# design 1

Figure 1. Routing congestion map (design 1).
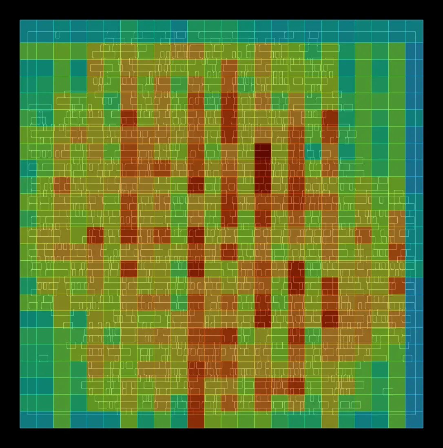

<file path="config.mk">
export PLATFORM = sky130hd
export DESIGN_NAME = unit_div
export DESIGN_NICKNAME = d
export VERILOG_FILES = /design/src/rtl/unit_div.sv
export SDC_FILE = /design/constraint.sdc
export NUM_CORES = 1
export LEC_CHECK = 0
export CELL_PAD_IN_SITES_DETAIL_PLACEMENT = 1
export CELL_PAD_IN_SITES_GLOBAL_PLACEMENT = 1
export CORE_AREA = 3 3 163 165
export DETAILED_ROUTE_END_ITERATION = 16
export DIE_AREA = 0 0 166 168
export PLACE_DENSITY = 0.76
export SYNTH_ARGS = -nofsm -noshare
export SYNTH_HDL_FRONTEND = slang
export SYNTH_SLANG_ARGS = --single-unit
export TNS_END_PERCENT = 1
</file>
<file path="constraint.sdc">
create_clock -name clk -period 2.75 [get_ports clk]
set_input_delay 0.55 -clock clk [delete_from_list [all_inputs] [get_ports clk]]
set_output_delay 0.55 -clock clk [all_outputs]
set_load 0.05 [all_outputs]
</file>
<file path="src/rtl/unit_div.sv">
// Sequential 32-bit restoring divider: one quotient bit per clock, start/done handshake.
// Optional signed support is enabled by defining UNIT_DIV_SIGNED_EN.
module unit_div (
  input  logic        clk,
  input  logic        rst_n,
  input  logic        start,
  input  logic        sgn,
  input  logic [31:0] a,
  input  logic [31:0] b,
  output logic        busy,
  output logic        done,
  output logic [31:0] q,
  output logic [31:0] r,
  output logic        dz,
  output logic        O
);

  typedef enum logic [1:0] {IDLE, RUN, FIN} state_t;

  state_t      state;
  logic [4:0]  cnt;
  logic [31:0] rem;
  logic [31:0] dvd;
  logic [31:0] div;
  logic        dz_p;
  logic [32:0] diff;
  logic [31:0] ld_a;
  logic [31:0] ld_b;

`ifdef UNIT_DIV_SIGNED_EN
  logic neg_q;
  logic neg_r;
  logic ovf_p;
  logic O_q;

  assign O = O_q;

  // Core always divides magnitudes; signs are reapplied on the FIN edge.
  always_comb begin
    ld_a = (sgn && a[31]) ? (~a + 32'd1) : a;
    ld_b = (sgn && b[31]) ? (~b + 32'd1) : b;
  end
`else
  logic unused_sgn;

  assign unused_sgn = sgn;
  assign O          = 1'b0;

  always_comb begin
    ld_a = a;
    ld_b = b;
  end
`endif

  always_comb begin
    diff = {rem, dvd[31]} - {1'b0, div};
  end

  always_ff @(posedge clk or negedge rst_n) begin
    if (!rst_n) begin
      state <= IDLE;
      cnt   <= '0;
      rem   <= '0;
      dvd   <= '0;
      div   <= '0;
      dz_p  <= 1'b0;
      busy  <= 1'b0;
      done  <= 1'b0;
      q     <= '0;
      r     <= '0;
      dz    <= 1'b0;
`ifdef UNIT_DIV_SIGNED_EN
      neg_q <= 1'b0;
      neg_r <= 1'b0;
      ovf_p <= 1'b0;
      O_q   <= 1'b0;
`endif
    end else begin
      done <= 1'b0;
      case (state)
        IDLE: begin
          if (start) begin
            busy <= 1'b1;
            cnt  <= 5'd31;
            div  <= ld_b;
            if (b == '0) begin
              // Divide by zero bypasses RUN; rem/dvd carry the fixed result.
              rem   <= a;
              dvd   <= '1;
              dz_p  <= 1'b1;
              state <= FIN;
            end else begin
              rem   <= '0;
              dvd   <= ld_a;
              dz_p  <= 1'b0;
              state <= RUN;
            end
`ifdef UNIT_DIV_SIGNED_EN
            neg_q <= sgn && (b != '0) && (a[31] ^ b[31]);
            neg_r <= sgn && (b != '0) && a[31];
            ovf_p <= sgn && (a == 32'h8000_0000) && (b == 32'hFFFF_FFFF);
`endif
          end
        end
        RUN: begin
          if (diff[32]) begin
            rem <= {rem[30:0], dvd[31]};
          end else begin
            rem <= diff[31:0];
          end
          dvd <= {dvd[30:0], ~diff[32]};
          if (cnt == '0) begin
            state <= FIN;
          end else begin
            cnt <= cnt - 5'd1;
          end
        end
        FIN: begin
          busy  <= 1'b0;
          done  <= 1'b1;
          dz    <= dz_p;
`ifdef UNIT_DIV_SIGNED_EN
          q     <= neg_q ? (~dvd + 32'd1) : dvd;
          r     <= neg_r ? (~rem + 32'd1) : rem;
          O_q   <= ovf_p;
`else
          q     <= dvd;
          r     <= rem;
`endif
          state <= IDLE;
        end
        default: state <= IDLE;
      endcase
    end
  end

endmodule

</file>
# design 2

--- config.mk ---
export PLATFORM = sky130hd
export DESIGN_NAME = weddinglight_gen
export DESIGN_NICKNAME = d
export VERILOG_FILES = /design/src/rtl/weddinglight_gen.sv
export SDC_FILE = /design/constraint.sdc
export NUM_CORES = 1
export LEC_CHECK = 0
export CORE_MARGIN = 5
export CORE_UTILIZATION = 60
export CTS_BUF_LIST = sky130_fd_sc_hd__clkbuf_16
export CTS_CLUSTER_SIZE = 30
export DETAILED_ROUTE_END_ITERATION = 6
export GPL_TIMING_DRIVEN = 0
export PLACE_DENSITY = 0.83
export SYNTH_ARGS = -nofsm -noshare
export SYNTH_HDL_FRONTEND = slang
export SYNTH_SLANG_ARGS = --single-unit
--- constraint.sdc ---
create_clock -name clk -period 8.7 [get_ports clk]
set_clock_uncertainty 0.1 [all_clocks]
set_input_delay 1.74 -clock clk [delete_from_list [all_inputs] [get_ports clk]]
set_output_delay 1.74 -clock clk [all_outputs]
set_load 0.01 [all_outputs]
--- src/rtl/weddinglight_gen.sv ---
// Run-time selectable LED pattern generator: centre-out fill, edge-in fill,
// bouncing pair and single-bit chase, stepped by a programmable prescaler.
module weddinglight_gen #(
  parameter int WIDTH = 16,
  parameter int DIV_W = 4
) (
  input  logic             clk,
  input  logic             rst,
  input  logic             en,
  input  logic [1:0]       mode,
  input  logic [DIV_W-1:0] div,
  output logic [WIDTH-1:0] q,
  output logic             wrap
);

  localparam int H  = WIDTH / 2;
  localparam int IW = $clog2(WIDTH);

  typedef enum logic [1:0] {
    M_OUT    = 2'd0,
    M_IN     = 2'd1,
    M_BOUNCE = 2'd2,
    M_CHASE  = 2'd3
  } mode_t;

  mode_t            mode_q;
  logic [IW-1:0]    idx;
  logic [DIV_W-1:0] cnt;
  logic [WIDTH-1:0] pat;
  logic             tick;
  logic             last;
  logic             mode_chg;
  int               last_idx;
  int               ix;
  int               p;

  assign tick     = (cnt >= div);
  assign mode_chg = (mode != mode_q);
  assign last     = (int'(idx) == last_idx);

  always_comb begin
    last_idx = WIDTH - 1;
    case (mode_q)
      M_OUT:    last_idx = H;
      M_IN:     last_idx = H;
      M_BOUNCE: last_idx = 2 * H - 3;
      M_CHASE:  last_idx = WIDTH - 1;
      default:  last_idx = WIDTH - 1;
    endcase
  end

  // Patterns are built bit by bit in int arithmetic so no intermediate value
  // can truncate, whatever the width.
  always_comb begin
    pat = '0;
    ix  = int'(idx);
    p   = (ix < H) ? ix : (2 * H - 2 - ix);
    for (int i = 0; i < WIDTH; i++) begin
      case (mode_q)
        M_OUT:    pat[i] = (i >= H - ix) && (i <= H - 1 + ix);
        M_IN:     pat[i] = (i < ix) || (i >= WIDTH - ix);
        M_BOUNCE: pat[i] = (i == H - 1 - p) || (i == H + p);
        M_CHASE:  pat[i] = (i == ix);
        default:  pat[i] = 1'b0;
      endcase
    end
  end

  // A mode change always restarts the new pattern from scratch, even while paused.
  always_ff @(posedge clk or negedge rst) begin
    if (!rst) begin
      mode_q <= M_OUT;
      idx    <= '0;
      cnt    <= '0;
      q      <= '0;
      wrap   <= 1'b0;
    end else if (mode_chg) begin
      mode_q <= mode_t'(mode);
      idx    <= '0;
      cnt    <= '0;
      q      <= '0;
      wrap   <= 1'b0;
    end else if (en) begin
      if (tick) begin
        cnt  <= '0;
        q    <= pat;
        idx  <= last ? '0 : idx + 1'b1;
        wrap <= last;
      end else begin
        cnt  <= cnt + 1'b1;
        wrap <= 1'b0;
      end
    end else begin
      wrap <= 1'b0;
    end
  end

endmodule
# design 3

--- src/rtl/cdf_engine.sv ---
// CDF engine: streams packed histogram words from scratch memory, writes the running
// prefix sums back word by word, then one {cdf_min, cdf_total} summary word and pulses done.
module cdf_engine #(
    parameter int DATA_W   = 32,
    parameter int LANES    = 4,
    parameter int NUM_BINS = 256,
    parameter int ADDR_W   = 16,
    parameter int RD_LAT   = 1
) (
    input  logic                      clk,
    input  logic                      reset,
    input  logic                      start,
    input  logic [ADDR_W-1:0]         hist_base,
    input  logic [ADDR_W-1:0]         cdf_base,
    output logic [ADDR_W-1:0]         ReadAddress,
    input  logic [DATA_W*LANES-1:0]   ReadBus,
    output logic                      WE,
    output logic [ADDR_W-1:0]         WriteAddress,
    output logic [DATA_W*LANES-1:0]   WriteBus,
    output logic                      busy,
    output logic                      done,
    output logic [DATA_W-1:0]         cdf_min,
    output logic [DATA_W-1:0]         cdf_total,
    output logic                      overflow
);
    localparam int BUS_W = DATA_W * LANES;
    localparam int WORDS = NUM_BINS / LANES;
    localparam int CNT_W = (WORDS > 1) ? $clog2(WORDS) : 1;
    localparam logic [CNT_W-1:0]  LAST_RD = CNT_W'(WORDS - 1);
    localparam logic [ADDR_W-1:0] SUM_OFS = ADDR_W'(WORDS);

    typedef enum logic [2:0] {
        S_IDLE    = 3'd0,
        S_READ    = 3'd1,
        S_DRAIN   = 3'd2,
        S_SUMMARY = 3'd3,
        S_DONE    = 3'd4
    } state_t;

    state_t              state_q;
    logic [ADDR_W-1:0]   cdf_base_q;
    logic [ADDR_W-1:0]   wr_idx_q;
    logic [ADDR_W-1:0]   rd_addr_q;
    logic [ADDR_W-1:0]   wr_addr_q;
    logic [CNT_W-1:0]    rd_cnt_q;
    logic [RD_LAT-1:0]   vpipe_q;
    logic [RD_LAT-1:0]   vpipe_d;
    logic [DATA_W-1:0]   run_q;
    logic [DATA_W-1:0]   run_d;
    logic [DATA_W-1:0]   min_q;
    logic [DATA_W-1:0]   min_d;
    logic                ovf_q;
    logic                ovf_d;
    logic [BUS_W-1:0]    wbus_q;
    logic [BUS_W-1:0]    cdf_word_d;
    logic [BUS_W-1:0]    summary_s;
    logic                we_q;
    logic                busy_q;
    logic                done_q;
    logic                ret_s;

    // Lane-by-lane prefix sums of the returned word on top of the running total.
    always_comb begin
        logic [DATA_W:0] sum_v;
        sum_v      = '0;
        run_d      = run_q;
        min_d      = min_q;
        ovf_d      = ovf_q;
        cdf_word_d = '0;
        for (int i = 0; i < LANES; i++) begin
            sum_v = {1'b0, run_d} + {1'b0, ReadBus[BUS_W-1-i*DATA_W -: DATA_W]};
            run_d = sum_v[DATA_W-1:0];
            ovf_d = ovf_d | sum_v[DATA_W];
            // A zero minimum means no nonzero CDF value has been seen yet this run.
            if (min_d == '0) begin
                min_d = run_d;
            end else begin
                min_d = min_d;
            end
            cdf_word_d[BUS_W-1-i*DATA_W -: DATA_W] = run_d;
        end
    end

    // Read-valid shift register and summary word assembly.
    always_comb begin
        vpipe_d    = '0;
        vpipe_d[0] = (state_q == S_READ);
        for (int i = 1; i < RD_LAT; i++) begin
            vpipe_d[i] = vpipe_q[i-1];
        end
        summary_s = '0;
        summary_s[BUS_W-1 -: 2*DATA_W] = {min_q, run_q};
    end

    assign ret_s = vpipe_q[RD_LAT-1];

    // Control FSM together with the registered datapath and bus outputs.
    always_ff @(posedge clk or posedge reset) begin
        if (reset) begin
            state_q    <= S_IDLE;
            cdf_base_q <= '0;
            wr_idx_q   <= '0;
            rd_addr_q  <= '0;
            wr_addr_q  <= '0;
            rd_cnt_q   <= '0;
            vpipe_q    <= '0;
            run_q      <= '0;
            min_q      <= '0;
            ovf_q      <= 1'b0;
            wbus_q     <= '0;
            we_q       <= 1'b0;
            busy_q     <= 1'b0;
            done_q     <= 1'b0;
        end else begin
            vpipe_q <= vpipe_d;
            we_q    <= ret_s;
            if (ret_s) begin
                wbus_q    <= cdf_word_d;
                wr_addr_q <= cdf_base_q + wr_idx_q;
                wr_idx_q  <= wr_idx_q + ADDR_W'(1);
                run_q     <= run_d;
                min_q     <= min_d;
                ovf_q     <= ovf_d;
            end
            case (state_q)
                S_IDLE: begin
                    if (start) begin
                        state_q    <= S_READ;
                        rd_addr_q  <= hist_base;
                        cdf_base_q <= cdf_base;
                        run_q      <= '0;
                        min_q      <= '0;
                        ovf_q      <= 1'b0;
                        wr_idx_q   <= '0;
                        rd_cnt_q   <= '0;
                        busy_q     <= 1'b1;
                    end
                end
                S_READ: begin
                    rd_addr_q <= rd_addr_q + ADDR_W'(1);
                    rd_cnt_q  <= rd_cnt_q + CNT_W'(1);
                    if (rd_cnt_q == LAST_RD) begin
                        state_q <= S_DRAIN;
                    end
                end
                S_DRAIN: begin
                    // Empty pipe means the last returned word is being written this cycle.
                    if (vpipe_q == '0) begin
                        state_q   <= S_SUMMARY;
                        we_q      <= 1'b1;
                        wr_addr_q <= cdf_base_q + SUM_OFS;
                        wbus_q    <= summary_s;
                    end
                end
                S_SUMMARY: begin
                    state_q <= S_DONE;
                    we_q    <= 1'b0;
                    busy_q  <= 1'b0;
                    done_q  <= 1'b1;
                end
                S_DONE: begin
                    state_q <= S_IDLE;
                    done_q  <= 1'b0;
                end
                default: begin
                    state_q <= S_IDLE;
                end
            endcase
        end
    end

    assign ReadAddress  = rd_addr_q;
    assign WE           = we_q;
    assign WriteAddress = wr_addr_q;
    assign WriteBus     = wbus_q;
    assign busy         = busy_q;
    assign done         = done_q;
    assign cdf_min      = min_q;
    assign cdf_total    = run_q;
    assign overflow     = ovf_q;

endmodule
--- config.mk ---
export PLATFORM = sky130hd
export DESIGN_NAME = cdf_engine
export DESIGN_NICKNAME = d
export VERILOG_FILES = /design/src/rtl/cdf_engine.sv
export SDC_FILE = /design/constraint.sdc
export NUM_CORES = 1
export LEC_CHECK = 0
export CAP_MARGIN = 20
export CORE_AREA = 4 4 247 249
export DETAILED_ROUTE_END_ITERATION = 8
export DIE_AREA = 0 0 251 253
export PLACE_DENSITY_LB_ADDON = 0.2
export SETUP_SLACK_MARGIN = 0.05
export SLEW_MARGIN = 20
export SYNTH_ARGS = -nofsm -noshare
export SYNTH_HDL_FRONTEND = slang
export SYNTH_SLANG_ARGS = --single-unit
--- constraint.sdc ---
create_clock -name clk -period 9.1 [get_ports clk]
set_input_delay 1.365 -clock clk [delete_from_list [all_inputs] [get_ports clk]]
set_output_delay 1.365 -clock clk [all_outputs]
set_load 0.01 [all_outputs]
# design 4

## src/rtl/tape_timing_pkg.sv

```systemverilog
// ROM-loader pulse timing constants and player state encoding for the TAP player.
package tape_timing_pkg;

  localparam int unsigned PILOT_T      = 2168;
  localparam int unsigned SYNC1_T      = 667;
  localparam int unsigned SYNC2_T      = 735;
  localparam int unsigned BIT0_T       = 855;
  localparam int unsigned BIT1_T       = 1710;
  localparam int unsigned PILOT_HDR_N  = 8063;
  localparam int unsigned PILOT_DATA_N = 3223;

  localparam int unsigned PULSE_CNT_W = 12;
  localparam int unsigned PILOT_CNT_W = 13;
  localparam int unsigned PAUSE_CNT_W = 22;

  typedef enum logic [2:0] {
    ST_IDLE,
    ST_FLAG,
    ST_PILOT,
    ST_SYNC1,
    ST_SYNC2,
    ST_DATA,
    ST_PAUSE
  } tape_state_t;

endpackage

```

## src/rtl/tstate_tick_gen.sv

```systemverilog
// Fractional clock divider: one-cycle tick at TSTATE_HZ on average from a CLK_FREQ clock.
module tstate_tick_gen #(
  parameter int unsigned CLK_FREQ  = 27000000,
  parameter int unsigned TSTATE_HZ = 3500000
) (
  input  logic clk,
  input  logic reset_n,
  output logic tick
);

  localparam int unsigned ACC_W = $clog2(2 * CLK_FREQ);

  logic [ACC_W-1:0] acc;
  logic [ACC_W-1:0] acc_sum_c;

  assign acc_sum_c = acc + ACC_W'(TSTATE_HZ);

  always_ff @(posedge clk or negedge reset_n) begin
    if (!reset_n) begin
      acc  <= '0;
      tick <= 1'b0;
    end else if (acc_sum_c >= ACC_W'(CLK_FREQ)) begin
      acc  <= acc_sum_c - ACC_W'(CLK_FREQ);
      tick <= 1'b1;
    end else begin
      acc  <= acc_sum_c;
      tick <= 1'b0;
    end
  end

endmodule

```

## src/rtl/tape_tap_player.sv

```systemverilog
// Plays a TAP block (flag + data bytes) onto the EAR line with ROM-loader pulse timing.
module tape_tap_player
  import tape_timing_pkg::*;
#(
  parameter int unsigned CLK_FREQ    = 27000000,
  parameter int unsigned TSTATE_HZ   = 3500000,
  parameter int unsigned PAUSE_T     = 3500000,
  parameter int unsigned PILOT_LEN   = PILOT_T,
  parameter int unsigned SYNC1_LEN   = SYNC1_T,
  parameter int unsigned SYNC2_LEN   = SYNC2_T,
  parameter int unsigned BIT0_LEN    = BIT0_T,
  parameter int unsigned BIT1_LEN    = BIT1_T,
  parameter int unsigned HDR_PILOTS  = PILOT_HDR_N,
  parameter int unsigned DATA_PILOTS = PILOT_DATA_N
) (
  input  logic        clk,
  input  logic        reset_n,
  input  logic        blk_start,
  input  logic [15:0] blk_len,
  input  logic [7:0]  byte_data,
  input  logic        byte_valid,
  output logic        byte_ready,
  input  logic        stop,
  output logic        aud_in,
  output logic        busy,
  output logic        done,
  output logic        underrun
);

  tape_state_t            state;
  logic                   tick;
  logic [PULSE_CNT_W-1:0] pulse_cnt;
  logic [PILOT_CNT_W-1:0] pilot_left;
  logic [PAUSE_CNT_W-1:0] pause_cnt;
  logic [15:0]            bytes_left;
  logic [7:0]             cur_byte;
  logic [7:0]             nxt_byte;
  logic                   nxt_valid;
  logic [2:0]             bit_idx;
  logic                   half;
  logic                   stall;

  logic [PULSE_CNT_W-1:0] pulse_len_c;
  logic                   count_en_c;
  logic                   pulse_done_c;
  logic                   accept_c;

  tstate_tick_gen #(
    .CLK_FREQ (CLK_FREQ),
    .TSTATE_HZ(TSTATE_HZ)
  ) u_tick (
    .clk    (clk),
    .reset_n(reset_n),
    .tick   (tick)
  );

  // Current pulse length; cur_byte is shifted so bit 7 is always the bit on air.
  always_comb begin
    pulse_len_c = '0;
    case (state)
      ST_PILOT: pulse_len_c = PULSE_CNT_W'(PILOT_LEN);
      ST_SYNC1: pulse_len_c = PULSE_CNT_W'(SYNC1_LEN);
      ST_SYNC2: pulse_len_c = PULSE_CNT_W'(SYNC2_LEN);
      ST_DATA:  pulse_len_c = cur_byte[7] ? PULSE_CNT_W'(BIT1_LEN) : PULSE_CNT_W'(BIT0_LEN);
      default:  pulse_len_c = '0;
    endcase
    count_en_c   = tick && !stall && (state inside {ST_PILOT, ST_SYNC1, ST_SYNC2, ST_DATA});
    pulse_done_c = count_en_c && (pulse_cnt == pulse_len_c - PULSE_CNT_W'(1));
    accept_c     = byte_valid && byte_ready;
  end

  always_ff @(posedge clk or negedge reset_n) begin
    if (!reset_n) begin
      state      <= ST_IDLE;
      aud_in     <= 1'b1;
      busy       <= 1'b0;
      done       <= 1'b0;
      byte_ready <= 1'b0;
      underrun   <= 1'b0;
      pulse_cnt  <= '0;
      pilot_left <= '0;
      pause_cnt  <= '0;
      bytes_left <= '0;
      cur_byte   <= '0;
      nxt_byte   <= '0;
      nxt_valid  <= 1'b0;
      bit_idx    <= '0;
      half       <= 1'b0;
      stall      <= 1'b0;
    end else begin
      done <= 1'b0;
      if (stop) begin
        state      <= ST_IDLE;
        aud_in     <= 1'b1;
        busy       <= 1'b0;
        byte_ready <= 1'b0;
        nxt_valid  <= 1'b0;
        stall      <= 1'b0;
      end else begin
        if (pulse_done_c) begin
          pulse_cnt <= '0;
        end else if (count_en_c) begin
          pulse_cnt <= pulse_cnt + PULSE_CNT_W'(1);
        end

        case (state)
          ST_IDLE: begin
            if (blk_start) begin
              underrun <= 1'b0;
              if (blk_len == 16'd0) begin
                done <= 1'b1;
              end else begin
                state      <= ST_FLAG;
                busy       <= 1'b1;
                byte_ready <= 1'b1;
                bytes_left <= blk_len;
              end
            end
          end
          ST_FLAG: begin
            if (accept_c) begin
              cur_byte   <= byte_data;
              bytes_left <= bytes_left - 16'd1;
              byte_ready <= 1'b0;
              pilot_left <= byte_data[7] ? PILOT_CNT_W'(DATA_PILOTS) : PILOT_CNT_W'(HDR_PILOTS);
              pulse_cnt  <= '0;
              state      <= ST_PILOT;
            end
          end
          ST_PILOT: begin
            if (pulse_done_c) begin
              aud_in     <= ~aud_in;
              pilot_left <= pilot_left - PILOT_CNT_W'(1);
              if (pilot_left == PILOT_CNT_W'(1)) state <= ST_SYNC1;
            end
          end
          ST_SYNC1: begin
            if (pulse_done_c) begin
              aud_in <= ~aud_in;
              state  <= ST_SYNC2;
            end
          end
          ST_SYNC2: begin
            if (pulse_done_c) begin
              aud_in     <= ~aud_in;
              state      <= ST_DATA;
              bit_idx    <= '0;
              half       <= 1'b0;
              byte_ready <= (bytes_left != 16'd0);
            end
          end
          ST_DATA: begin
            if (stall) begin
              // Starved at a byte boundary: line and pulse counter frozen until the byte arrives.
              if (accept_c) begin
                cur_byte   <= byte_data;
                bytes_left <= bytes_left - 16'd1;
                stall      <= 1'b0;
                byte_ready <= (bytes_left != 16'd1);
              end
            end else begin
              if (accept_c) begin
                nxt_byte   <= byte_data;
                nxt_valid  <= 1'b1;
                bytes_left <= bytes_left - 16'd1;
                byte_ready <= 1'b0;
              end
              if (pulse_done_c) begin
                aud_in <= ~aud_in;
                half   <= ~half;
                if (half) begin
                  if (bit_idx == 3'd0) byte_ready <= 1'b0;
                  if (bit_idx == 3'd7) begin
                    bit_idx <= '0;
                    if (nxt_valid) begin
                      cur_byte   <= nxt_byte;
                      nxt_valid  <= 1'b0;
                      byte_ready <= (bytes_left != 16'd0);
                    end else if (bytes_left == 16'd0) begin
                      state     <= ST_PAUSE;
                      pause_cnt <= '0;
                    end else begin
                      stall      <= 1'b1;
                      underrun   <= 1'b1;
                      byte_ready <= 1'b1;
                    end
                  end else begin
                    bit_idx  <= bit_idx + 3'd1;
                    cur_byte <= {cur_byte[6:0], 1'b0};
                  end
                end
              end
            end
          end
          ST_PAUSE: begin
            if (tick) begin
              if (pause_cnt == PAUSE_CNT_W'(PAUSE_T - 1)) begin
                aud_in <= 1'b1;
                done   <= 1'b1;
                busy   <= 1'b0;
                state  <= ST_IDLE;
              end else begin
                pause_cnt <= pause_cnt + PAUSE_CNT_W'(1);
              end
            end
          end
          default: state <= ST_IDLE;
        endcase
      end
    end
  end

endmodule
```

## config.mk

```make
export PLATFORM = sky130hd
export DESIGN_NAME = tape_tap_player
export DESIGN_NICKNAME = d
export VERILOG_FILES = /design/src/rtl/tape_timing_pkg.sv /design/src/rtl/tstate_tick_gen.sv /design/src/rtl/tape_tap_player.sv
export SDC_FILE = /design/constraint.sdc
export NUM_CORES = 1
export LEC_CHECK = 0
export CAP_MARGIN = 30
export CORE_MARGIN = 8
export CORE_UTILIZATION = 46
export CTS_CLUSTER_SIZE = 20
export DETAILED_ROUTE_END_ITERATION = 6
export SLEW_MARGIN = 20
export SYNTH_ARGS = -nofsm -noshare
export SYNTH_HDL_FRONTEND = slang
export SYNTH_SLANG_ARGS = --single-unit
```

## constraint.sdc

```tcl
create_clock -name clk -period 4.1 [get_ports clk]
set_input_delay 0.82 -clock clk [delete_from_list [all_inputs] [get_ports clk]]
set_output_delay 0.82 -clock clk [all_outputs]
set_load 0.05 [all_outputs]
```

Figure 2. Metal 1 (design 4).
Scale bar: 50 um.
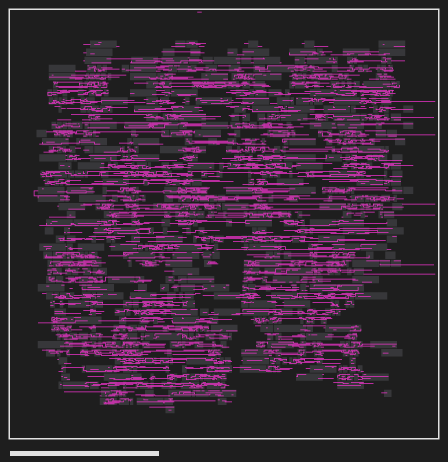
wire length on this layer: 8740 um
main direction: horizontal
longest straight run: 30.8 um
nets with wire on the layer: 883
share of all routed wire: 47%
drt total wl: 18.6 mm
met1 usage: 25.0%
total number of vias: 6628

Figure 3. Signal wires by layer (design 4).
Scale bar: 50 um. Only two layers are drawn.
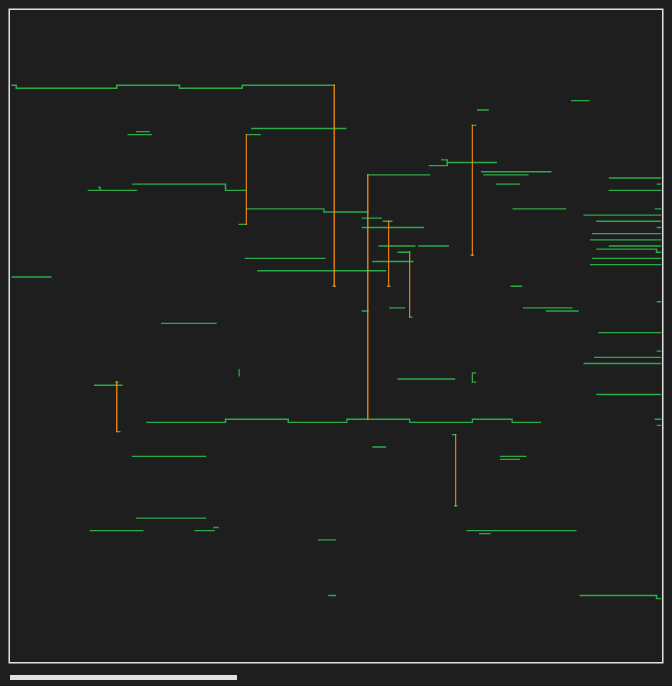
legend:
  green:
    layer: M3
    wire_length: 817 um
  orange:
    layer: M4
    wire_length: 201 um
WL per Instance: 16.4 um
overall routing resource usage: 18.9%

==> impl_metrics.json, design 4 <==
{
  "critPathCapture": "u_tick.acc[16]",
  "status": "finished, final reports clean",
  "met3_length_um": 816,
  "final_util_pct": 54.0,
  "comb_area_share_pct": 49.7,
  "num-nonclk-inverters": 27,
  "sequential_cell_total": 115,
  "cts_tree": "yes",
  "path_delay_family": "AND-OR/OR-AND gates",
  "report.final.slew_viol_count": 0,
  "dp_slack_ns": 0.664,
  "critPathBufInv": 2,
  "cap_viol_max_count": 0,
  "grt_setup_unrepaired": "false",
  "drive_gt1_share_pct": 9.59,
  "crit_type": "flip-flop to flip-flop",
  "busiest_layer": "met2",
  "timing.rr.end": "u_tick.acc[16]",
  "cts.clk_slew.worst_paths_ns": 0.06,
  "fillCellCount": 1515,
  "seq_share_pct": 33.5,
  "nClkBuffers": 21,
  "final_common_cell": "dfrtp_1",
  "drt_drc_violations_left": 0
}
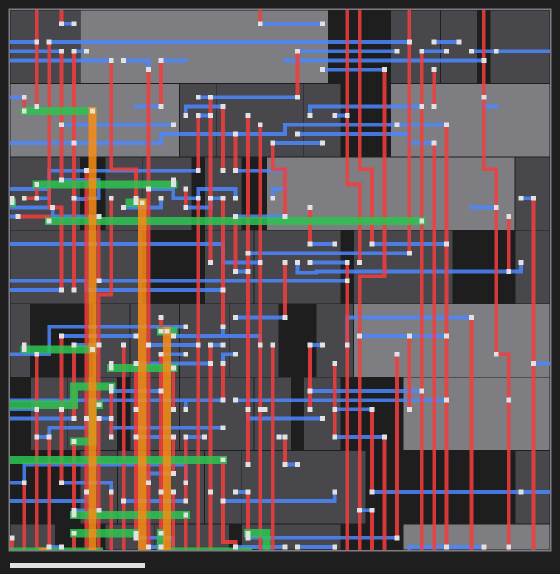
Figure 4: design 2, zoomed window.
Scale bar: 5 um. Region (48, 48) to (68, 68) um. Cells in gray, sequential cells in the stronger gray; small squares are vias.
legend:
  green:
    layer: M3
  blue:
    layer: M1
  red:
    layer: M2
  orange:
    layer: M4
sequential cells in the window: 6
most frequent: nand2_1 (9), dfrtp_1 (6)
netlist names of flops here include: `q` (6)
cells with their middle in the window: 37

Figure 5. Metal 1 (design 2).
Scale bar: 20 um.
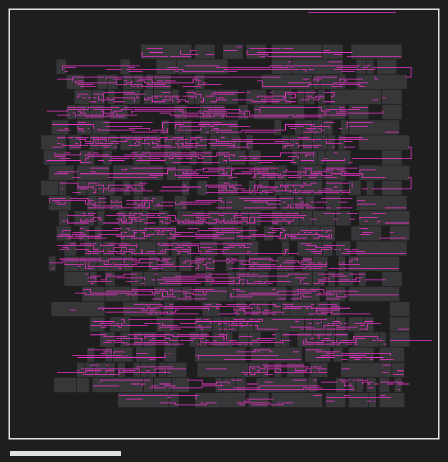
wire length on this layer: 3400 um
main direction: horizontal
share of all routed wire: 37%
longest straight run: 31.3 um
nets with wire on the layer: 368
total number of vias: 3054
met1 usage: 41.6%
drt total wl: 9.19 mm

==> impl_metrics.json, design 2 <==
{
  "status": "finished, final reports clean",
  "cp_max_fo": 10,
  "critPathCaptureType": "flip-flop",
  "area_growth_syn_to_layout_pct": 14.2,
  "fp-utilization_pct": 61.5,
  "routabilityCongestion": 1.03,
  "nClkBuffers": 3,
  "edf_count": 0,
  "largest-register": "q",
  "ys_sh_xor_pct": 3.88,
  "ys_sh_adder_pct": 7.01,
  "final-comb-area_um2": 1770,
  "hold_path.class": "flip-flop to flip-flop",
  "buffers": 58,
  "crit_chain": "buf_4, clkbuf_1, inv_1, ha_1, buf_2, or4_4, buf_6, nand2_4, nand2_4, ha_1, nor3_1, nor2b_1, a22oi_1, o21ai_0, a32o_1",
  "antenna_found_initial": 0,
  "required_ns": 8.80,
  "hold_viol": 0,
  "hold_depth": 2,
  "syn-cell-area_um2": 2680,
  "final_common_cell": "nand2_1",
  "grt_util_met3_pct": 7.61,
  "grt_pass1_wl_mm": 15.2,
  "first_pass_iters": 5,
  "num-nonclk-inverters": 15
}
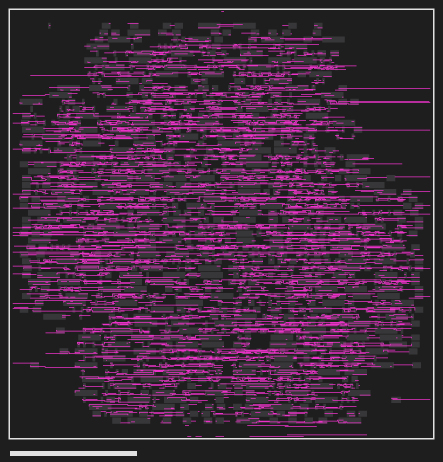
Figure 6: design 1, metal 1.
Scale bar: 50 um.
wire length on this layer: 14200 um
share of all routed wire: 46%
main direction: horizontal
drt total wl: 30.9 mm
total number of vias: 8610
met1 usage: 29.7%

Figure 7. Signal wires by layer (design 1).
Scale bar: 50 um. Only two layers are drawn.
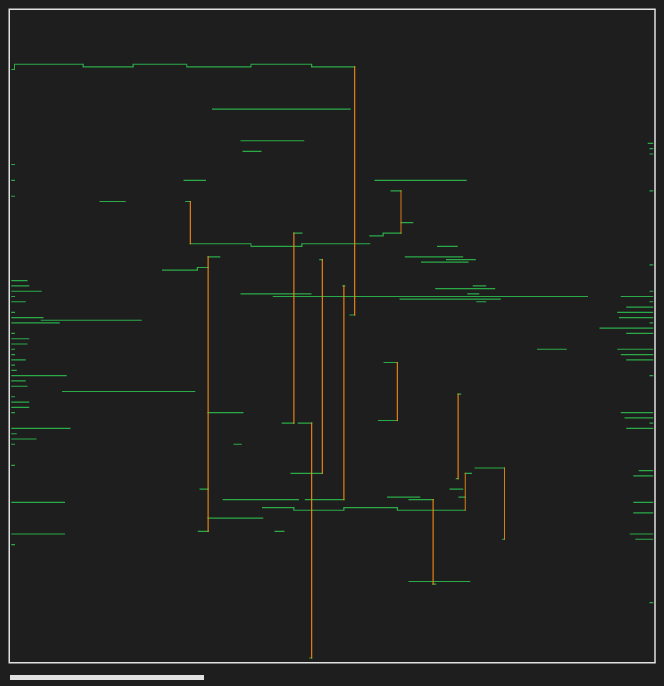
legend:
  orange:
    layer: M4
    wire_length: 462 um
  green:
    layer: M3
    wire_length: 982 um
overall routing resource usage: 22.1%
WL per Instance: 19.2 um

## Picture notes: Figure 1
fin util: 49.7%
global routing's busiest layer: met2
M2 GR Usage: 37.6%
grt met3 use: 3.43%

==> impl_metrics.json, design 1 <==
{
  "status": "finished with violations",
  "violations": "setup timing",
  "grt_max_degree": 121,
  "io_pins": 136,
  "first_pass_iters": 5,
  "dp_hpwl_mm": 21.8,
  "final_common_cell": "nand2_1",
  "m1WireLength_mm": 14.2,
  "clockBufferDepth": 2,
  "final-comb-area_um2": 4780,
  "ys.flops": 171,
  "comb_cells": 799,
  "fin_skew_ns": 0.0112,
  "required_ns": 3.04,
  "fp_nets": 1183,
  "setup_viol": 23,
  "cts_tree": "yes",
  "synthCells": 1080,
  "sequential_cell_total": 171,
  "report.final.slew_viol_count": 0,
  "cts_resized": 27,
  "row_count": 58,
  "die_h_um": 168,
  "antenna_found_initial": 0,
  "syn-cell-area_um2": 9310,
  "path_depth": 14,
  "max_freq_mhz": 348,
  "timing.final.ws_setup_ns": -0.125,
  "buf_share_pct": 18.4,
  "ys_top_cells_by_count": "nand2_1 (282), dfrtp_1 (171), a21oi_1 (65)",
  "crit_path_max_incr_delay_ns": 0.44,
  "cts.clk_slew.worst_paths_ns": 0.07,
  "placed_cell_area_um2": 11600,
  "routabilityCongestion": 0.901
}
Figure 8. Signal metal coverage by tile (design 3).
The die is cut into 25 by 25 equal tiles; white is low, dark blue is high, scaled to the fullest tile. Values are wire area over tile area, all layers added.
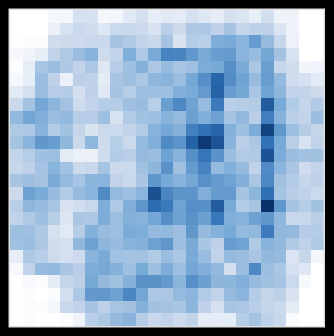
densest ninth of the die: middle
fullest tile: 0.69
tiles over half the peak: 17%
mean over tiles: 0.24
overall routing resource usage: 28.6%
drt total wl: 94.4 mm
WL per Instance: 24.2 um
total number of vias: 21700

==> impl_metrics.json, design 3 <==
{
  "path_depth": 35,
  "critPathCaptureType": "flip-flop",
  "met3_length_mm": 7.32,
  "dp_slack_ns": -0.222,
  "htree_levels": 2,
  "die-area_um2": 63500,
  "grt_util_met3_pct": 6.32,
  "largest_area_cell": "dfrtp_1",
  "synthCells": 2459,
  "num-nets-final": 3421,
  "hold_viol": 0,
  "worst_pin_slew_ns": 1.05,
  "cp_data_arrival_time_ns": 9.09,
  "routed_via_density": 5.56,
  "crit_path_max_incr_delay_ns": 0.52,
  "setup_tns_ns": 0,
  "numCtsBuffers": 36,
  "fin_crit_sh_pct": 94.7,
  "status": "finished, final reports clean",
  "fin_skew_ns": 0.0194,
  "n_antenna_cell": 3,
  "max_freq_mhz": 116,
  "hold_buffers": 0,
  "synth.mux.area_fraction_pct": 3.78
}

# design 5

Figure 9. Signal wires by layer (design 5).
Scale bar: 10 um. Only two layers are drawn.
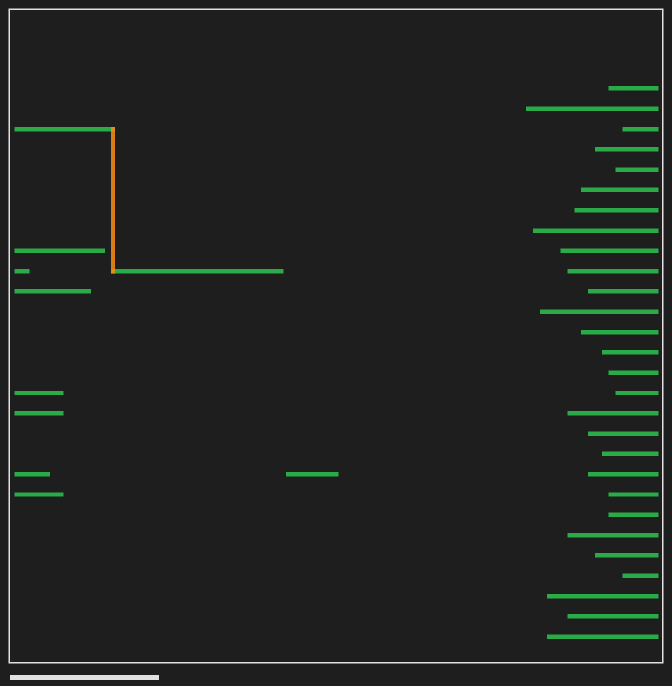

===== src/rtl/hs_mem_ctrl_pkg.sv =====
// Shared types for the handshake RAM front-end: controller state encoding
// and a helper for deriving address widths from entry counts.
package hs_mem_ctrl_pkg;

    // Controller phase: clear sweep after reset, then normal request service.
    typedef enum logic [0:0] {
        HS_MEM_CTRL_INIT = 1'b0,
        HS_MEM_CTRL_RUN  = 1'b1
    } hs_mem_ctrl_state_e;

    // Index width needed to address 'depth' entries (at least one bit).
    function automatic int hs_mem_ctrl_addr_width(input int depth);
        return (depth < 2) ? 1 : $clog2(depth);
    endfunction

endpackage


===== src/rtl/hs_mem_ctrl_rsp_slice.sv =====
// One-entry valid/ready output register holding a RAM response {rdata, err}.
// A new entry may be loaded in the same cycle the current one is consumed,
// so a continuously-ready consumer sees one response per cycle.
module hs_mem_ctrl_rsp_slice
    import hs_mem_ctrl_pkg::*;
#(
    parameter type      DATA_TYPE  = logic [7:0],
    parameter DATA_TYPE INIT_VALUE = DATA_TYPE'('0)
) (
    input  logic     clk,
    input  logic     rst_n,
    // load side
    input  logic     in_valid,
    output logic     in_ready,
    input  DATA_TYPE in_rdata,
    input  logic     in_err,
    // drain side
    output logic     out_valid,
    input  logic     out_ready,
    output DATA_TYPE out_rdata,
    output logic     out_err
);

    logic     valid_q;
    logic     valid_d;
    DATA_TYPE rdata_q;
    DATA_TYPE rdata_d;
    logic     err_q;
    logic     err_d;
    logic     load;

    // Space is available when empty or when the held entry leaves this cycle.
    assign in_ready = !valid_q || out_ready;
    assign load     = in_valid && in_ready;

    // Next-state: load wins over drain so valid stays high on a swap cycle;
    // data only changes on load, keeping a held response stable.
    always_comb begin
        valid_d = valid_q;
        rdata_d = rdata_q;
        err_d   = err_q;
        if (load) begin
            valid_d = 1'b1;
            rdata_d = in_rdata;
            err_d   = in_err;
        end else if (out_ready) begin
            valid_d = 1'b0;
        end
    end

    // Response storage; reset discards any pending response.
    always_ff @(posedge clk or negedge rst_n) begin
        if (!rst_n) begin
            valid_q <= 1'b0;
            rdata_q <= INIT_VALUE;
            err_q   <= 1'b0;
        end else begin
            valid_q <= valid_d;
            rdata_q <= rdata_d;
            err_q   <= err_d;
        end
    end

    assign out_valid = valid_q;
    assign out_rdata = rdata_q;
    assign out_err   = err_q;

endmodule


===== src/rtl/hs_mem_spram_ctrl.sv =====
// Initiator-side handshake front-end for a single-port RAM with asynchronous
// read. Clears the RAM after reset, then turns each accepted valid/ready
// request into one RAM access and one registered response. Writes return the
// old content because rdata is sampled in the same cycle the write is issued.
module hs_mem_spram_ctrl
    import hs_mem_ctrl_pkg::*;
#(
    parameter type      DATA_TYPE     = logic [7:0],
    parameter int       DATA_DEPTH    = 16,
    parameter DATA_TYPE INIT_VALUE    = DATA_TYPE'('0),
    parameter logic     INIT_ON_RESET = 1'b1
) (
    input  logic                                          clk,
    input  logic                                          rst_n,
    // request stream
    input  logic                                          req_valid,
    output logic                                          req_ready,
    input  logic [hs_mem_ctrl_addr_width(DATA_DEPTH)-1:0] req_addr,
    input  DATA_TYPE                                      req_wdata,
    input  logic                                          req_wen,
    // response stream
    output logic                                          rsp_valid,
    input  logic                                          rsp_ready,
    output DATA_TYPE                                      rsp_rdata,
    output logic                                          rsp_err,
    // status
    output logic                                          init_busy,
    // RAM port
    output logic [hs_mem_ctrl_addr_width(DATA_DEPTH)-1:0] mem_addr,
    output DATA_TYPE                                      mem_wdata,
    output logic                                          mem_wen,
    input  DATA_TYPE                                      mem_rdata
);

    localparam int ADDR_WIDTH = hs_mem_ctrl_addr_width(DATA_DEPTH);

    // Last entry of the sweep, and the depth widened by one bit so that
    // non-power-of-two depths can be compared against any request address.
    localparam logic [ADDR_WIDTH-1:0] LAST_ADDR   = ADDR_WIDTH'(DATA_DEPTH - 1);
    localparam logic [ADDR_WIDTH:0]   DEPTH_EXT   = (ADDR_WIDTH + 1)'(DATA_DEPTH);
    localparam hs_mem_ctrl_state_e    RESET_STATE = INIT_ON_RESET ? HS_MEM_CTRL_INIT
                                                                  : HS_MEM_CTRL_RUN;

    hs_mem_ctrl_state_e    state_q;
    hs_mem_ctrl_state_e    state_d;
    logic [ADDR_WIDTH-1:0] cnt_q;
    logic [ADDR_WIDTH-1:0] cnt_d;
    logic                  init_busy_q;
    logic                  init_busy_d;

    logic                  run;
    logic                  in_range;
    logic                  accept;
    logic                  slice_in_ready;
    DATA_TYPE              rsp_rdata_in;
    logic                  rsp_err_in;

    assign run      = (state_q == HS_MEM_CTRL_RUN);
    assign in_range = ({1'b0, req_addr} < DEPTH_EXT);

    // Requests are taken only in RUN and only when the response slot frees up.
    assign req_ready = run && slice_in_ready;
    assign accept    = req_valid && req_ready;

    // Sweep sequencing: one entry per cycle, then RUN for good.
    always_comb begin
        state_d     = state_q;
        cnt_d       = cnt_q;
        if (state_q == HS_MEM_CTRL_INIT) begin
            if (cnt_q == LAST_ADDR) begin
                state_d = HS_MEM_CTRL_RUN;
                cnt_d   = '0;
            end else begin
                cnt_d   = cnt_q + ADDR_WIDTH'(1);
            end
        end
        init_busy_d = (state_d == HS_MEM_CTRL_INIT);
    end

    // Controller state; an asynchronous reset restarts the sweep from entry 0.
    always_ff @(posedge clk or negedge rst_n) begin
        if (!rst_n) begin
            state_q     <= RESET_STATE;
            cnt_q       <= '0;
            init_busy_q <= INIT_ON_RESET;
        end else begin
            state_q     <= state_d;
            cnt_q       <= cnt_d;
            init_busy_q <= init_busy_d;
        end
    end

    assign init_busy = init_busy_q;

    // RAM port steering: sweep writes during INIT, request pass-through in RUN
    // with writes gated by accept and range so idle or bad requests are inert.
    always_comb begin
        mem_addr  = req_addr;
        mem_wdata = req_wdata;
        mem_wen   = 1'b0;
        if (state_q == HS_MEM_CTRL_INIT) begin
            mem_addr  = cnt_q;
            mem_wdata = INIT_VALUE;
            mem_wen   = 1'b1;
        end else begin
            mem_wen   = accept && req_wen && in_range;
        end
    end

    // Response payload captured in the accept cycle, before any write lands.
    always_comb begin
        rsp_rdata_in = in_range ? mem_rdata : INIT_VALUE;
        rsp_err_in   = !in_range;
    end

    hs_mem_ctrl_rsp_slice #(
        .DATA_TYPE  (DATA_TYPE),
        .INIT_VALUE (INIT_VALUE)
    ) u_rsp_slice (
        .clk       (clk),
        .rst_n     (rst_n),
        .in_valid  (accept),
        .in_ready  (slice_in_ready),
        .in_rdata  (rsp_rdata_in),
        .in_err    (rsp_err_in),
        .out_valid (rsp_valid),
        .out_ready (rsp_ready),
        .out_rdata (rsp_rdata),
        .out_err   (rsp_err)
    );

endmodule


===== config.mk =====
export PLATFORM = sky130hd
export DESIGN_NAME = hs_mem_spram_ctrl
export DESIGN_NICKNAME = d
export VERILOG_FILES = /design/src/rtl/hs_mem_ctrl_pkg.sv /design/src/rtl/hs_mem_ctrl_rsp_slice.sv /design/src/rtl/hs_mem_spram_ctrl.sv
export SDC_FILE = /design/constraint.sdc
export NUM_CORES = 1
export LEC_CHECK = 0
export ABC_AREA = 1
export CORE_MARGIN = 2
export CORE_UTILIZATION = 50
export CTS_CLUSTER_SIZE = 24
export DETAILED_ROUTE_END_ITERATION = 7
export DONT_BUFFER_PORTS = 1
export RECOVER_POWER = 25
export SYNTH_ARGS = -nofsm -noshare
export SYNTH_HDL_FRONTEND = slang
export SYNTH_SLANG_ARGS = --single-unit
export TNS_END_PERCENT = 30

===== constraint.sdc =====
create_clock -name clk -period 1.4 [get_ports clk]
set_input_delay 0.35 -clock clk [delete_from_list [all_inputs] [get_ports clk]]
set_output_delay 0.35 -clock clk [all_outputs]
set_load 0.01 [all_outputs]

# design 6

[config.mk]
export PLATFORM = sky130hd
export DESIGN_NAME = instruction_decode_stage_flat
export DESIGN_NICKNAME = d
export VERILOG_FILES = /design/src/rtl/instruction_decode_stage_if.sv /design/src/rtl/instruction_decode_stage.sv /design/src/flat_wrapper.sv
export SDC_FILE = /design/constraint.sdc
export NUM_CORES = 1
export LEC_CHECK = 0
export ABC_AREA = 1
export CAP_MARGIN = 20
export CORE_MARGIN = 3
export CORE_UTILIZATION = 56
export CTS_BUF_LIST = sky130_fd_sc_hd__clkbuf_4 sky130_fd_sc_hd__clkbuf_8 sky130_fd_sc_hd__clkbuf_16
export DETAILED_ROUTE_END_ITERATION = 6
export GPL_TIMING_DRIVEN = 0
export HOLD_SLACK_MARGIN = 0.05
export MAX_ROUTING_LAYER = met4
export PLACE_DENSITY = 0.81
export SLEW_MARGIN = 0
export SYNTH_ARGS = -nofsm -noshare
export SYNTH_HDL_FRONTEND = slang
export SYNTH_SLANG_ARGS = --single-unit
export TNS_END_PERCENT = 30
[constraint.sdc]
create_clock -name clk -period 2.16 [get_ports clk]
set_clock_uncertainty 0.2 [all_clocks]
set_input_delay 0.324 -clock clk [delete_from_list [all_inputs] [get_ports clk]]
set_output_delay 0.324 -clock clk [all_outputs]
set_load 0.05 [all_outputs]
[src/rtl/instruction_decode_stage_if.sv]
// Handshake bundle between fetch, the decode stage and execute.
//   master : fetch/execute side (drives in_*, flags, flush, out_ready)
//   slave  : decode stage (drives in_ready and every out_* field)
// Signals:
//   flush              synchronous discard of buffered entries
//   in_valid/in_ready  fetch-side handshake; in_instr, in_pc, flags_nzcv ride with it
//   out_valid/out_ready execute-side handshake; out_* carry the decoded head entry
interface instruction_decode_stage_if #(
  parameter int unsigned DATA_WIDTH   = 32,
  parameter int unsigned ALUCTL_WIDTH = 11
);
  logic                    flush;
  logic                    in_valid;
  logic                    in_ready;
  logic [31:0]             in_instr;
  logic [DATA_WIDTH-1:0]   in_pc;
  logic [3:0]              flags_nzcv;
  logic                    out_valid;
  logic                    out_ready;
  logic [3:0]              out_rd;
  logic [3:0]              out_rn;
  logic [3:0]              out_rm;
  logic [7:0]              out_shift;
  logic [DATA_WIDTH-1:0]   out_imm;
  logic                    out_imm_en;
  logic                    out_set_flags;
  logic [ALUCTL_WIDTH-1:0] out_alu_code;
  logic                    out_exec;
  logic                    out_is_branch;
  logic                    out_link;
  logic [DATA_WIDTH-1:0]   out_br_target;
  logic                    out_is_load;
  logic                    out_is_store;
  logic [11:0]             out_dt_offset;
  logic                    out_undef;

  modport master (
    output flush, in_valid, in_instr, in_pc, flags_nzcv, out_ready,
    input  in_ready, out_valid, out_rd, out_rn, out_rm, out_shift, out_imm, out_imm_en,
           out_set_flags, out_alu_code, out_exec, out_is_branch, out_link, out_br_target,
           out_is_load, out_is_store, out_dt_offset, out_undef
  );

  modport slave (
    input  flush, in_valid, in_instr, in_pc, flags_nzcv, out_ready,
    output in_ready, out_valid, out_rd, out_rn, out_rm, out_shift, out_imm, out_imm_en,
           out_set_flags, out_alu_code, out_exec, out_is_branch, out_link, out_br_target,
           out_is_load, out_is_store, out_dt_offset, out_undef
  );
endinterface

[src/rtl/instruction_decode_stage.sv]
// Registered ARM-subset decode stage. Each accepted word is decoded combinationally
// (data-processing, B/BL, LDR/STR, condition check, rotated immediate, branch target)
// and written into a DEPTH-entry FIFO; execute sees the registered FIFO head.
// Ports:
//   clk    rising-edge clock
//   rst_n  asynchronous active-low reset; empties the FIFO and zeroes every output
//   bus    slave side of instruction_decode_stage_if (fetch handshake in, decoded entry out)
module instruction_decode_stage #(
  parameter int unsigned DATA_WIDTH   = 32,
  parameter int unsigned ALUCTL_WIDTH = 11,
  parameter int unsigned DEPTH        = 2
) (
  input logic                       clk,
  input logic                       rst_n,
  instruction_decode_stage_if.slave bus
);

  localparam int unsigned PtrW = (DEPTH > 1) ? $clog2(DEPTH) : 1;
  localparam int unsigned CntW = $clog2(DEPTH + 1);

  typedef struct packed {
    logic [3:0]              rd;
    logic [3:0]              rn;
    logic [3:0]              rm;
    logic [7:0]              shift;
    logic [DATA_WIDTH-1:0]   imm;
    logic                    imm_en;
    logic                    set_flags;
    logic [ALUCTL_WIDTH-1:0] alu;
    logic                    exec;
    logic                    is_branch;
    logic                    link;
    logic [DATA_WIDTH-1:0]   br_target;
    logic                    is_load;
    logic                    is_store;
    logic [11:0]             dt_offset;
    logic                    undef;
  } entry_t;

  // ---------------------------------------------------------------------------
  // Decode of the offered word
  // ---------------------------------------------------------------------------
  logic [31:0]           instr;
  logic                  flag_n, flag_z, flag_c, flag_v;
  logic                  cond_pass;
  logic [3:0]            op;
  logic                  dp_ok;
  logic [ALUCTL_WIDTH-1:0] dp_alu;
  logic [4:0]            rot;
  logic [31:0]           imm8_ext;
  logic [31:0]           imm32;
  logic [DATA_WIDTH-1:0] br_sext;
  entry_t                dec;

  assign instr = bus.in_instr;
  assign {flag_n, flag_z, flag_c, flag_v} = bus.flags_nzcv;

  always_comb begin
    cond_pass = 1'b0;
    unique case (instr[31:28])
      4'h0: cond_pass = flag_z;
      4'h1: cond_pass = !flag_z;
      4'h2: cond_pass = flag_c;
      4'h3: cond_pass = !flag_c;
      4'h4: cond_pass = flag_n;
      4'h5: cond_pass = !flag_n;
      4'h6: cond_pass = flag_v;
      4'h7: cond_pass = !flag_v;
      4'h8: cond_pass = flag_c && !flag_z;
      4'h9: cond_pass = !flag_c || flag_z;
      4'hA: cond_pass = (flag_n == flag_v);
      4'hB: cond_pass = (flag_n != flag_v);
      4'hC: cond_pass = !flag_z && (flag_n == flag_v);
      4'hD: cond_pass = flag_z || (flag_n != flag_v);
      4'hE: cond_pass = 1'b1;
      4'hF: cond_pass = 1'b0;
    endcase
  end

  always_comb begin
    op     = instr[24:21];
    dp_ok  = 1'b1;
    dp_alu = '0;
    case (op)
      4'b0000: dp_alu = ALUCTL_WIDTH'(3);   // AND
      4'b0001: dp_alu = ALUCTL_WIDTH'(5);   // EOR
      4'b0010: dp_alu = ALUCTL_WIDTH'(2);   // SUB
      4'b0100: dp_alu = ALUCTL_WIDTH'(0);   // ADD
      4'b1000: dp_alu = ALUCTL_WIDTH'(9);   // TST
      4'b1001: dp_alu = ALUCTL_WIDTH'(10);  // TEQ
      4'b1010: dp_alu = ALUCTL_WIDTH'(8);   // CMP
      4'b1100: dp_alu = ALUCTL_WIDTH'(4);   // ORR
      4'b1101: dp_alu = ALUCTL_WIDTH'(6);   // MOV
      4'b1110: dp_alu = ALUCTL_WIDTH'(11);  // BIC
      4'b1111: dp_alu = ALUCTL_WIDTH'(7);   // MVN
      default: dp_ok  = 1'b0;               // RSB/ADC/SBC/RSC/CMN unsupported
    endcase
  end

  // Rotate-right of the 8-bit immediate by twice the 4-bit rotate field.
  // A rotate of 0 makes the left shift 32, which clears that term.
  assign rot      = {instr[11:8], 1'b0};
  assign imm8_ext = {24'd0, instr[7:0]};
  assign imm32    = (imm8_ext >> rot) | (imm8_ext << (6'd32 - {1'b0, rot}));
  assign br_sext  = {{(DATA_WIDTH - 24){instr[23]}}, instr[23:0]};

  always_comb begin
    dec = '0;
    if (instr[27:26] == 2'b00 && dp_ok) begin
      dec.rd        = instr[15:12];
      dec.rn        = instr[19:16];
      if (instr[25]) begin
        dec.imm    = DATA_WIDTH'(imm32);
        dec.imm_en = 1'b1;
      end else begin
        dec.rm    = instr[3:0];
        dec.shift = instr[11:4];
      end
      // Compare/test ops always update flags regardless of the S bit.
      dec.set_flags = instr[20] || (op inside {4'b1000, 4'b1001, 4'b1010});
      dec.alu       = dp_alu;
      dec.exec      = cond_pass;
    end else if (instr[27:25] == 3'b101) begin
      dec.is_branch = 1'b1;
      dec.link      = instr[24];
      dec.alu       = instr[24] ? ALUCTL_WIDTH'(32) : ALUCTL_WIDTH'(31);
      dec.br_target = bus.in_pc + DATA_WIDTH'(8) + (br_sext << 2);
      dec.exec      = cond_pass;
    end else if (instr[27:26] == 2'b01) begin
      dec.rn        = instr[19:16];
      dec.dt_offset = instr[11:0];
      if (instr[20]) begin
        dec.rd      = instr[15:12];
        dec.is_load = 1'b1;
        dec.alu     = ALUCTL_WIDTH'(41);
      end else begin
        // Store data register travels on rm so rd never implies a writeback.
        dec.rm       = instr[15:12];
        dec.is_store = 1'b1;
        dec.alu      = ALUCTL_WIDTH'(42);
      end
      dec.exec = cond_pass;
    end else begin
      dec.undef = 1'b1;
      dec.alu   = ALUCTL_WIDTH'(63);
    end
  end

  // ---------------------------------------------------------------------------
  // Decoded-entry FIFO
  // ---------------------------------------------------------------------------
  entry_t          mem_q [DEPTH];
  entry_t          mem_d [DEPTH];
  logic [PtrW-1:0] wr_ptr_q, wr_ptr_d;
  logic [PtrW-1:0] rd_ptr_q, rd_ptr_d;
  logic [CntW-1:0] count_q, count_d;
  logic            push, pop;
  entry_t          head;

  assign bus.in_ready  = (count_q < CntW'(DEPTH));
  assign bus.out_valid = (count_q != '0);
  assign push          = bus.in_valid && bus.in_ready;
  assign pop           = bus.out_valid && bus.out_ready;

  always_comb begin
    mem_d    = mem_q;
    wr_ptr_d = wr_ptr_q;
    rd_ptr_d = rd_ptr_q;
    count_d  = count_q;
    if (bus.flush) begin
      wr_ptr_d = '0;
      rd_ptr_d = '0;
      count_d  = '0;
    end else begin
      if (push) begin
        mem_d[wr_ptr_q] = dec;
        wr_ptr_d        = wr_ptr_q + PtrW'(1);
      end
      if (pop) begin
        rd_ptr_d = rd_ptr_q + PtrW'(1);
      end
      case ({push, pop})
        2'b10:   count_d = count_q + CntW'(1);
        2'b01:   count_d = count_q - CntW'(1);
        default: count_d = count_q;
      endcase
    end
  end

  always_ff @(posedge clk or negedge rst_n) begin
    if (!rst_n) begin
      wr_ptr_q <= '0;
      rd_ptr_q <= '0;
      count_q  <= '0;
      for (int unsigned i = 0; i < DEPTH; i++) begin
        mem_q[i] <= '0;
      end
    end else begin
      wr_ptr_q <= wr_ptr_d;
      rd_ptr_q <= rd_ptr_d;
      count_q  <= count_d;
      mem_q    <= mem_d;
    end
  end

  // Stale slots are masked so an empty stage always presents all-zero fields.
  assign head = bus.out_valid ? mem_q[rd_ptr_q] : '0;

  assign bus.out_rd        = head.rd;
  assign bus.out_rn        = head.rn;
  assign bus.out_rm        = head.rm;
  assign bus.out_shift     = head.shift;
  assign bus.out_imm       = head.imm;
  assign bus.out_imm_en    = head.imm_en;
  assign bus.out_set_flags = head.set_flags;
  assign bus.out_alu_code  = head.alu;
  assign bus.out_exec      = head.exec;
  assign bus.out_is_branch = head.is_branch;
  assign bus.out_link      = head.link;
  assign bus.out_br_target = head.br_target;
  assign bus.out_is_load   = head.is_load;
  assign bus.out_is_store  = head.is_store;
  assign bus.out_dt_offset = head.dt_offset;
  assign bus.out_undef     = head.undef;

endmodule

[src/flat_wrapper.sv]
// flat-port wrapper written by rule: the top's interface ports become plain ports
module instruction_decode_stage_flat 
#(
  parameter int unsigned DATA_WIDTH   = 32,
  parameter int unsigned ALUCTL_WIDTH = 11,
  parameter int unsigned DEPTH        = 2
)
  (clk, rst_n, bus_flush, bus_in_valid, bus_in_instr, bus_in_pc, bus_flags_nzcv, bus_out_ready, bus_in_ready, bus_out_valid, bus_out_rd, bus_out_rn, bus_out_rm, bus_out_shift, bus_out_imm, bus_out_imm_en, bus_out_set_flags, bus_out_alu_code, bus_out_exec, bus_out_is_branch, bus_out_link, bus_out_br_target, bus_out_is_load, bus_out_is_store, bus_out_dt_offset, bus_out_undef);
  instruction_decode_stage_if #(.DATA_WIDTH(DATA_WIDTH), .ALUCTL_WIDTH(ALUCTL_WIDTH)) bus_i ();
  input logic clk;
  input logic rst_n;
  input wire logic [$bits(bus_i.flush)-1:0] bus_flush;
  input wire logic [$bits(bus_i.in_valid)-1:0] bus_in_valid;
  input wire logic [$bits(bus_i.in_instr)-1:0] bus_in_instr;
  input wire logic [$bits(bus_i.in_pc)-1:0] bus_in_pc;
  input wire logic [$bits(bus_i.flags_nzcv)-1:0] bus_flags_nzcv;
  input wire logic [$bits(bus_i.out_ready)-1:0] bus_out_ready;
  output wire logic [$bits(bus_i.in_ready)-1:0] bus_in_ready;
  output wire logic [$bits(bus_i.out_valid)-1:0] bus_out_valid;
  output wire logic [$bits(bus_i.out_rd)-1:0] bus_out_rd;
  output wire logic [$bits(bus_i.out_rn)-1:0] bus_out_rn;
  output wire logic [$bits(bus_i.out_rm)-1:0] bus_out_rm;
  output wire logic [$bits(bus_i.out_shift)-1:0] bus_out_shift;
  output wire logic [$bits(bus_i.out_imm)-1:0] bus_out_imm;
  output wire logic [$bits(bus_i.out_imm_en)-1:0] bus_out_imm_en;
  output wire logic [$bits(bus_i.out_set_flags)-1:0] bus_out_set_flags;
  output wire logic [$bits(bus_i.out_alu_code)-1:0] bus_out_alu_code;
  output wire logic [$bits(bus_i.out_exec)-1:0] bus_out_exec;
  output wire logic [$bits(bus_i.out_is_branch)-1:0] bus_out_is_branch;
  output wire logic [$bits(bus_i.out_link)-1:0] bus_out_link;
  output wire logic [$bits(bus_i.out_br_target)-1:0] bus_out_br_target;
  output wire logic [$bits(bus_i.out_is_load)-1:0] bus_out_is_load;
  output wire logic [$bits(bus_i.out_is_store)-1:0] bus_out_is_store;
  output wire logic [$bits(bus_i.out_dt_offset)-1:0] bus_out_dt_offset;
  output wire logic [$bits(bus_i.out_undef)-1:0] bus_out_undef;
  assign bus_i.flush = bus_flush;
  assign bus_i.in_valid = bus_in_valid;
  assign bus_i.in_instr = bus_in_instr;
  assign bus_i.in_pc = bus_in_pc;
  assign bus_i.flags_nzcv = bus_flags_nzcv;
  assign bus_i.out_ready = bus_out_ready;
  assign bus_in_ready = bus_i.in_ready;
  assign bus_out_valid = bus_i.out_valid;
  assign bus_out_rd = bus_i.out_rd;
  assign bus_out_rn = bus_i.out_rn;
  assign bus_out_rm = bus_i.out_rm;
  assign bus_out_shift = bus_i.out_shift;
  assign bus_out_imm = bus_i.out_imm;
  assign bus_out_imm_en = bus_i.out_imm_en;
  assign bus_out_set_flags = bus_i.out_set_flags;
  assign bus_out_alu_code = bus_i.out_alu_code;
  assign bus_out_exec = bus_i.out_exec;
  assign bus_out_is_branch = bus_i.out_is_branch;
  assign bus_out_link = bus_i.out_link;
  assign bus_out_br_target = bus_i.out_br_target;
  assign bus_out_is_load = bus_i.out_is_load;
  assign bus_out_is_store = bus_i.out_is_store;
  assign bus_out_dt_offset = bus_i.out_dt_offset;
  assign bus_out_undef = bus_i.out_undef;
  instruction_decode_stage #(.DATA_WIDTH(DATA_WIDTH), .ALUCTL_WIDTH(ALUCTL_WIDTH), .DEPTH(DEPTH)) u_core (.clk(clk), .rst_n(rst_n), .bus(bus_i));
endmodule
# design 7

### config.mk
export PLATFORM = sky130hd
export DESIGN_NAME = pi_channel_scheduler
export DESIGN_NICKNAME = d
export VERILOG_FILES = /design/src/rtl/pi_sched_pkg.sv /design/src/rtl/pi_sm_datapath.sv /design/src/rtl/pi_channel_scheduler.sv
export SDC_FILE = /design/constraint.sdc
export NUM_CORES = 1
export LEC_CHECK = 0
export ABC_AREA = 1
export CAP_MARGIN = 15
export CORE_ASPECT_RATIO = 0.6
export CORE_MARGIN = 2
export CORE_UTILIZATION = 60
export CTS_CLUSTER_SIZE = 10
export DETAILED_ROUTE_END_ITERATION = 16
export PLACE_DENSITY = 0.8
export SYNTH_ARGS = -nofsm -noshare
export SYNTH_HDL_FRONTEND = slang
export SYNTH_SLANG_ARGS = --single-unit
### constraint.sdc
create_clock -name clk -period 6.9 [get_ports clk]
set_input_delay 1.38 -clock clk [delete_from_list [all_inputs] [get_ports clk]]
set_output_delay 1.38 -clock clk [all_outputs]
set_load 0.01 [all_outputs]
### src/rtl/pi_sched_pkg.sv
// Shared definitions for the PI channel scheduler: sizes, gains, FSM
// encoding and sign-magnitude arithmetic helpers.
package pi_sched_pkg;

  localparam int N_CH    = 4;
  localparam int N_WIDTH = 17;
  localparam int Q_WIDTH = 8;
  localparam int ACC_W   = N_WIDTH + 10;
  localparam int CH_W    = $clog2(N_CH);
  localparam int INT_W   = ACC_W - 1 - Q_WIDTH;

  localparam logic [N_WIDTH-1:0] K_P = 17'h00014;
  localparam logic [N_WIDTH-1:0] K_I = 17'h00014;

  localparam int unsigned PWM_MAX = 200;
  localparam int unsigned PWM_MIN = 5;

  // Anti-windup value: PWM_MAX.0 as a positive ACC_W word
  localparam logic [ACC_W-1:0] U_MAX = ACC_W'(PWM_MAX * (2 ** Q_WIDTH));

  localparam logic [2:0] ST_IDLE  = 3'd0;
  localparam logic [2:0] ST_SNAP  = 3'd1;
  localparam logic [2:0] ST_LOAD  = 3'd2;
  localparam logic [2:0] ST_MUL_P = 3'd3;
  localparam logic [2:0] ST_MUL_I = 3'd4;
  localparam logic [2:0] ST_ACC   = 3'd5;
  localparam logic [2:0] ST_STORE = 3'd6;
  localparam logic [2:0] ST_DONE  = 3'd7;

  // Sign-magnitude add; the result takes the sign of the larger magnitude
  // and a zero result is always +0.
  function automatic logic [ACC_W-1:0] sm_add(input logic [ACC_W-1:0] a,
                                              input logic [ACC_W-1:0] b);
    logic [ACC_W-2:0] mag;
    logic             sgn;
    if (a[ACC_W-1] == b[ACC_W-1]) begin
      mag = a[ACC_W-2:0] + b[ACC_W-2:0];
      sgn = a[ACC_W-1];
    end else if (a[ACC_W-2:0] >= b[ACC_W-2:0]) begin
      mag = a[ACC_W-2:0] - b[ACC_W-2:0];
      sgn = a[ACC_W-1];
    end else begin
      mag = b[ACC_W-2:0] - a[ACC_W-2:0];
      sgn = b[ACC_W-1];
    end
    return {sgn & (|mag), mag};
  endfunction

  // Sign-magnitude subtract a - b (negate b, then add)
  function automatic logic [ACC_W-1:0] sm_sub(input logic [ACC_W-1:0] a,
                                              input logic [ACC_W-1:0] b);
    return sm_add(a, {~b[ACC_W-1], b[ACC_W-2:0]});
  endfunction

  // Error word setpoint - measured from two unsigned Q8 values
  function automatic logic [N_WIDTH-1:0] sm_err(input logic [N_WIDTH-2:0] sp,
                                                input logic [N_WIDTH-2:0] ms);
    logic [ACC_W-1:0] d;
    d = sm_sub({{(ACC_W-N_WIDTH+1){1'b0}}, sp}, {{(ACC_W-N_WIDTH+1){1'b0}}, ms});
    return {d[ACC_W-1], (N_WIDTH-1)'(d[ACC_W-2:0])};
  endfunction

  // Q8 sign-magnitude multiply with truncation; zero product is +0
  function automatic logic [ACC_W-1:0] sm_mul(input logic [N_WIDTH-1:0] a,
                                              input logic [N_WIDTH-1:0] b);
    logic [2*(N_WIDTH-1)-1:0] prod;
    logic [ACC_W-2:0]         mag;
    prod = a[N_WIDTH-2:0] * b[N_WIDTH-2:0];
    mag  = (ACC_W-1)'(prod >> Q_WIDTH);
    return {(a[N_WIDTH-1] ^ b[N_WIDTH-1]) & (|mag), mag};
  endfunction

endpackage

### src/rtl/pi_sm_datapath.sv
// Shared PI datapath: one error subtractor, one multiplier and one
// accumulator adder, stepped by the scheduler state.
module pi_sm_datapath
  import pi_sched_pkg::*;
(
  input  logic               clk,
  input  logic               reset_n,
  input  logic [2:0]         state_i,
  input  logic [N_WIDTH-2:0] sp_i,
  input  logic [N_WIDTH-2:0] ms_i,
  input  logic [N_WIDTH-1:0] e_k1_i,
  input  logic [ACC_W-1:0]   u_k1_i,
  output logic [N_WIDTH-1:0] e_o,
  output logic [ACC_W-1:0]   acc_o
);

  logic [N_WIDTH-1:0] e_q, e_d, err_s;
  logic [ACC_W-1:0]   p_q, p_d, i_q, i_d, acc_q, acc_d;
  logic [N_WIDTH-1:0] mul_a_s, mul_b_s;
  logic [ACC_W-1:0]   add_a_s, add_b_s, mul_s, add_s;

  assign err_s = sm_err(sp_i, ms_i);
  assign mul_s = sm_mul(mul_a_s, mul_b_s);
  assign add_s = sm_add(add_a_s, add_b_s);
  assign e_o   = e_q;
  assign acc_o = acc_q;

  // Operand muxing: P term uses e_k, I term uses e_k1; adder first folds P into u_k1, then adds I
  always_comb begin
    mul_a_s = K_P;
    mul_b_s = e_q;
    add_a_s = u_k1_i;
    add_b_s = p_q;
    case (state_i)
      ST_MUL_I: begin
        mul_a_s = K_I;
        mul_b_s = e_k1_i;
      end
      ST_ACC: begin
        add_a_s = acc_q;
        add_b_s = i_q;
      end
      default: begin
        mul_a_s = K_P;
        mul_b_s = e_q;
      end
    endcase
  end

  // Next-state of the working registers for the current channel slot
  always_comb begin
    e_d   = e_q;
    p_d   = p_q;
    i_d   = i_q;
    acc_d = acc_q;
    case (state_i)
      ST_LOAD:  e_d = err_s;
      ST_MUL_P: p_d = mul_s;
      ST_MUL_I: begin
        i_d   = mul_s;
        acc_d = add_s;
      end
      ST_ACC:   acc_d = add_s;
      default:  e_d = e_q;
    endcase
  end

  // Working registers
  always_ff @(posedge clk or negedge reset_n) begin
    if (!reset_n) begin
      e_q   <= '0;
      p_q   <= '0;
      i_q   <= '0;
      acc_q <= '0;
    end else begin
      e_q   <= e_d;
      p_q   <= p_d;
      i_q   <= i_d;
      acc_q <= acc_d;
    end
  end

endmodule

### src/rtl/pi_channel_scheduler.sv
// Time-multiplexed PI controller for N_CH wheel motors. Each accepted tick
// snapshots the inputs, runs every channel through the shared datapath in a
// fixed 5-cycle slot and publishes all PWM lanes together.
module pi_channel_scheduler
  import pi_sched_pkg::*;
(
  input  logic                        clk,
  input  logic                        reset_n,
  input  logic                        sample_tick,
  input  logic [N_CH-1:0]             enable,
  input  logic [N_CH*(N_WIDTH-1)-1:0] setpoint,
  input  logic [N_CH*(N_WIDTH-1)-1:0] measured,
  input  logic                        clear_overrun,
  output logic [N_CH*8-1:0]           pwm_cmd,
  output logic                        pwm_valid,
  output logic                        busy,
  output logic                        overrun
);

  logic [2:0]                  state_q, state_d;
  logic [CH_W-1:0]             ch_q, ch_d;
  logic [N_CH-1:0]             en_snap_q;
  logic [N_CH*(N_WIDTH-1)-1:0] sp_snap_q, ms_snap_q;
  logic [N_WIDTH-1:0]          e_k1_q [N_CH];
  logic [ACC_W-1:0]            u_k1_q [N_CH];
  logic [7:0]                  stage_q [N_CH];
  logic [N_CH*8-1:0]           pwm_cmd_q;
  logic                        pwm_valid_q, busy_q, overrun_q;

  logic [N_WIDTH-2:0] sp_cur_s, ms_cur_s;
  logic [N_WIDTH-1:0] e_s, e_new_s;
  logic [ACC_W-1:0]   acc_s, u_new_s;
  logic [INT_W-1:0]   int_s;
  logic [7:0]         pwm_new_s;
  logic               last_s;

  assign sp_cur_s = sp_snap_q[int'(ch_q)*(N_WIDTH-1) +: (N_WIDTH-1)];
  assign ms_cur_s = ms_snap_q[int'(ch_q)*(N_WIDTH-1) +: (N_WIDTH-1)];
  assign int_s    = acc_s[ACC_W-2:Q_WIDTH];
  assign last_s   = (ch_q == CH_W'(N_CH-1));

  assign pwm_cmd   = pwm_cmd_q;
  assign pwm_valid = pwm_valid_q;
  assign busy      = busy_q;
  assign overrun   = overrun_q;

  pi_sm_datapath u_dp (
    .clk     (clk),
    .reset_n (reset_n),
    .state_i (state_q),
    .sp_i    (sp_cur_s),
    .ms_i    (ms_cur_s),
    .e_k1_i  (e_k1_q[ch_q]),
    .u_k1_i  (u_k1_q[ch_q]),
    .e_o     (e_s),
    .acc_o   (acc_s)
  );

  // Sequencer: every channel takes LOAD..STORE regardless of enable, giving fixed latency
  always_comb begin
    state_d = state_q;
    ch_d    = ch_q;
    case (state_q)
      ST_IDLE: begin
        if (sample_tick) state_d = ST_SNAP;
        else             state_d = ST_IDLE;
      end
      ST_SNAP: begin
        state_d = ST_LOAD;
        ch_d    = '0;
      end
      ST_LOAD:  state_d = ST_MUL_P;
      ST_MUL_P: state_d = ST_MUL_I;
      ST_MUL_I: state_d = ST_ACC;
      ST_ACC:   state_d = ST_STORE;
      ST_STORE: begin
        if (last_s) begin
          state_d = ST_DONE;
        end else begin
          state_d = ST_LOAD;
          ch_d    = ch_q + 1'b1;
        end
      end
      ST_DONE:  state_d = ST_IDLE;
      default:  state_d = ST_IDLE;
    endcase
  end

  // Output shaping for the channel in its STORE slot: negative clamp, anti-windup, deadband
  always_comb begin
    pwm_new_s = 8'd0;
    u_new_s   = '0;
    e_new_s   = '0;
    if (!en_snap_q[ch_q]) begin
      pwm_new_s = 8'd0;
    end else begin
      e_new_s = e_s;
      if (acc_s[ACC_W-1]) begin
        pwm_new_s = 8'd0;
        u_new_s   = '0;
      end else if (int_s >= INT_W'(PWM_MAX)) begin
        pwm_new_s = 8'(PWM_MAX);
        u_new_s   = U_MAX;
      end else if (int_s <= INT_W'(PWM_MIN)) begin
        pwm_new_s = 8'd0;
        u_new_s   = acc_s;
      end else begin
        pwm_new_s = int_s[7:0];
        u_new_s   = acc_s;
      end
    end
  end

  // FSM and channel counter
  always_ff @(posedge clk or negedge reset_n) begin
    if (!reset_n) begin
      state_q <= ST_IDLE;
      ch_q    <= '0;
    end else begin
      state_q <= state_d;
      ch_q    <= ch_d;
    end
  end

  // Input snapshot taken with the accepted tick so later input changes cannot leak in
  always_ff @(posedge clk or negedge reset_n) begin
    if (!reset_n) begin
      en_snap_q <= '0;
      sp_snap_q <= '0;
      ms_snap_q <= '0;
    end else if (state_q == ST_IDLE && sample_tick) begin
      en_snap_q <= enable;
      sp_snap_q <= setpoint;
      ms_snap_q <= measured;
    end
  end

  // Per-channel loop memory and staged PWM values
  always_ff @(posedge clk or negedge reset_n) begin
    if (!reset_n) begin
      for (int c = 0; c < N_CH; c++) begin
        e_k1_q[c]  <= '0;
        u_k1_q[c]  <= '0;
        stage_q[c] <= 8'd0;
      end
    end else if (state_q == ST_STORE) begin
      e_k1_q[ch_q]  <= e_new_s;
      u_k1_q[ch_q]  <= u_new_s;
      stage_q[ch_q] <= pwm_new_s;
    end
  end

  // Published outputs; the last channel's value bypasses the stage so all lanes move together
  always_ff @(posedge clk or negedge reset_n) begin
    if (!reset_n) begin
      pwm_cmd_q   <= '0;
      pwm_valid_q <= 1'b0;
      busy_q      <= 1'b0;
      overrun_q   <= 1'b0;
    end else begin
      pwm_valid_q <= (state_q == ST_STORE) && last_s;
      busy_q      <= (state_d != ST_IDLE);
      if (state_q == ST_STORE && last_s) begin
        for (int c = 0; c < N_CH - 1; c++) begin
          pwm_cmd_q[c*8 +: 8] <= stage_q[c];
        end
        pwm_cmd_q[(N_CH-1)*8 +: 8] <= pwm_new_s;
      end
      if (sample_tick && state_q != ST_IDLE) begin
        overrun_q <= 1'b1;
      end else if (clear_overrun) begin
        overrun_q <= 1'b0;
      end
    end
  end

endmodule

Figure 10. Zoomed window (design 7).
Scale bar: 5 um. Region (192, 112) to (212, 132) um. Cells in gray, sequential cells in the stronger gray; small squares are vias.
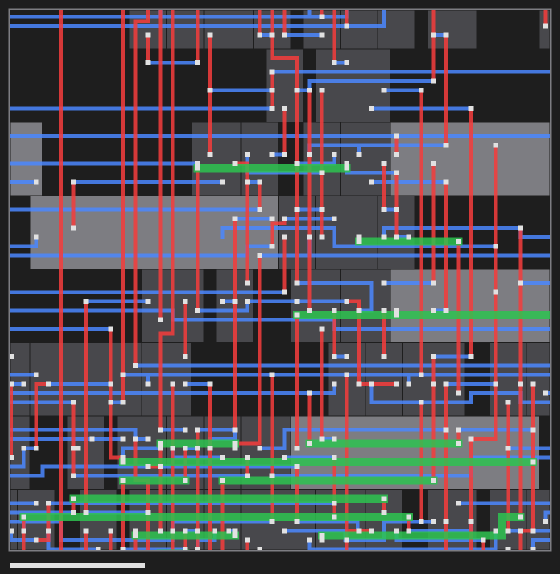
legend:
  green:
    layer: M3
  blue:
    layer: M1
  red:
    layer: M2
netlist names of flops here include: `u_dp.acc_o` (4)
sequential cells in the window: 4
cells with their middle in the window: 49
most frequent: nand2_1 (24), o21ai_0 (6), dfrtp_1 (4)

==> impl_metrics.json, design 7 <==
{
  "status": "finished, final reports clean",
  "gr-total-overflow": 0,
  "use_met1_pct": 62.1,
  "cp_data_arrival_time_ns": 6.16,
  "fp_nets": 3491,
  "edf_count": 0,
  "buf_share_pct": 6.79,
  "first_pass_iters": 8,
  "io_pins": 171,
  "drt_drc_violations_left": 0,
  "grt_max_degree": 179,
  "numCtsBuffers": 51,
  "synth_stat.cells": 3249,
  "hold_end": "u_k1_q[72]",
  "cap_viol_max_count": 0,
  "hold_slack_ns": 0.465,
  "buffers": 198,
  "final-comb-area_um2": 12400,
  "final_antenna_net_count": 0,
  "met2_length_mm": 34.3,
  "comb_cells": 2317,
  "ys_types": 55,
  "synth.mux.area_fraction_pct": 6.06,
  "yosysChipArea_um2": 25300
}
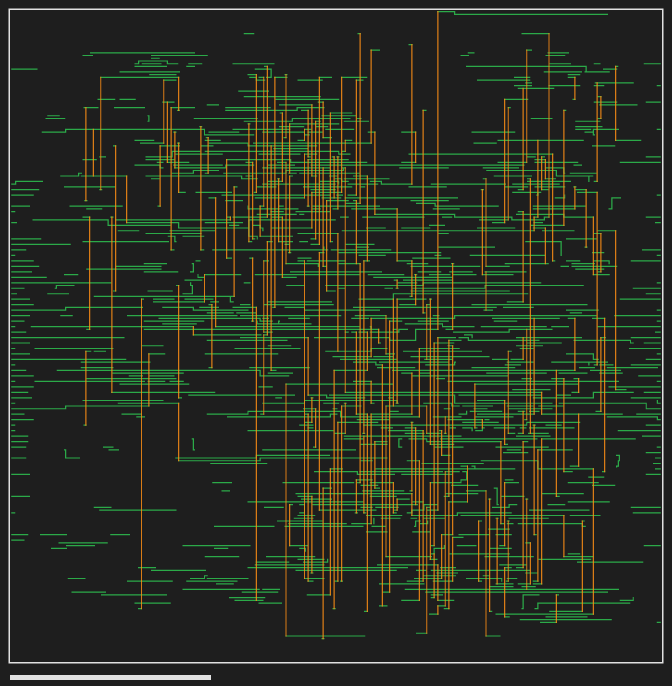
Figure 11: design 6, signal wires by layer.
Scale bar: 50 um. Only two layers are drawn.
legend:
  green:
    layer: M3
    wire_length: 7710 um
  orange:
    layer: M4
    wire_length: 4640 um
overall routing resource usage: 40.2%
drt total wl: 61.8 mm
total number of vias: 16500

==> impl_metrics.json, design 6 <==
{
  "setup_viol": 191,
  "regArea_um2": 5610,
  "timing.final.ws_setup_ns": -0.410,
  "status": "finished with violations",
  "drt_drc_violations_left": 10,
  "violations": "DRC, setup timing",
  "nClkBuffers": 37,
  "m1WireLength_mm": 21.8,
  "synth_stat.cells": 1976,
  "buffers": 343,
  "yosys-top-cells-area": "dfrtp_1 (41%), nand2_1 (21%), o21ai_0 (6.1%), ha_1 (5.3%), a21oi_1 (5.2%)",
  "htree_levels": 1,
  "ys.flops": 224,
  "area_growth_syn_to_layout_pct": 51.5,
  "path_common_cell": "buf_8",
  "met2_length_mm": 27.6
}
Figure 12. Signal metal coverage by tile (design 5).
The die is cut into 9 by 9 equal tiles; white is low, dark blue is high, scaled to the fullest tile. Values are wire area over tile area, all layers added.
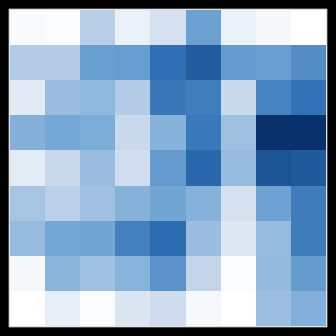
fullest tile: 0.38
densest ninth of the die: right middle
tiles over half the peak: 37%
nearly empty tiles: 6.2%
overall routing resource usage: 20.1%
WL per Instance: 13.9 um
total number of vias: 689
drt total wl: 1.80 mm

Figure 13. Zoomed window (design 5).
Scale bar: 5 um. Region (23, 23) to (43, 43) um. Cells in gray, sequential cells in the stronger gray; small squares are vias.
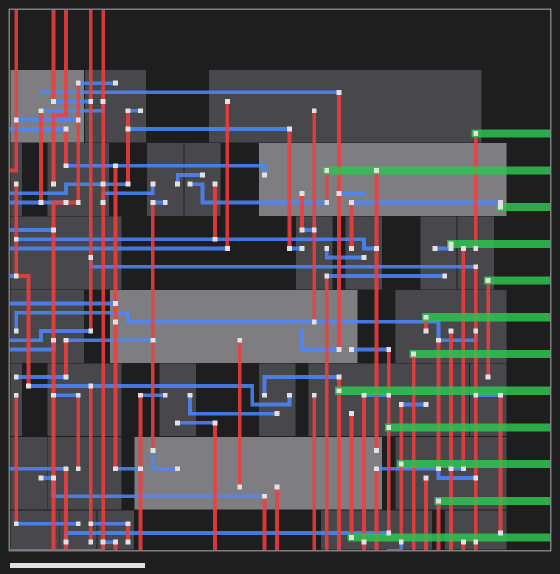
legend:
  green:
    layer: M3
  blue:
    layer: M1
  red:
    layer: M2
most frequent: nand2_1 (8), buf_4 (4)
cells with their middle in the window: 27
netlist names of flops here include: `u_rsp_slice.out_rdata` (3)
sequential cells in the window: 3

Notes on Figure 9 above:
legend:
  orange:
    layer: M4
    wire_length: 9.50 um
  green:
    layer: M3
    wire_length: 176 um

==> impl_metrics.json, design 5 <==
{
  "fp_nets": 129,
  "cap_viol_max_count": 0,
  "use_met1_pct": 24.1,
  "fin_skew_ns": 0.00285,
  "violations": "setup timing",
  "synthCells": 103,
  "met2_usage_pct": 36.2,
  "path_delay_family": "flip-flops",
  "status": "finished with violations",
  "routabilityCongestion": 0.768,
  "num-nets-final": 140,
  "first_pass_iters": 4,
  "drive_gt1_share_pct": 36.3,
  "final-comb-area_um2": 385,
  "avgSynthCellArea_um2": 7.64,
  "largest_area_cell": "dfrtp_1",
  "ys.flop_type": "dfrtp_1",
  "setup_viol": 14,
  "gr-total-overflow": 0,
  "row_count": 14,
  "hold_viol": 0,
  "timing.final.ws_setup_ns": -0.0496,
  "n_antenna_cell": 0,
  "hold_buffers": 1,
  "crit_type": "flip-flop to output port",
  "comb_area_share_pct": 38.3,
  "comb_cells": 66,
  "most_common_cell": "nand2_1",
  "cts.sinks": 15,
  "largest_reg_flops": 8,
  "buffers": 11,
  "final_area_um2": 1010,
  "highest_layer": "met4",
  "regArea_um2": 378
}

==> gallery <==
Routing congestion map.
(a)
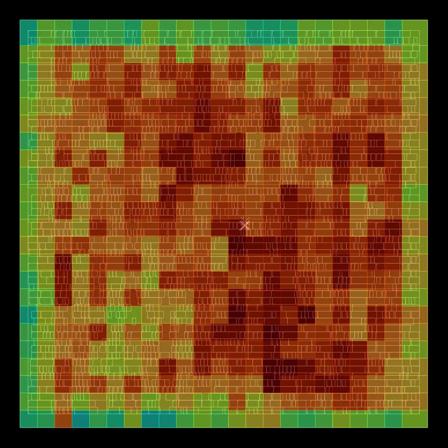
(b)
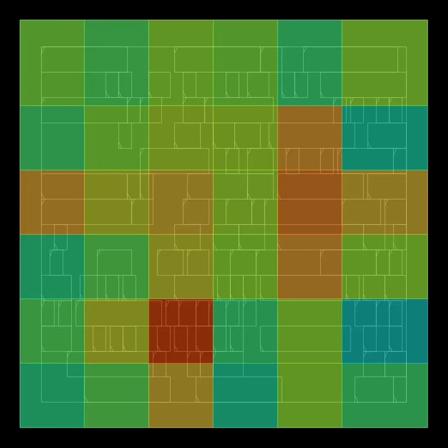
(c)
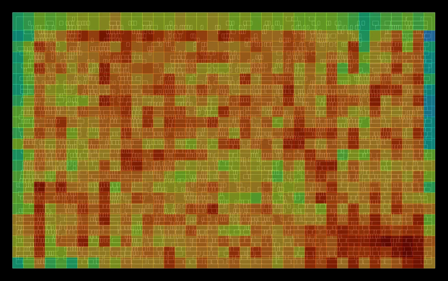
Design 6 is (a).
Design 5 is (b).
Design 7 is (c).


# design 8

===== config.mk =====
export PLATFORM = sky130hd
export DESIGN_NAME = multicycle_control_unit
export DESIGN_NICKNAME = d
export VERILOG_FILES = /design/src/rtl/multicycle_control_unit.sv
export SDC_FILE = /design/constraint.sdc
export NUM_CORES = 1
export LEC_CHECK = 0
export ABC_AREA = 1
export CORE_AREA = 5 5 61 63
export CTS_CLUSTER_SIZE = 8
export DETAILED_ROUTE_END_ITERATION = 7
export DIE_AREA = 0 0 66 68
export PLACE_DENSITY = 0.83
export RECOVER_POWER = 100
export SLEW_MARGIN = 40
export SYNTH_ARGS = -nofsm -noshare
export SYNTH_HDL_FRONTEND = slang
export SYNTH_SLANG_ARGS = --single-unit

===== constraint.sdc =====
create_clock -name clk -period 4 [get_ports clk]
set_input_delay 0.4 -clock clk [delete_from_list [all_inputs] [get_ports clk]]
set_output_delay 0.4 -clock clk [all_outputs]
set_load 0.01 [all_outputs]

===== src/rtl/multicycle_control_unit.sv =====
// Multi-cycle control sequencer: IDLE -> DECODE -> EXEC -> [MEM] -> WB.
// Latches one instruction at a time and drives ALU, memory and write-back controls.
module multicycle_control_unit #(
    parameter int INSTR_W     = 16,
    parameter int OPC_LSB     = 8,
    parameter int OPC_W       = 4,
    parameter int MEM_TIMEOUT = 15
) (
    input  logic               clk,
    input  logic               rst,
    input  logic               instr_valid,
    input  logic [INSTR_W-1:0] instruction,
    output logic               instr_ready,
    input  logic               mem_ack,
    output logic [INSTR_W-1:0] ir,
    output logic [1:0]         op,
    output logic               binv,
    output logic               cin,
    output logic               mrd,
    output logic               mwr,
    output logic               wr,
    output logic               pc_inc,
    output logic               busy,
    output logic               illegal,
    output logic               mem_err
);

    localparam int CW = (MEM_TIMEOUT > 1) ? $clog2(MEM_TIMEOUT) : 1;
    localparam logic [CW-1:0] LAST = CW'(MEM_TIMEOUT - 1);

    typedef enum logic [2:0] {
        S_IDLE,
        S_DECODE,
        S_EXEC,
        S_MEM,
        S_WB
    } state_t;

    typedef enum logic [1:0] {
        C_REG,
        C_LOAD,
        C_STORE
    } cls_t;

    state_t           state;
    logic [CW-1:0]    cnt;
    logic [OPC_W-1:0] opc;
    logic [1:0]       d_op;
    logic             d_binv;
    logic             d_cin;
    logic             d_legal;
    cls_t             d_cls;

    // ir is stable from DECODE to WB, so the decode can stay combinational
    always_comb begin
        opc     = ir[OPC_LSB +: OPC_W];
        d_op    = 2'd0;
        d_binv  = 1'b0;
        d_cin   = 1'b0;
        d_legal = 1'b0;
        d_cls   = C_REG;
        if ((opc >> 4) == '0) begin
            unique case (opc[3:0])
                4'b0000: begin
                    d_legal = 1'b1;
                    d_cls   = C_LOAD;
                end
                4'b0001: begin
                    d_op    = 2'd1;
                    d_legal = 1'b1;
                    d_cls   = C_STORE;
                end
                4'b0010: begin
                    d_op    = 2'd2;
                    d_legal = 1'b1;
                    d_cls   = C_LOAD;
                end
                4'b0101: begin
                    d_op    = 2'd2;
                    d_binv  = 1'b1;
                    d_cin   = 1'b1;
                    d_legal = 1'b1;
                    d_cls   = C_STORE;
                end
                4'b0110: begin
                    d_op    = 2'd3;
                    d_binv  = 1'b1;
                    d_cin   = 1'b1;
                    d_legal = 1'b1;
                    d_cls   = C_REG;
                end
                default: d_legal = 1'b0;
            endcase
        end
    end

    // Outputs are registered alongside the state they belong to
    always_ff @(posedge clk) begin
        if (rst) begin
            state       <= S_IDLE;
            ir          <= '0;
            cnt         <= '0;
            instr_ready <= 1'b1;
            busy        <= 1'b0;
            op          <= 2'd0;
            binv        <= 1'b0;
            cin         <= 1'b0;
            mrd         <= 1'b0;
            mwr         <= 1'b0;
            wr          <= 1'b0;
            pc_inc      <= 1'b0;
            illegal     <= 1'b0;
            mem_err     <= 1'b0;
        end else begin
            illegal <= 1'b0;
            mem_err <= 1'b0;
            wr      <= 1'b0;
            pc_inc  <= 1'b0;
            mrd     <= 1'b0;
            mwr     <= 1'b0;
            unique case (state)
                S_IDLE: begin
                    if (instr_valid) begin
                        ir          <= instruction;
                        state       <= S_DECODE;
                        instr_ready <= 1'b0;
                        busy        <= 1'b1;
                    end
                end
                S_DECODE: begin
                    if (d_legal) begin
                        state <= S_EXEC;
                        op    <= d_op;
                        binv  <= d_binv;
                        cin   <= d_cin;
                    end else begin
                        state       <= S_IDLE;
                        illegal     <= 1'b1;
                        instr_ready <= 1'b1;
                        busy        <= 1'b0;
                    end
                end
                S_EXEC: begin
                    if (d_cls == C_REG) begin
                        state  <= S_WB;
                        wr     <= 1'b1;
                        pc_inc <= 1'b1;
                    end else begin
                        state <= S_MEM;
                        cnt   <= '0;
                        mrd   <= (d_cls == C_LOAD);
                        mwr   <= (d_cls == C_STORE);
                    end
                end
                S_MEM: begin
                    if (mem_ack) begin
                        state  <= S_WB;
                        wr     <= 1'b1;
                        pc_inc <= 1'b1;
                    end else if (cnt == LAST) begin
                        state       <= S_IDLE;
                        mem_err     <= 1'b1;
                        instr_ready <= 1'b1;
                        busy        <= 1'b0;
                        op          <= 2'd0;
                        binv        <= 1'b0;
                        cin         <= 1'b0;
                    end else begin
                        cnt <= cnt + 1'b1;
                        mrd <= (d_cls == C_LOAD);
                        mwr <= (d_cls == C_STORE);
                    end
                end
                S_WB: begin
                    state       <= S_IDLE;
                    instr_ready <= 1'b1;
                    busy        <= 1'b0;
                    op          <= 2'd0;
                    binv        <= 1'b0;
                    cin         <= 1'b0;
                end
                default: begin
                    state       <= S_IDLE;
                    instr_ready <= 1'b1;
                    busy        <= 1'b0;
                    op          <= 2'd0;
                    binv        <= 1'b0;
                    cin         <= 1'b0;
                end
            endcase
        end
    end

endmodule


# design 9

## src/rtl/lcd_scan_driver.sv

```systemverilog
// Multi-digit BCD time to ASCII LCD streamer with frame snapshot, blink and timed alarm.
// Each frame latches one time source, then sends its digits most-significant first over valid/ready.
module lcd_scan_driver #(
    parameter int unsigned DIGITS       = 4,
    parameter int unsigned IDX_W        = 2,
    parameter int unsigned BLINK_DIV    = 256,
    parameter int unsigned ALARM_CYCLES = 1000,
    parameter int unsigned CNT_W        = 16
) (
    input  logic                  clock,
    input  logic                  reset,
    input  logic [4*DIGITS-1:0]   alarm_time,
    input  logic [4*DIGITS-1:0]   key,
    input  logic [4*DIGITS-1:0]   current_time,
    input  logic                  show_alarm,
    input  logic                  show_new_time,
    input  logic                  alarm_enable,
    input  logic                  stop_alarm,
    input  logic                  lcd_ready,
    output logic                  lcd_valid,
    output logic [7:0]            lcd_data,
    output logic [IDX_W-1:0]      lcd_digit_idx,
    output logic                  lcd_sof,
    output logic                  sound_alarm
);

    typedef enum logic {SNAP, SEND} state_t;

    state_t               state, state_next;
    logic [4*DIGITS-1:0]  src, frame_buf;
    logic [IDX_W-1:0]     idx;
    logic                 blank;
    logic                 blink_phase;
    logic [CNT_W-1:0]     blink_cnt;
    logic [CNT_W-1:0]     alarm_cnt;
    logic                 match, match_d, match_rise, alarm_clear;
    logic [3:0]           digit;

    function automatic logic [7:0] bcd_char(input logic [3:0] d);
        return (d <= 4'd9) ? {4'h3, d} : 8'h3A;
    endfunction

    always_comb begin
        if (show_new_time)   src = key;
        else if (show_alarm) src = alarm_time;
        else                 src = current_time;
    end

    always_ff @(posedge clock) begin
        if (reset) state <= SNAP;
        else       state <= state_next;
    end

    always_ff @(posedge clock) begin
        if (reset) begin
            frame_buf <= '0;
            idx       <= '0;
            blank     <= 1'b0;
        end else if (state == SNAP) begin
            frame_buf <= src;
            blank     <= show_new_time & blink_phase;
            idx       <= IDX_W'(DIGITS - 1);
        end else if (lcd_ready && idx != '0) begin
            idx <= idx - 1'b1;
        end
    end

    always_ff @(posedge clock) begin
        if (reset) begin
            blink_cnt   <= '0;
            blink_phase <= 1'b0;
        end else if (blink_cnt == CNT_W'(BLINK_DIV - 1)) begin
            blink_cnt   <= '0;
            blink_phase <= ~blink_phase;
        end else begin
            blink_cnt <= blink_cnt + 1'b1;
        end
    end

    always_comb begin
        digit = '0;
        for (int unsigned i = 0; i < DIGITS; i++) begin
            if (idx == IDX_W'(i)) digit = frame_buf[i*4 +: 4];
        end
    end

    always_comb begin
        state_next    = state;
        lcd_valid     = 1'b0;
        lcd_data      = 8'h00;
        lcd_digit_idx = '0;
        lcd_sof       = 1'b0;
        case (state)
            SNAP: state_next = SEND;
            SEND: begin
                lcd_valid     = 1'b1;
                lcd_data      = blank ? 8'h20 : bcd_char(digit);
                lcd_digit_idx = idx;
                lcd_sof       = (idx == IDX_W'(DIGITS - 1));
                if (lcd_ready && idx == '0) state_next = SNAP;
            end
            default: state_next = SNAP;
        endcase
    end

    assign match       = (current_time == alarm_time);
    assign match_rise  = match & ~match_d & alarm_enable;
    assign alarm_clear = stop_alarm | ~alarm_enable;

    // Clear has priority over a new edge; a zero duration parameter means sound until cleared.
    always_ff @(posedge clock) begin
        if (reset) begin
            match_d     <= 1'b0;
            sound_alarm <= 1'b0;
            alarm_cnt   <= '0;
        end else begin
            match_d <= match;
            if (alarm_clear) begin
                sound_alarm <= 1'b0;
                alarm_cnt   <= '0;
            end else if (match_rise) begin
                sound_alarm <= 1'b1;
                alarm_cnt   <= CNT_W'(ALARM_CYCLES);
            end else if (sound_alarm && ALARM_CYCLES != 0) begin
                if (alarm_cnt == CNT_W'(1)) begin
                    sound_alarm <= 1'b0;
                    alarm_cnt   <= '0;
                end else begin
                    alarm_cnt <= alarm_cnt - 1'b1;
                end
            end
        end
    end

endmodule

```

## config.mk

```make
export PLATFORM = sky130hd
export DESIGN_NAME = lcd_scan_driver
export DESIGN_NICKNAME = d
export VERILOG_FILES = /design/src/rtl/lcd_scan_driver.sv
export SDC_FILE = /design/constraint.sdc
export NUM_CORES = 1
export LEC_CHECK = 0
export ABC_AREA = 1
export CORE_ASPECT_RATIO = 1.4
export CORE_UTILIZATION = 57
export DETAILED_ROUTE_END_ITERATION = 16
export GPL_TIMING_DRIVEN = 0
export PLACE_DENSITY_LB_ADDON = 0.1
export SYNTH_ARGS = -nofsm -noshare
export SYNTH_HDL_FRONTEND = slang
export SYNTH_SLANG_ARGS = --single-unit
export TNS_END_PERCENT = 10
```

## constraint.sdc

```tcl
create_clock -name clock -period 4.2 [get_ports clock]
set_clock_uncertainty 0.15 [all_clocks]
set_input_delay 0.63 -clock clock [delete_from_list [all_inputs] [get_ports clock]]
set_output_delay 0.63 -clock clock [all_outputs]
set_load 0.005 [all_outputs]
```

# design 10

==> config.mk <==
export PLATFORM = sky130hd
export DESIGN_NAME = step_onehot_encoder_flat
export DESIGN_NICKNAME = d
export VERILOG_FILES = /design/src/rtl/step_onehot_encoder_if.sv /design/src/rtl/step_onehot_encoder.sv /design/src/flat_wrapper.sv
export SDC_FILE = /design/constraint.sdc
export NUM_CORES = 1
export LEC_CHECK = 0
export CORE_UTILIZATION = 34
export CTS_BUF_LIST = sky130_fd_sc_hd__clkbuf_8
export DETAILED_ROUTE_END_ITERATION = 6
export GPL_TIMING_DRIVEN = 0
export PLACE_DENSITY = 0.64
export SKIP_CTS_REPAIR_TIMING = 1
export SLEW_MARGIN = 0
export SYNTH_ARGS = -nofsm -noshare
export SYNTH_HDL_FRONTEND = slang
export SYNTH_SLANG_ARGS = --single-unit
==> constraint.sdc <==
create_clock -name Clock -period 6.2 [get_ports Clock]
set_input_delay 0.62 -clock Clock [delete_from_list [all_inputs] [get_ports Clock]]
set_output_delay 0.62 -clock Clock [all_outputs]
set_load 0.05 [all_outputs]
==> src/rtl/step_onehot_encoder_if.sv <==
// Bundles the step vector, error clear and encoder results for step_onehot_encoder.
// master drives the step vector; slave is the encoder side.
interface step_onehot_encoder_if #(
   parameter int NSTEPS = 11,
   parameter int CW     = 4,
   parameter int DONE_W = 8
);
   logic [0:NSTEPS-1] I;
   logic              clr_err;
   logic [CW-1:0]     count;
   logic              count_valid;
   logic              onehot_err;
   logic              seq_err;
   logic              err_sticky;
   logic [DONE_W-1:0] done_cnt;

   modport master (
      output I, clr_err,
      input  count, count_valid, onehot_err, seq_err, err_sticky, done_cnt
   );

   modport slave (
      input  I, clr_err,
      output count, count_valid, onehot_err, seq_err, err_sticky, done_cnt
   );
endinterface

==> src/rtl/step_onehot_encoder.sv <==
// Run-time monitor beside the control unit: re-encodes the one-hot step vector to a
// registered step count, checks one-hot legality and step ordering, counts finished sequences.
module step_onehot_encoder #(
   parameter int NSTEPS = 11,
   parameter int CW     = 4,
   parameter int DONE_W = 8
) (
   input  logic               Clock,
   input  logic               Resetn,
   step_onehot_encoder_if.slave bus
);

   typedef enum logic [1:0] {
      IDLE  = 2'd0,
      TRACK = 2'd1,
      FAULT = 2'd2
   } state_t;

   state_t            r_state;
   state_t            w_state_nxt;
   logic [CW-1:0]     r_count,       w_count_nxt;
   logic              r_count_valid, w_count_valid_nxt;
   logic              r_onehot_err,  w_onehot_err_nxt;
   logic              r_seq_err,     w_seq_err_nxt;
   logic              r_err_sticky,  w_err_sticky_nxt;
   logic [DONE_W-1:0] r_done_cnt,    w_done_cnt_nxt;

   logic [CW-1:0]     w_k;
   logic              w_zero;
   logic              w_multi;
   logic              w_advance;

   // Classify the sampled vector: index of the set bit, empty, or more than one bit.
   always_comb begin
      w_k     = {CW{1'b0}};
      w_zero  = (bus.I == {NSTEPS{1'b0}});
      w_multi = ($countones(bus.I) > 1);
      for (int i = 0; i < NSTEPS; i++) begin
         w_k = bus.I[i] ? CW'(i) : w_k;
      end
      w_advance = (w_k == CW'(r_count + CW'(1))) && (r_count < CW'(NSTEPS - 1));
   end

   // Next-state and next-output logic; a detected error overrides clr_err on err_sticky.
   always_comb begin
      w_state_nxt       = r_state;
      w_count_nxt       = r_count;
      w_count_valid_nxt = 1'b0;
      w_onehot_err_nxt  = 1'b0;
      w_seq_err_nxt     = 1'b0;
      w_err_sticky_nxt  = bus.clr_err ? 1'b0 : r_err_sticky;
      w_done_cnt_nxt    = r_done_cnt;
      case (r_state)
         IDLE: begin
            if (w_multi) begin
               w_onehot_err_nxt = 1'b1;
               w_err_sticky_nxt = 1'b1;
            end else if (!w_zero && (w_k == {CW{1'b0}})) begin
               w_state_nxt       = TRACK;
               w_count_nxt       = {CW{1'b0}};
               w_count_valid_nxt = 1'b1;
            end else begin
               w_state_nxt = IDLE;
            end
         end
         TRACK: begin
            if (w_zero || w_multi) begin
               w_onehot_err_nxt = 1'b1;
               w_err_sticky_nxt = 1'b1;
               w_state_nxt      = FAULT;
            end else if (w_k == r_count) begin
               w_count_valid_nxt = 1'b1;
            end else if (w_advance) begin
               w_count_nxt       = w_k;
               w_count_valid_nxt = 1'b1;
            end else if (w_k == {CW{1'b0}}) begin
               // Both normal completion and early termination count as a finished sequence.
               w_count_nxt       = {CW{1'b0}};
               w_count_valid_nxt = 1'b1;
               w_done_cnt_nxt    = r_done_cnt + {{(DONE_W-1){1'b0}}, 1'b1};
            end else begin
               w_seq_err_nxt    = 1'b1;
               w_err_sticky_nxt = 1'b1;
               w_state_nxt      = FAULT;
            end
         end
         FAULT: begin
            if (bus.clr_err) begin
               w_state_nxt = IDLE;
            end else begin
               w_state_nxt = FAULT;
            end
         end
         default: begin
            w_state_nxt = IDLE;
         end
      endcase
   end

   // State and output registers with synchronous active-low reset.
   always_ff @(posedge Clock) begin
      if (!Resetn) begin
         r_state       <= IDLE;
         r_count       <= {CW{1'b0}};
         r_count_valid <= 1'b0;
         r_onehot_err  <= 1'b0;
         r_seq_err     <= 1'b0;
         r_err_sticky  <= 1'b0;
         r_done_cnt    <= {DONE_W{1'b0}};
      end else begin
         r_state       <= w_state_nxt;
         r_count       <= w_count_nxt;
         r_count_valid <= w_count_valid_nxt;
         r_onehot_err  <= w_onehot_err_nxt;
         r_seq_err     <= w_seq_err_nxt;
         r_err_sticky  <= w_err_sticky_nxt;
         r_done_cnt    <= w_done_cnt_nxt;
      end
   end

   assign bus.count       = r_count;
   assign bus.count_valid = r_count_valid;
   assign bus.onehot_err  = r_onehot_err;
   assign bus.seq_err     = r_seq_err;
   assign bus.err_sticky  = r_err_sticky;
   assign bus.done_cnt    = r_done_cnt;

endmodule

==> src/flat_wrapper.sv <==
// flat-port wrapper written by rule: the top's interface ports become plain ports
module step_onehot_encoder_flat 
#(
   parameter int NSTEPS = 11,
   parameter int CW     = 4,
   parameter int DONE_W = 8
)
  (Clock, Resetn, bus_I, bus_clr_err, bus_count, bus_count_valid, bus_onehot_err, bus_seq_err, bus_err_sticky, bus_done_cnt);
  step_onehot_encoder_if #(.NSTEPS(NSTEPS), .CW(CW), .DONE_W(DONE_W)) bus_i ();
  input  logic Clock;
  input  logic Resetn;
  input wire logic [$bits(bus_i.I)-1:0] bus_I;
  input wire logic [$bits(bus_i.clr_err)-1:0] bus_clr_err;
  output wire logic [$bits(bus_i.count)-1:0] bus_count;
  output wire logic [$bits(bus_i.count_valid)-1:0] bus_count_valid;
  output wire logic [$bits(bus_i.onehot_err)-1:0] bus_onehot_err;
  output wire logic [$bits(bus_i.seq_err)-1:0] bus_seq_err;
  output wire logic [$bits(bus_i.err_sticky)-1:0] bus_err_sticky;
  output wire logic [$bits(bus_i.done_cnt)-1:0] bus_done_cnt;
  assign bus_i.I = bus_I;
  assign bus_i.clr_err = bus_clr_err;
  assign bus_count = bus_i.count;
  assign bus_count_valid = bus_i.count_valid;
  assign bus_onehot_err = bus_i.onehot_err;
  assign bus_seq_err = bus_i.seq_err;
  assign bus_err_sticky = bus_i.err_sticky;
  assign bus_done_cnt = bus_i.done_cnt;
  step_onehot_encoder #(.NSTEPS(NSTEPS), .CW(CW), .DONE_W(DONE_W)) u_core (.Clock(Clock), .Resetn(Resetn), .bus(bus_i));
endmodule
Figure 14. Zoomed window (design 9).
Scale bar: 5 um. Region (41, 61) to (61, 81) um. Cells in gray, sequential cells in the stronger gray; small squares are vias.
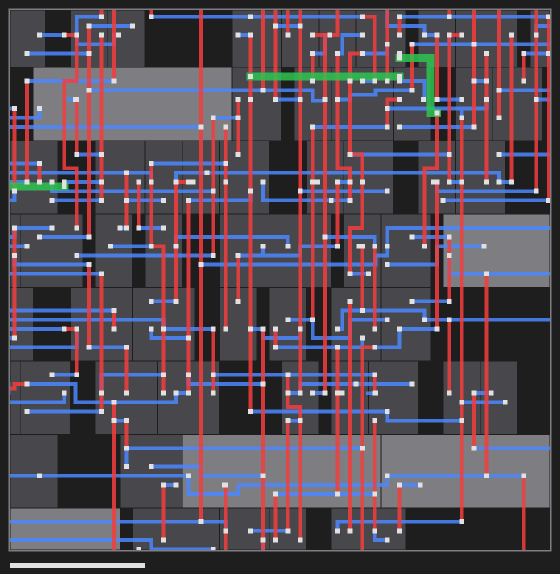
legend:
  green:
    layer: M3
  blue:
    layer: M1
  red:
    layer: M2
sequential cells in the window: 5
cells with their middle in the window: 55
netlist names of flops here include: `blink_cnt` (5)
most frequent: nand2_1 (10), inv_1 (9), a21oi_1 (6)

==> impl_metrics.json, design 9 <==
{
  "seq-power_mw": 0.555,
  "ys_top_cells_by_count": "nand2_1 (122), inv_1 (80), nor2_1 (74)",
  "finalWirelength_mm": 8.52,
  "status": "finished, final reports clean",
  "yosys-top-cells-area": "dfxtp_1 (31%), nand2_1 (13%), inv_1 (8.5%), nor2_1 (7.9%), a21oi_1 (6.7%)",
  "edf_count": 0,
  "path_depth": 9,
  "max-vdd-ir-drop_mv": 0.263,
  "critPathCaptureType": "output port",
  "ys_seq_share_pct": 31.3,
  "coreArea_um2": 5900,
  "period_minus_slack_ns": 3.23,
  "drt_drc_violations_left": 0,
  "num-nets-final": 677,
  "top_logic_kind": "simple AND/OR/NAND/NOR gates",
  "m1WireLength_mm": 3.28,
  "hold_path.class": "flip-flop to flip-flop",
  "use_met1_pct": 28.2,
  "r2r_slack_ns": 2.42,
  "drtIter0Drc": 122,
  "sequentialPowerShare_pct": 51.1,
  "top_power_group": "registers"
}
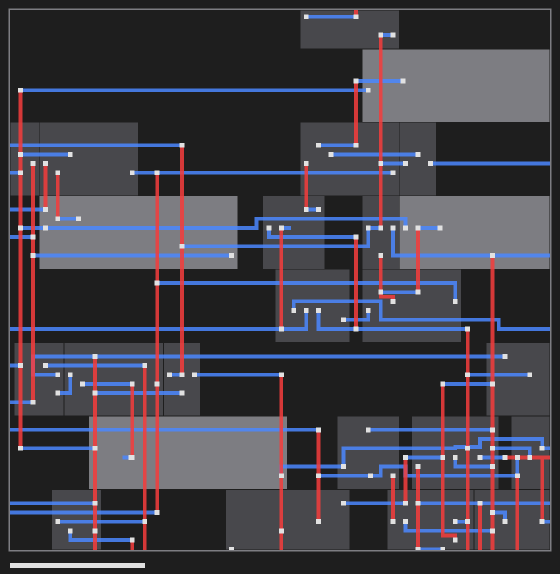
Figure 15: design 10, zoomed window.
Scale bar: 5 um. Region (44, 44) to (64, 64) um. Cells in gray, sequential cells in the stronger gray; small squares are vias.
legend:
  red:
    layer: M2
  blue:
    layer: M1
netlist names of flops here include: `u_core.bus.count` (4)
cells with their middle in the window: 23
most frequent: nand2_1 (4), mux2i_1 (4), dfxtp_1 (4)
sequential cells in the window: 4

Figure 16. Metal 1 (design 10).
Scale bar: 20 um.
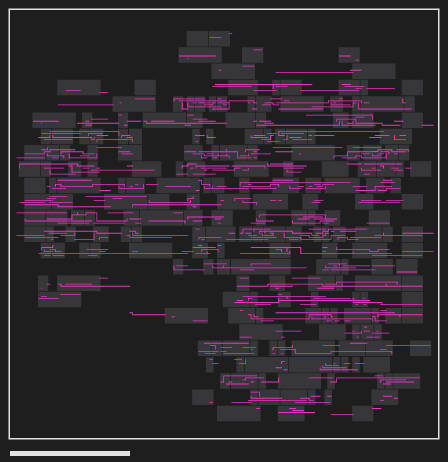
share of all routed wire: 50%
longest straight run: 24.8 um
main direction: horizontal
nets with wire on the layer: 224
wire length on this layer: 1660 um
total number of vias: 1406
met1 usage: 20.1%
drt total wl: 3.30 mm

==> impl_metrics.json, design 10 <==
{
  "status": "finished, final reports clean",
  "dp_cells": 269,
  "top_logic_kind": "simple AND/OR/NAND/NOR gates",
  "fp-utilization_pct": 36.4,
  "hold_path.class": "flip-flop to flip-flop",
  "clockBufferDepth": 2,
  "cts.clk_slew.worst_paths_ns": 0.07,
  "post_layout_nonfiller_instances": 273,
  "drt_drc_violations_left": 0,
  "postSynth.asyncResetShare_pct": 0,
  "mostFrequentLayoutCells": "inv_1 (29), clkdlybuf4s50_1 (29), dfxtp_1 (18)",
  "cts.sinks": 18,
  "slew_headroom_pct": 63.2,
  "required_ns": 6.39,
  "critPathBufInv": 6,
  "max_freq_mhz": 195,
  "die-area_um2": 5100,
  "pg_comb_mw": 0.149
}
Figure 17. Routing congestion map (design 8).
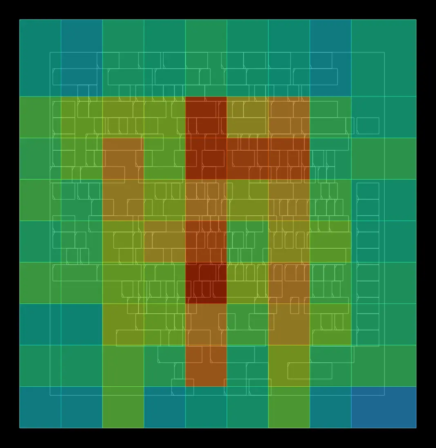
grt met3 use: 4.43%
overall routing resource usage: 13.5%
M2 GR Usage: 25.9%

Figure 18. Metal 1 (design 8).
Scale bar: 20 um.
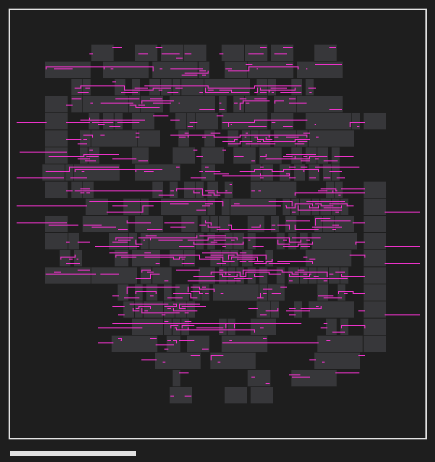
longest straight run: 29.9 um
wire length on this layer: 1200 um
met1 usage: 13.3%
total number of vias: 1269
drt total wl: 2.96 mm

==> impl_metrics.json, design 8 <==
{
  "mostFrequentLayoutCells": "dfxtp_1 (33), dlygate4sd3_1 (29), nand2_1 (27)",
  "edf_count": 0,
  "cp_data_arrival_time_ns": 2.17,
  "synth_stat.cells": 181,
  "reg2reg_from": "state[2]",
  "fp-utilization_pct": 43.1,
  "p_int_mw": 0.600,
  "dominant_cells": "flip-flops and latches",
  "synth.mux.area_fraction_pct": 0,
  "final_util_pct": 59.8,
  "path_delay_family": "simple AND/OR/NAND/NOR gates",
  "sequentialPowerShare_pct": 45.6,
  "buf_share_pct": 24.7,
  "hold_viol": 0,
  "cts_root_buf": "clkbuf_4",
  "fillCellCount": 311,
  "comb_cells": 113,
  "htree_levels": 2,
  "status": "finished, final reports clean",
  "yosys-top-cells-area": "dfxtp_1 (48%), a21oi_1 (8.4%), nand2_1 (7.1%), o21ai_0 (6.9%), inv_1 (6.8%)",
  "die-area_um2": 4490,
  "pg_comb_mw": 0.309
}

==> layout pictures side by side <==
Signal wires by layer.
Scale bar: 20 um. Only two layers are drawn.
picture 1
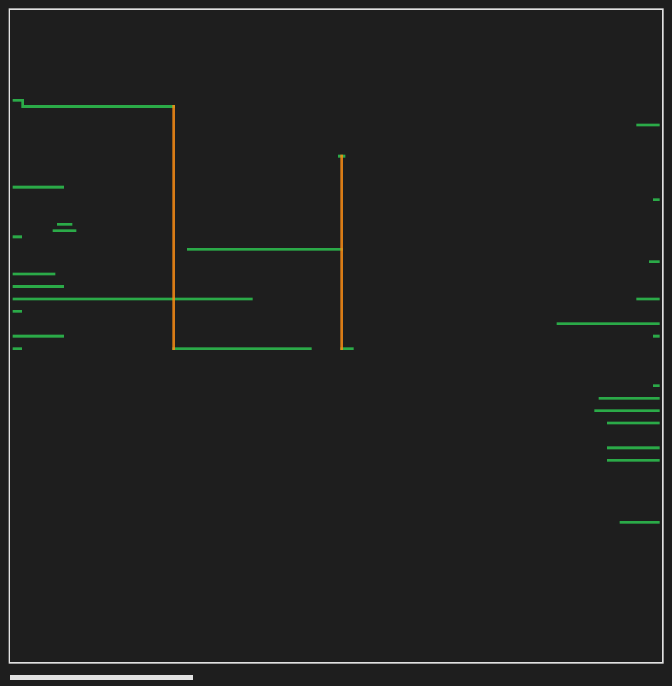
picture 2
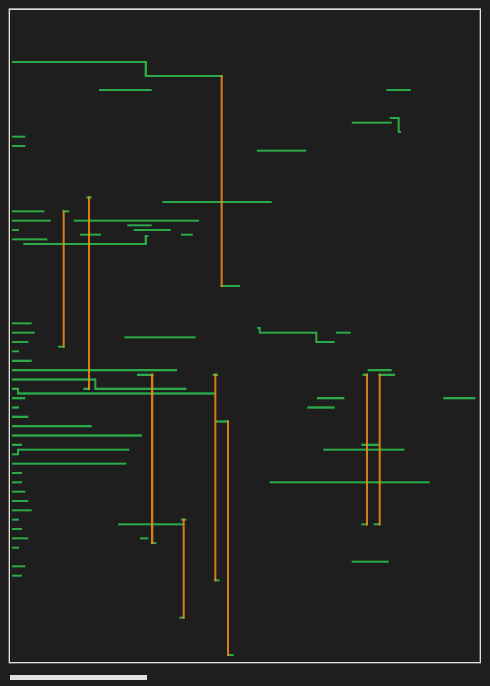
picture 3
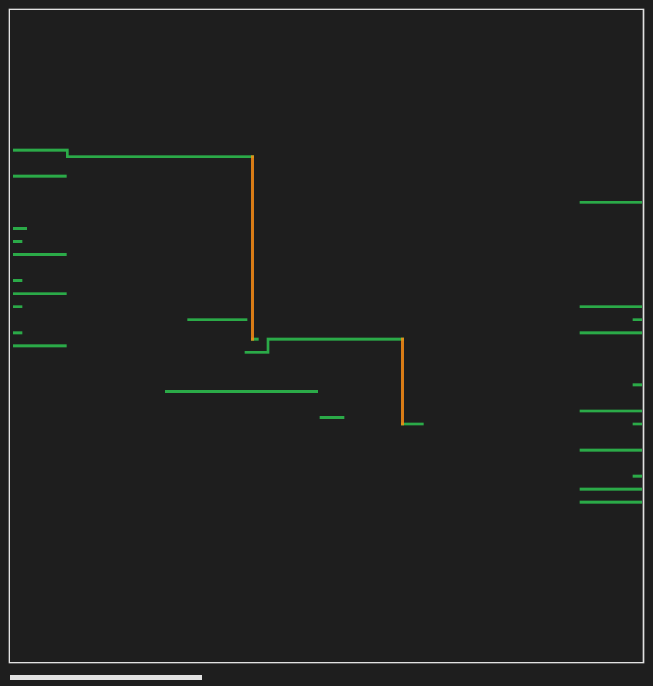
design 8 -> picture 3
design 10 -> picture 1
design 9 -> picture 2



==> layout pictures side by side <==
Signal wires by layer.
image #1
Scale bar: 20 um. Only two layers are drawn.
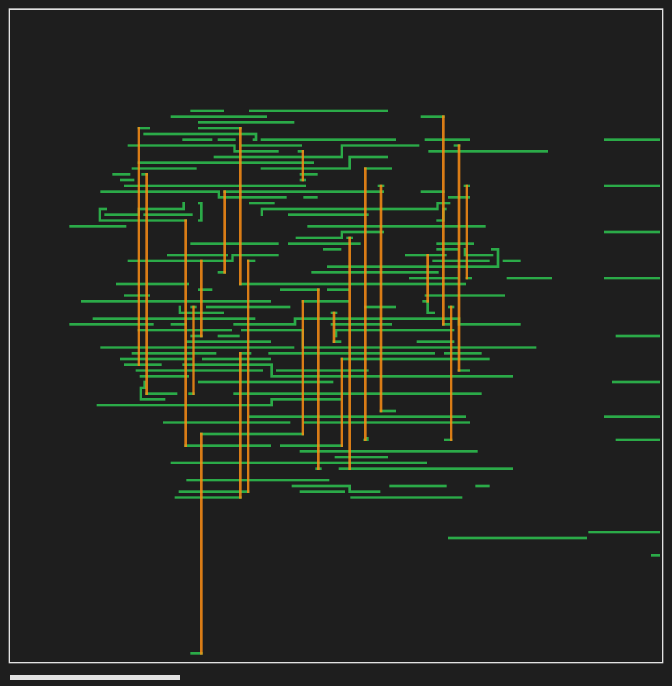
image #2
Scale bar: 100 um. Only two layers are drawn.
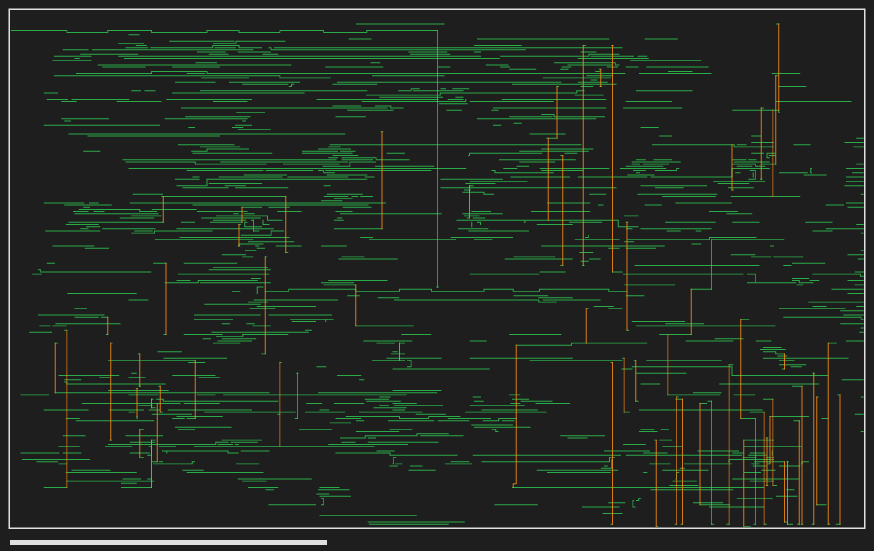
image #3
Scale bar: 100 um. Only two layers are drawn.
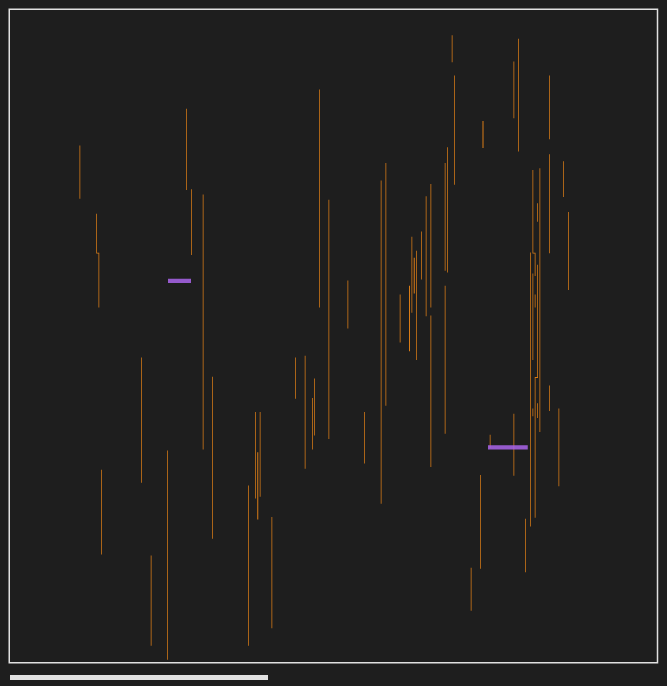
design 2 -> image #1
design 7 -> image #2
design 3 -> image #3


==> screenshots <==
Metal 1.
Plate I
Scale bar: 10 um.
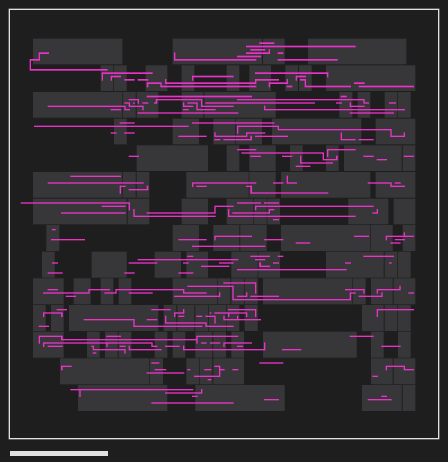
Plate II
Scale bar: 100 um.
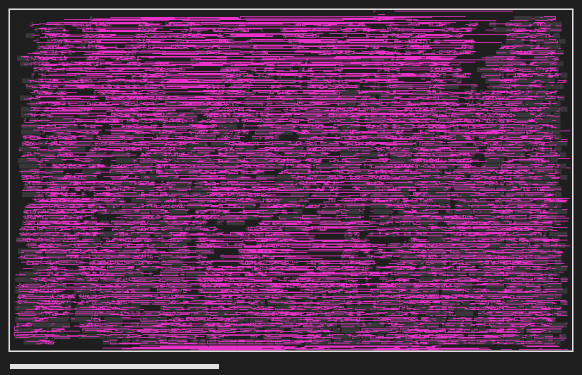
Plate III
Scale bar: 50 um.
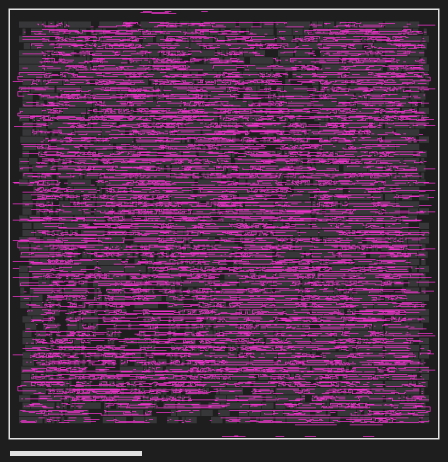
Plate IV
Scale bar: 100 um.
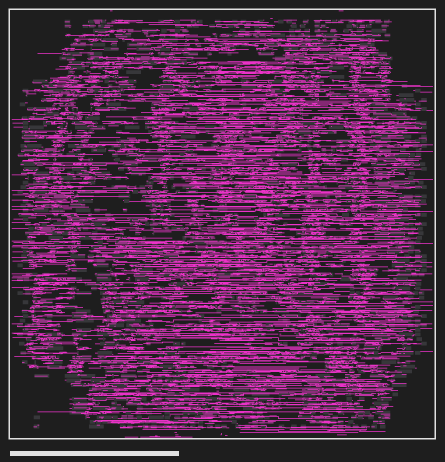
Plate V
Scale bar: 20 um.
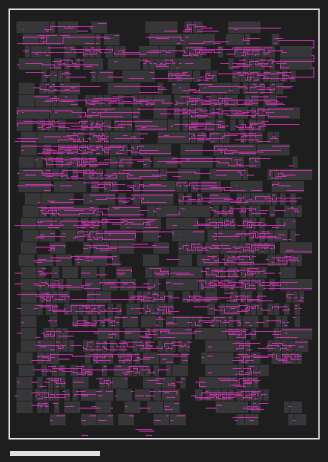
design 9 -> Plate V
design 3 -> Plate IV
design 5 -> Plate I
design 6 -> Plate III
design 7 -> Plate II
The one with the largest die is Plate IV.

Key to Plate III:
share of all routed wire: 35%
wire length on this layer: 21.8 mm

No activity file was given, so power comes from the tool's default toggle rates.
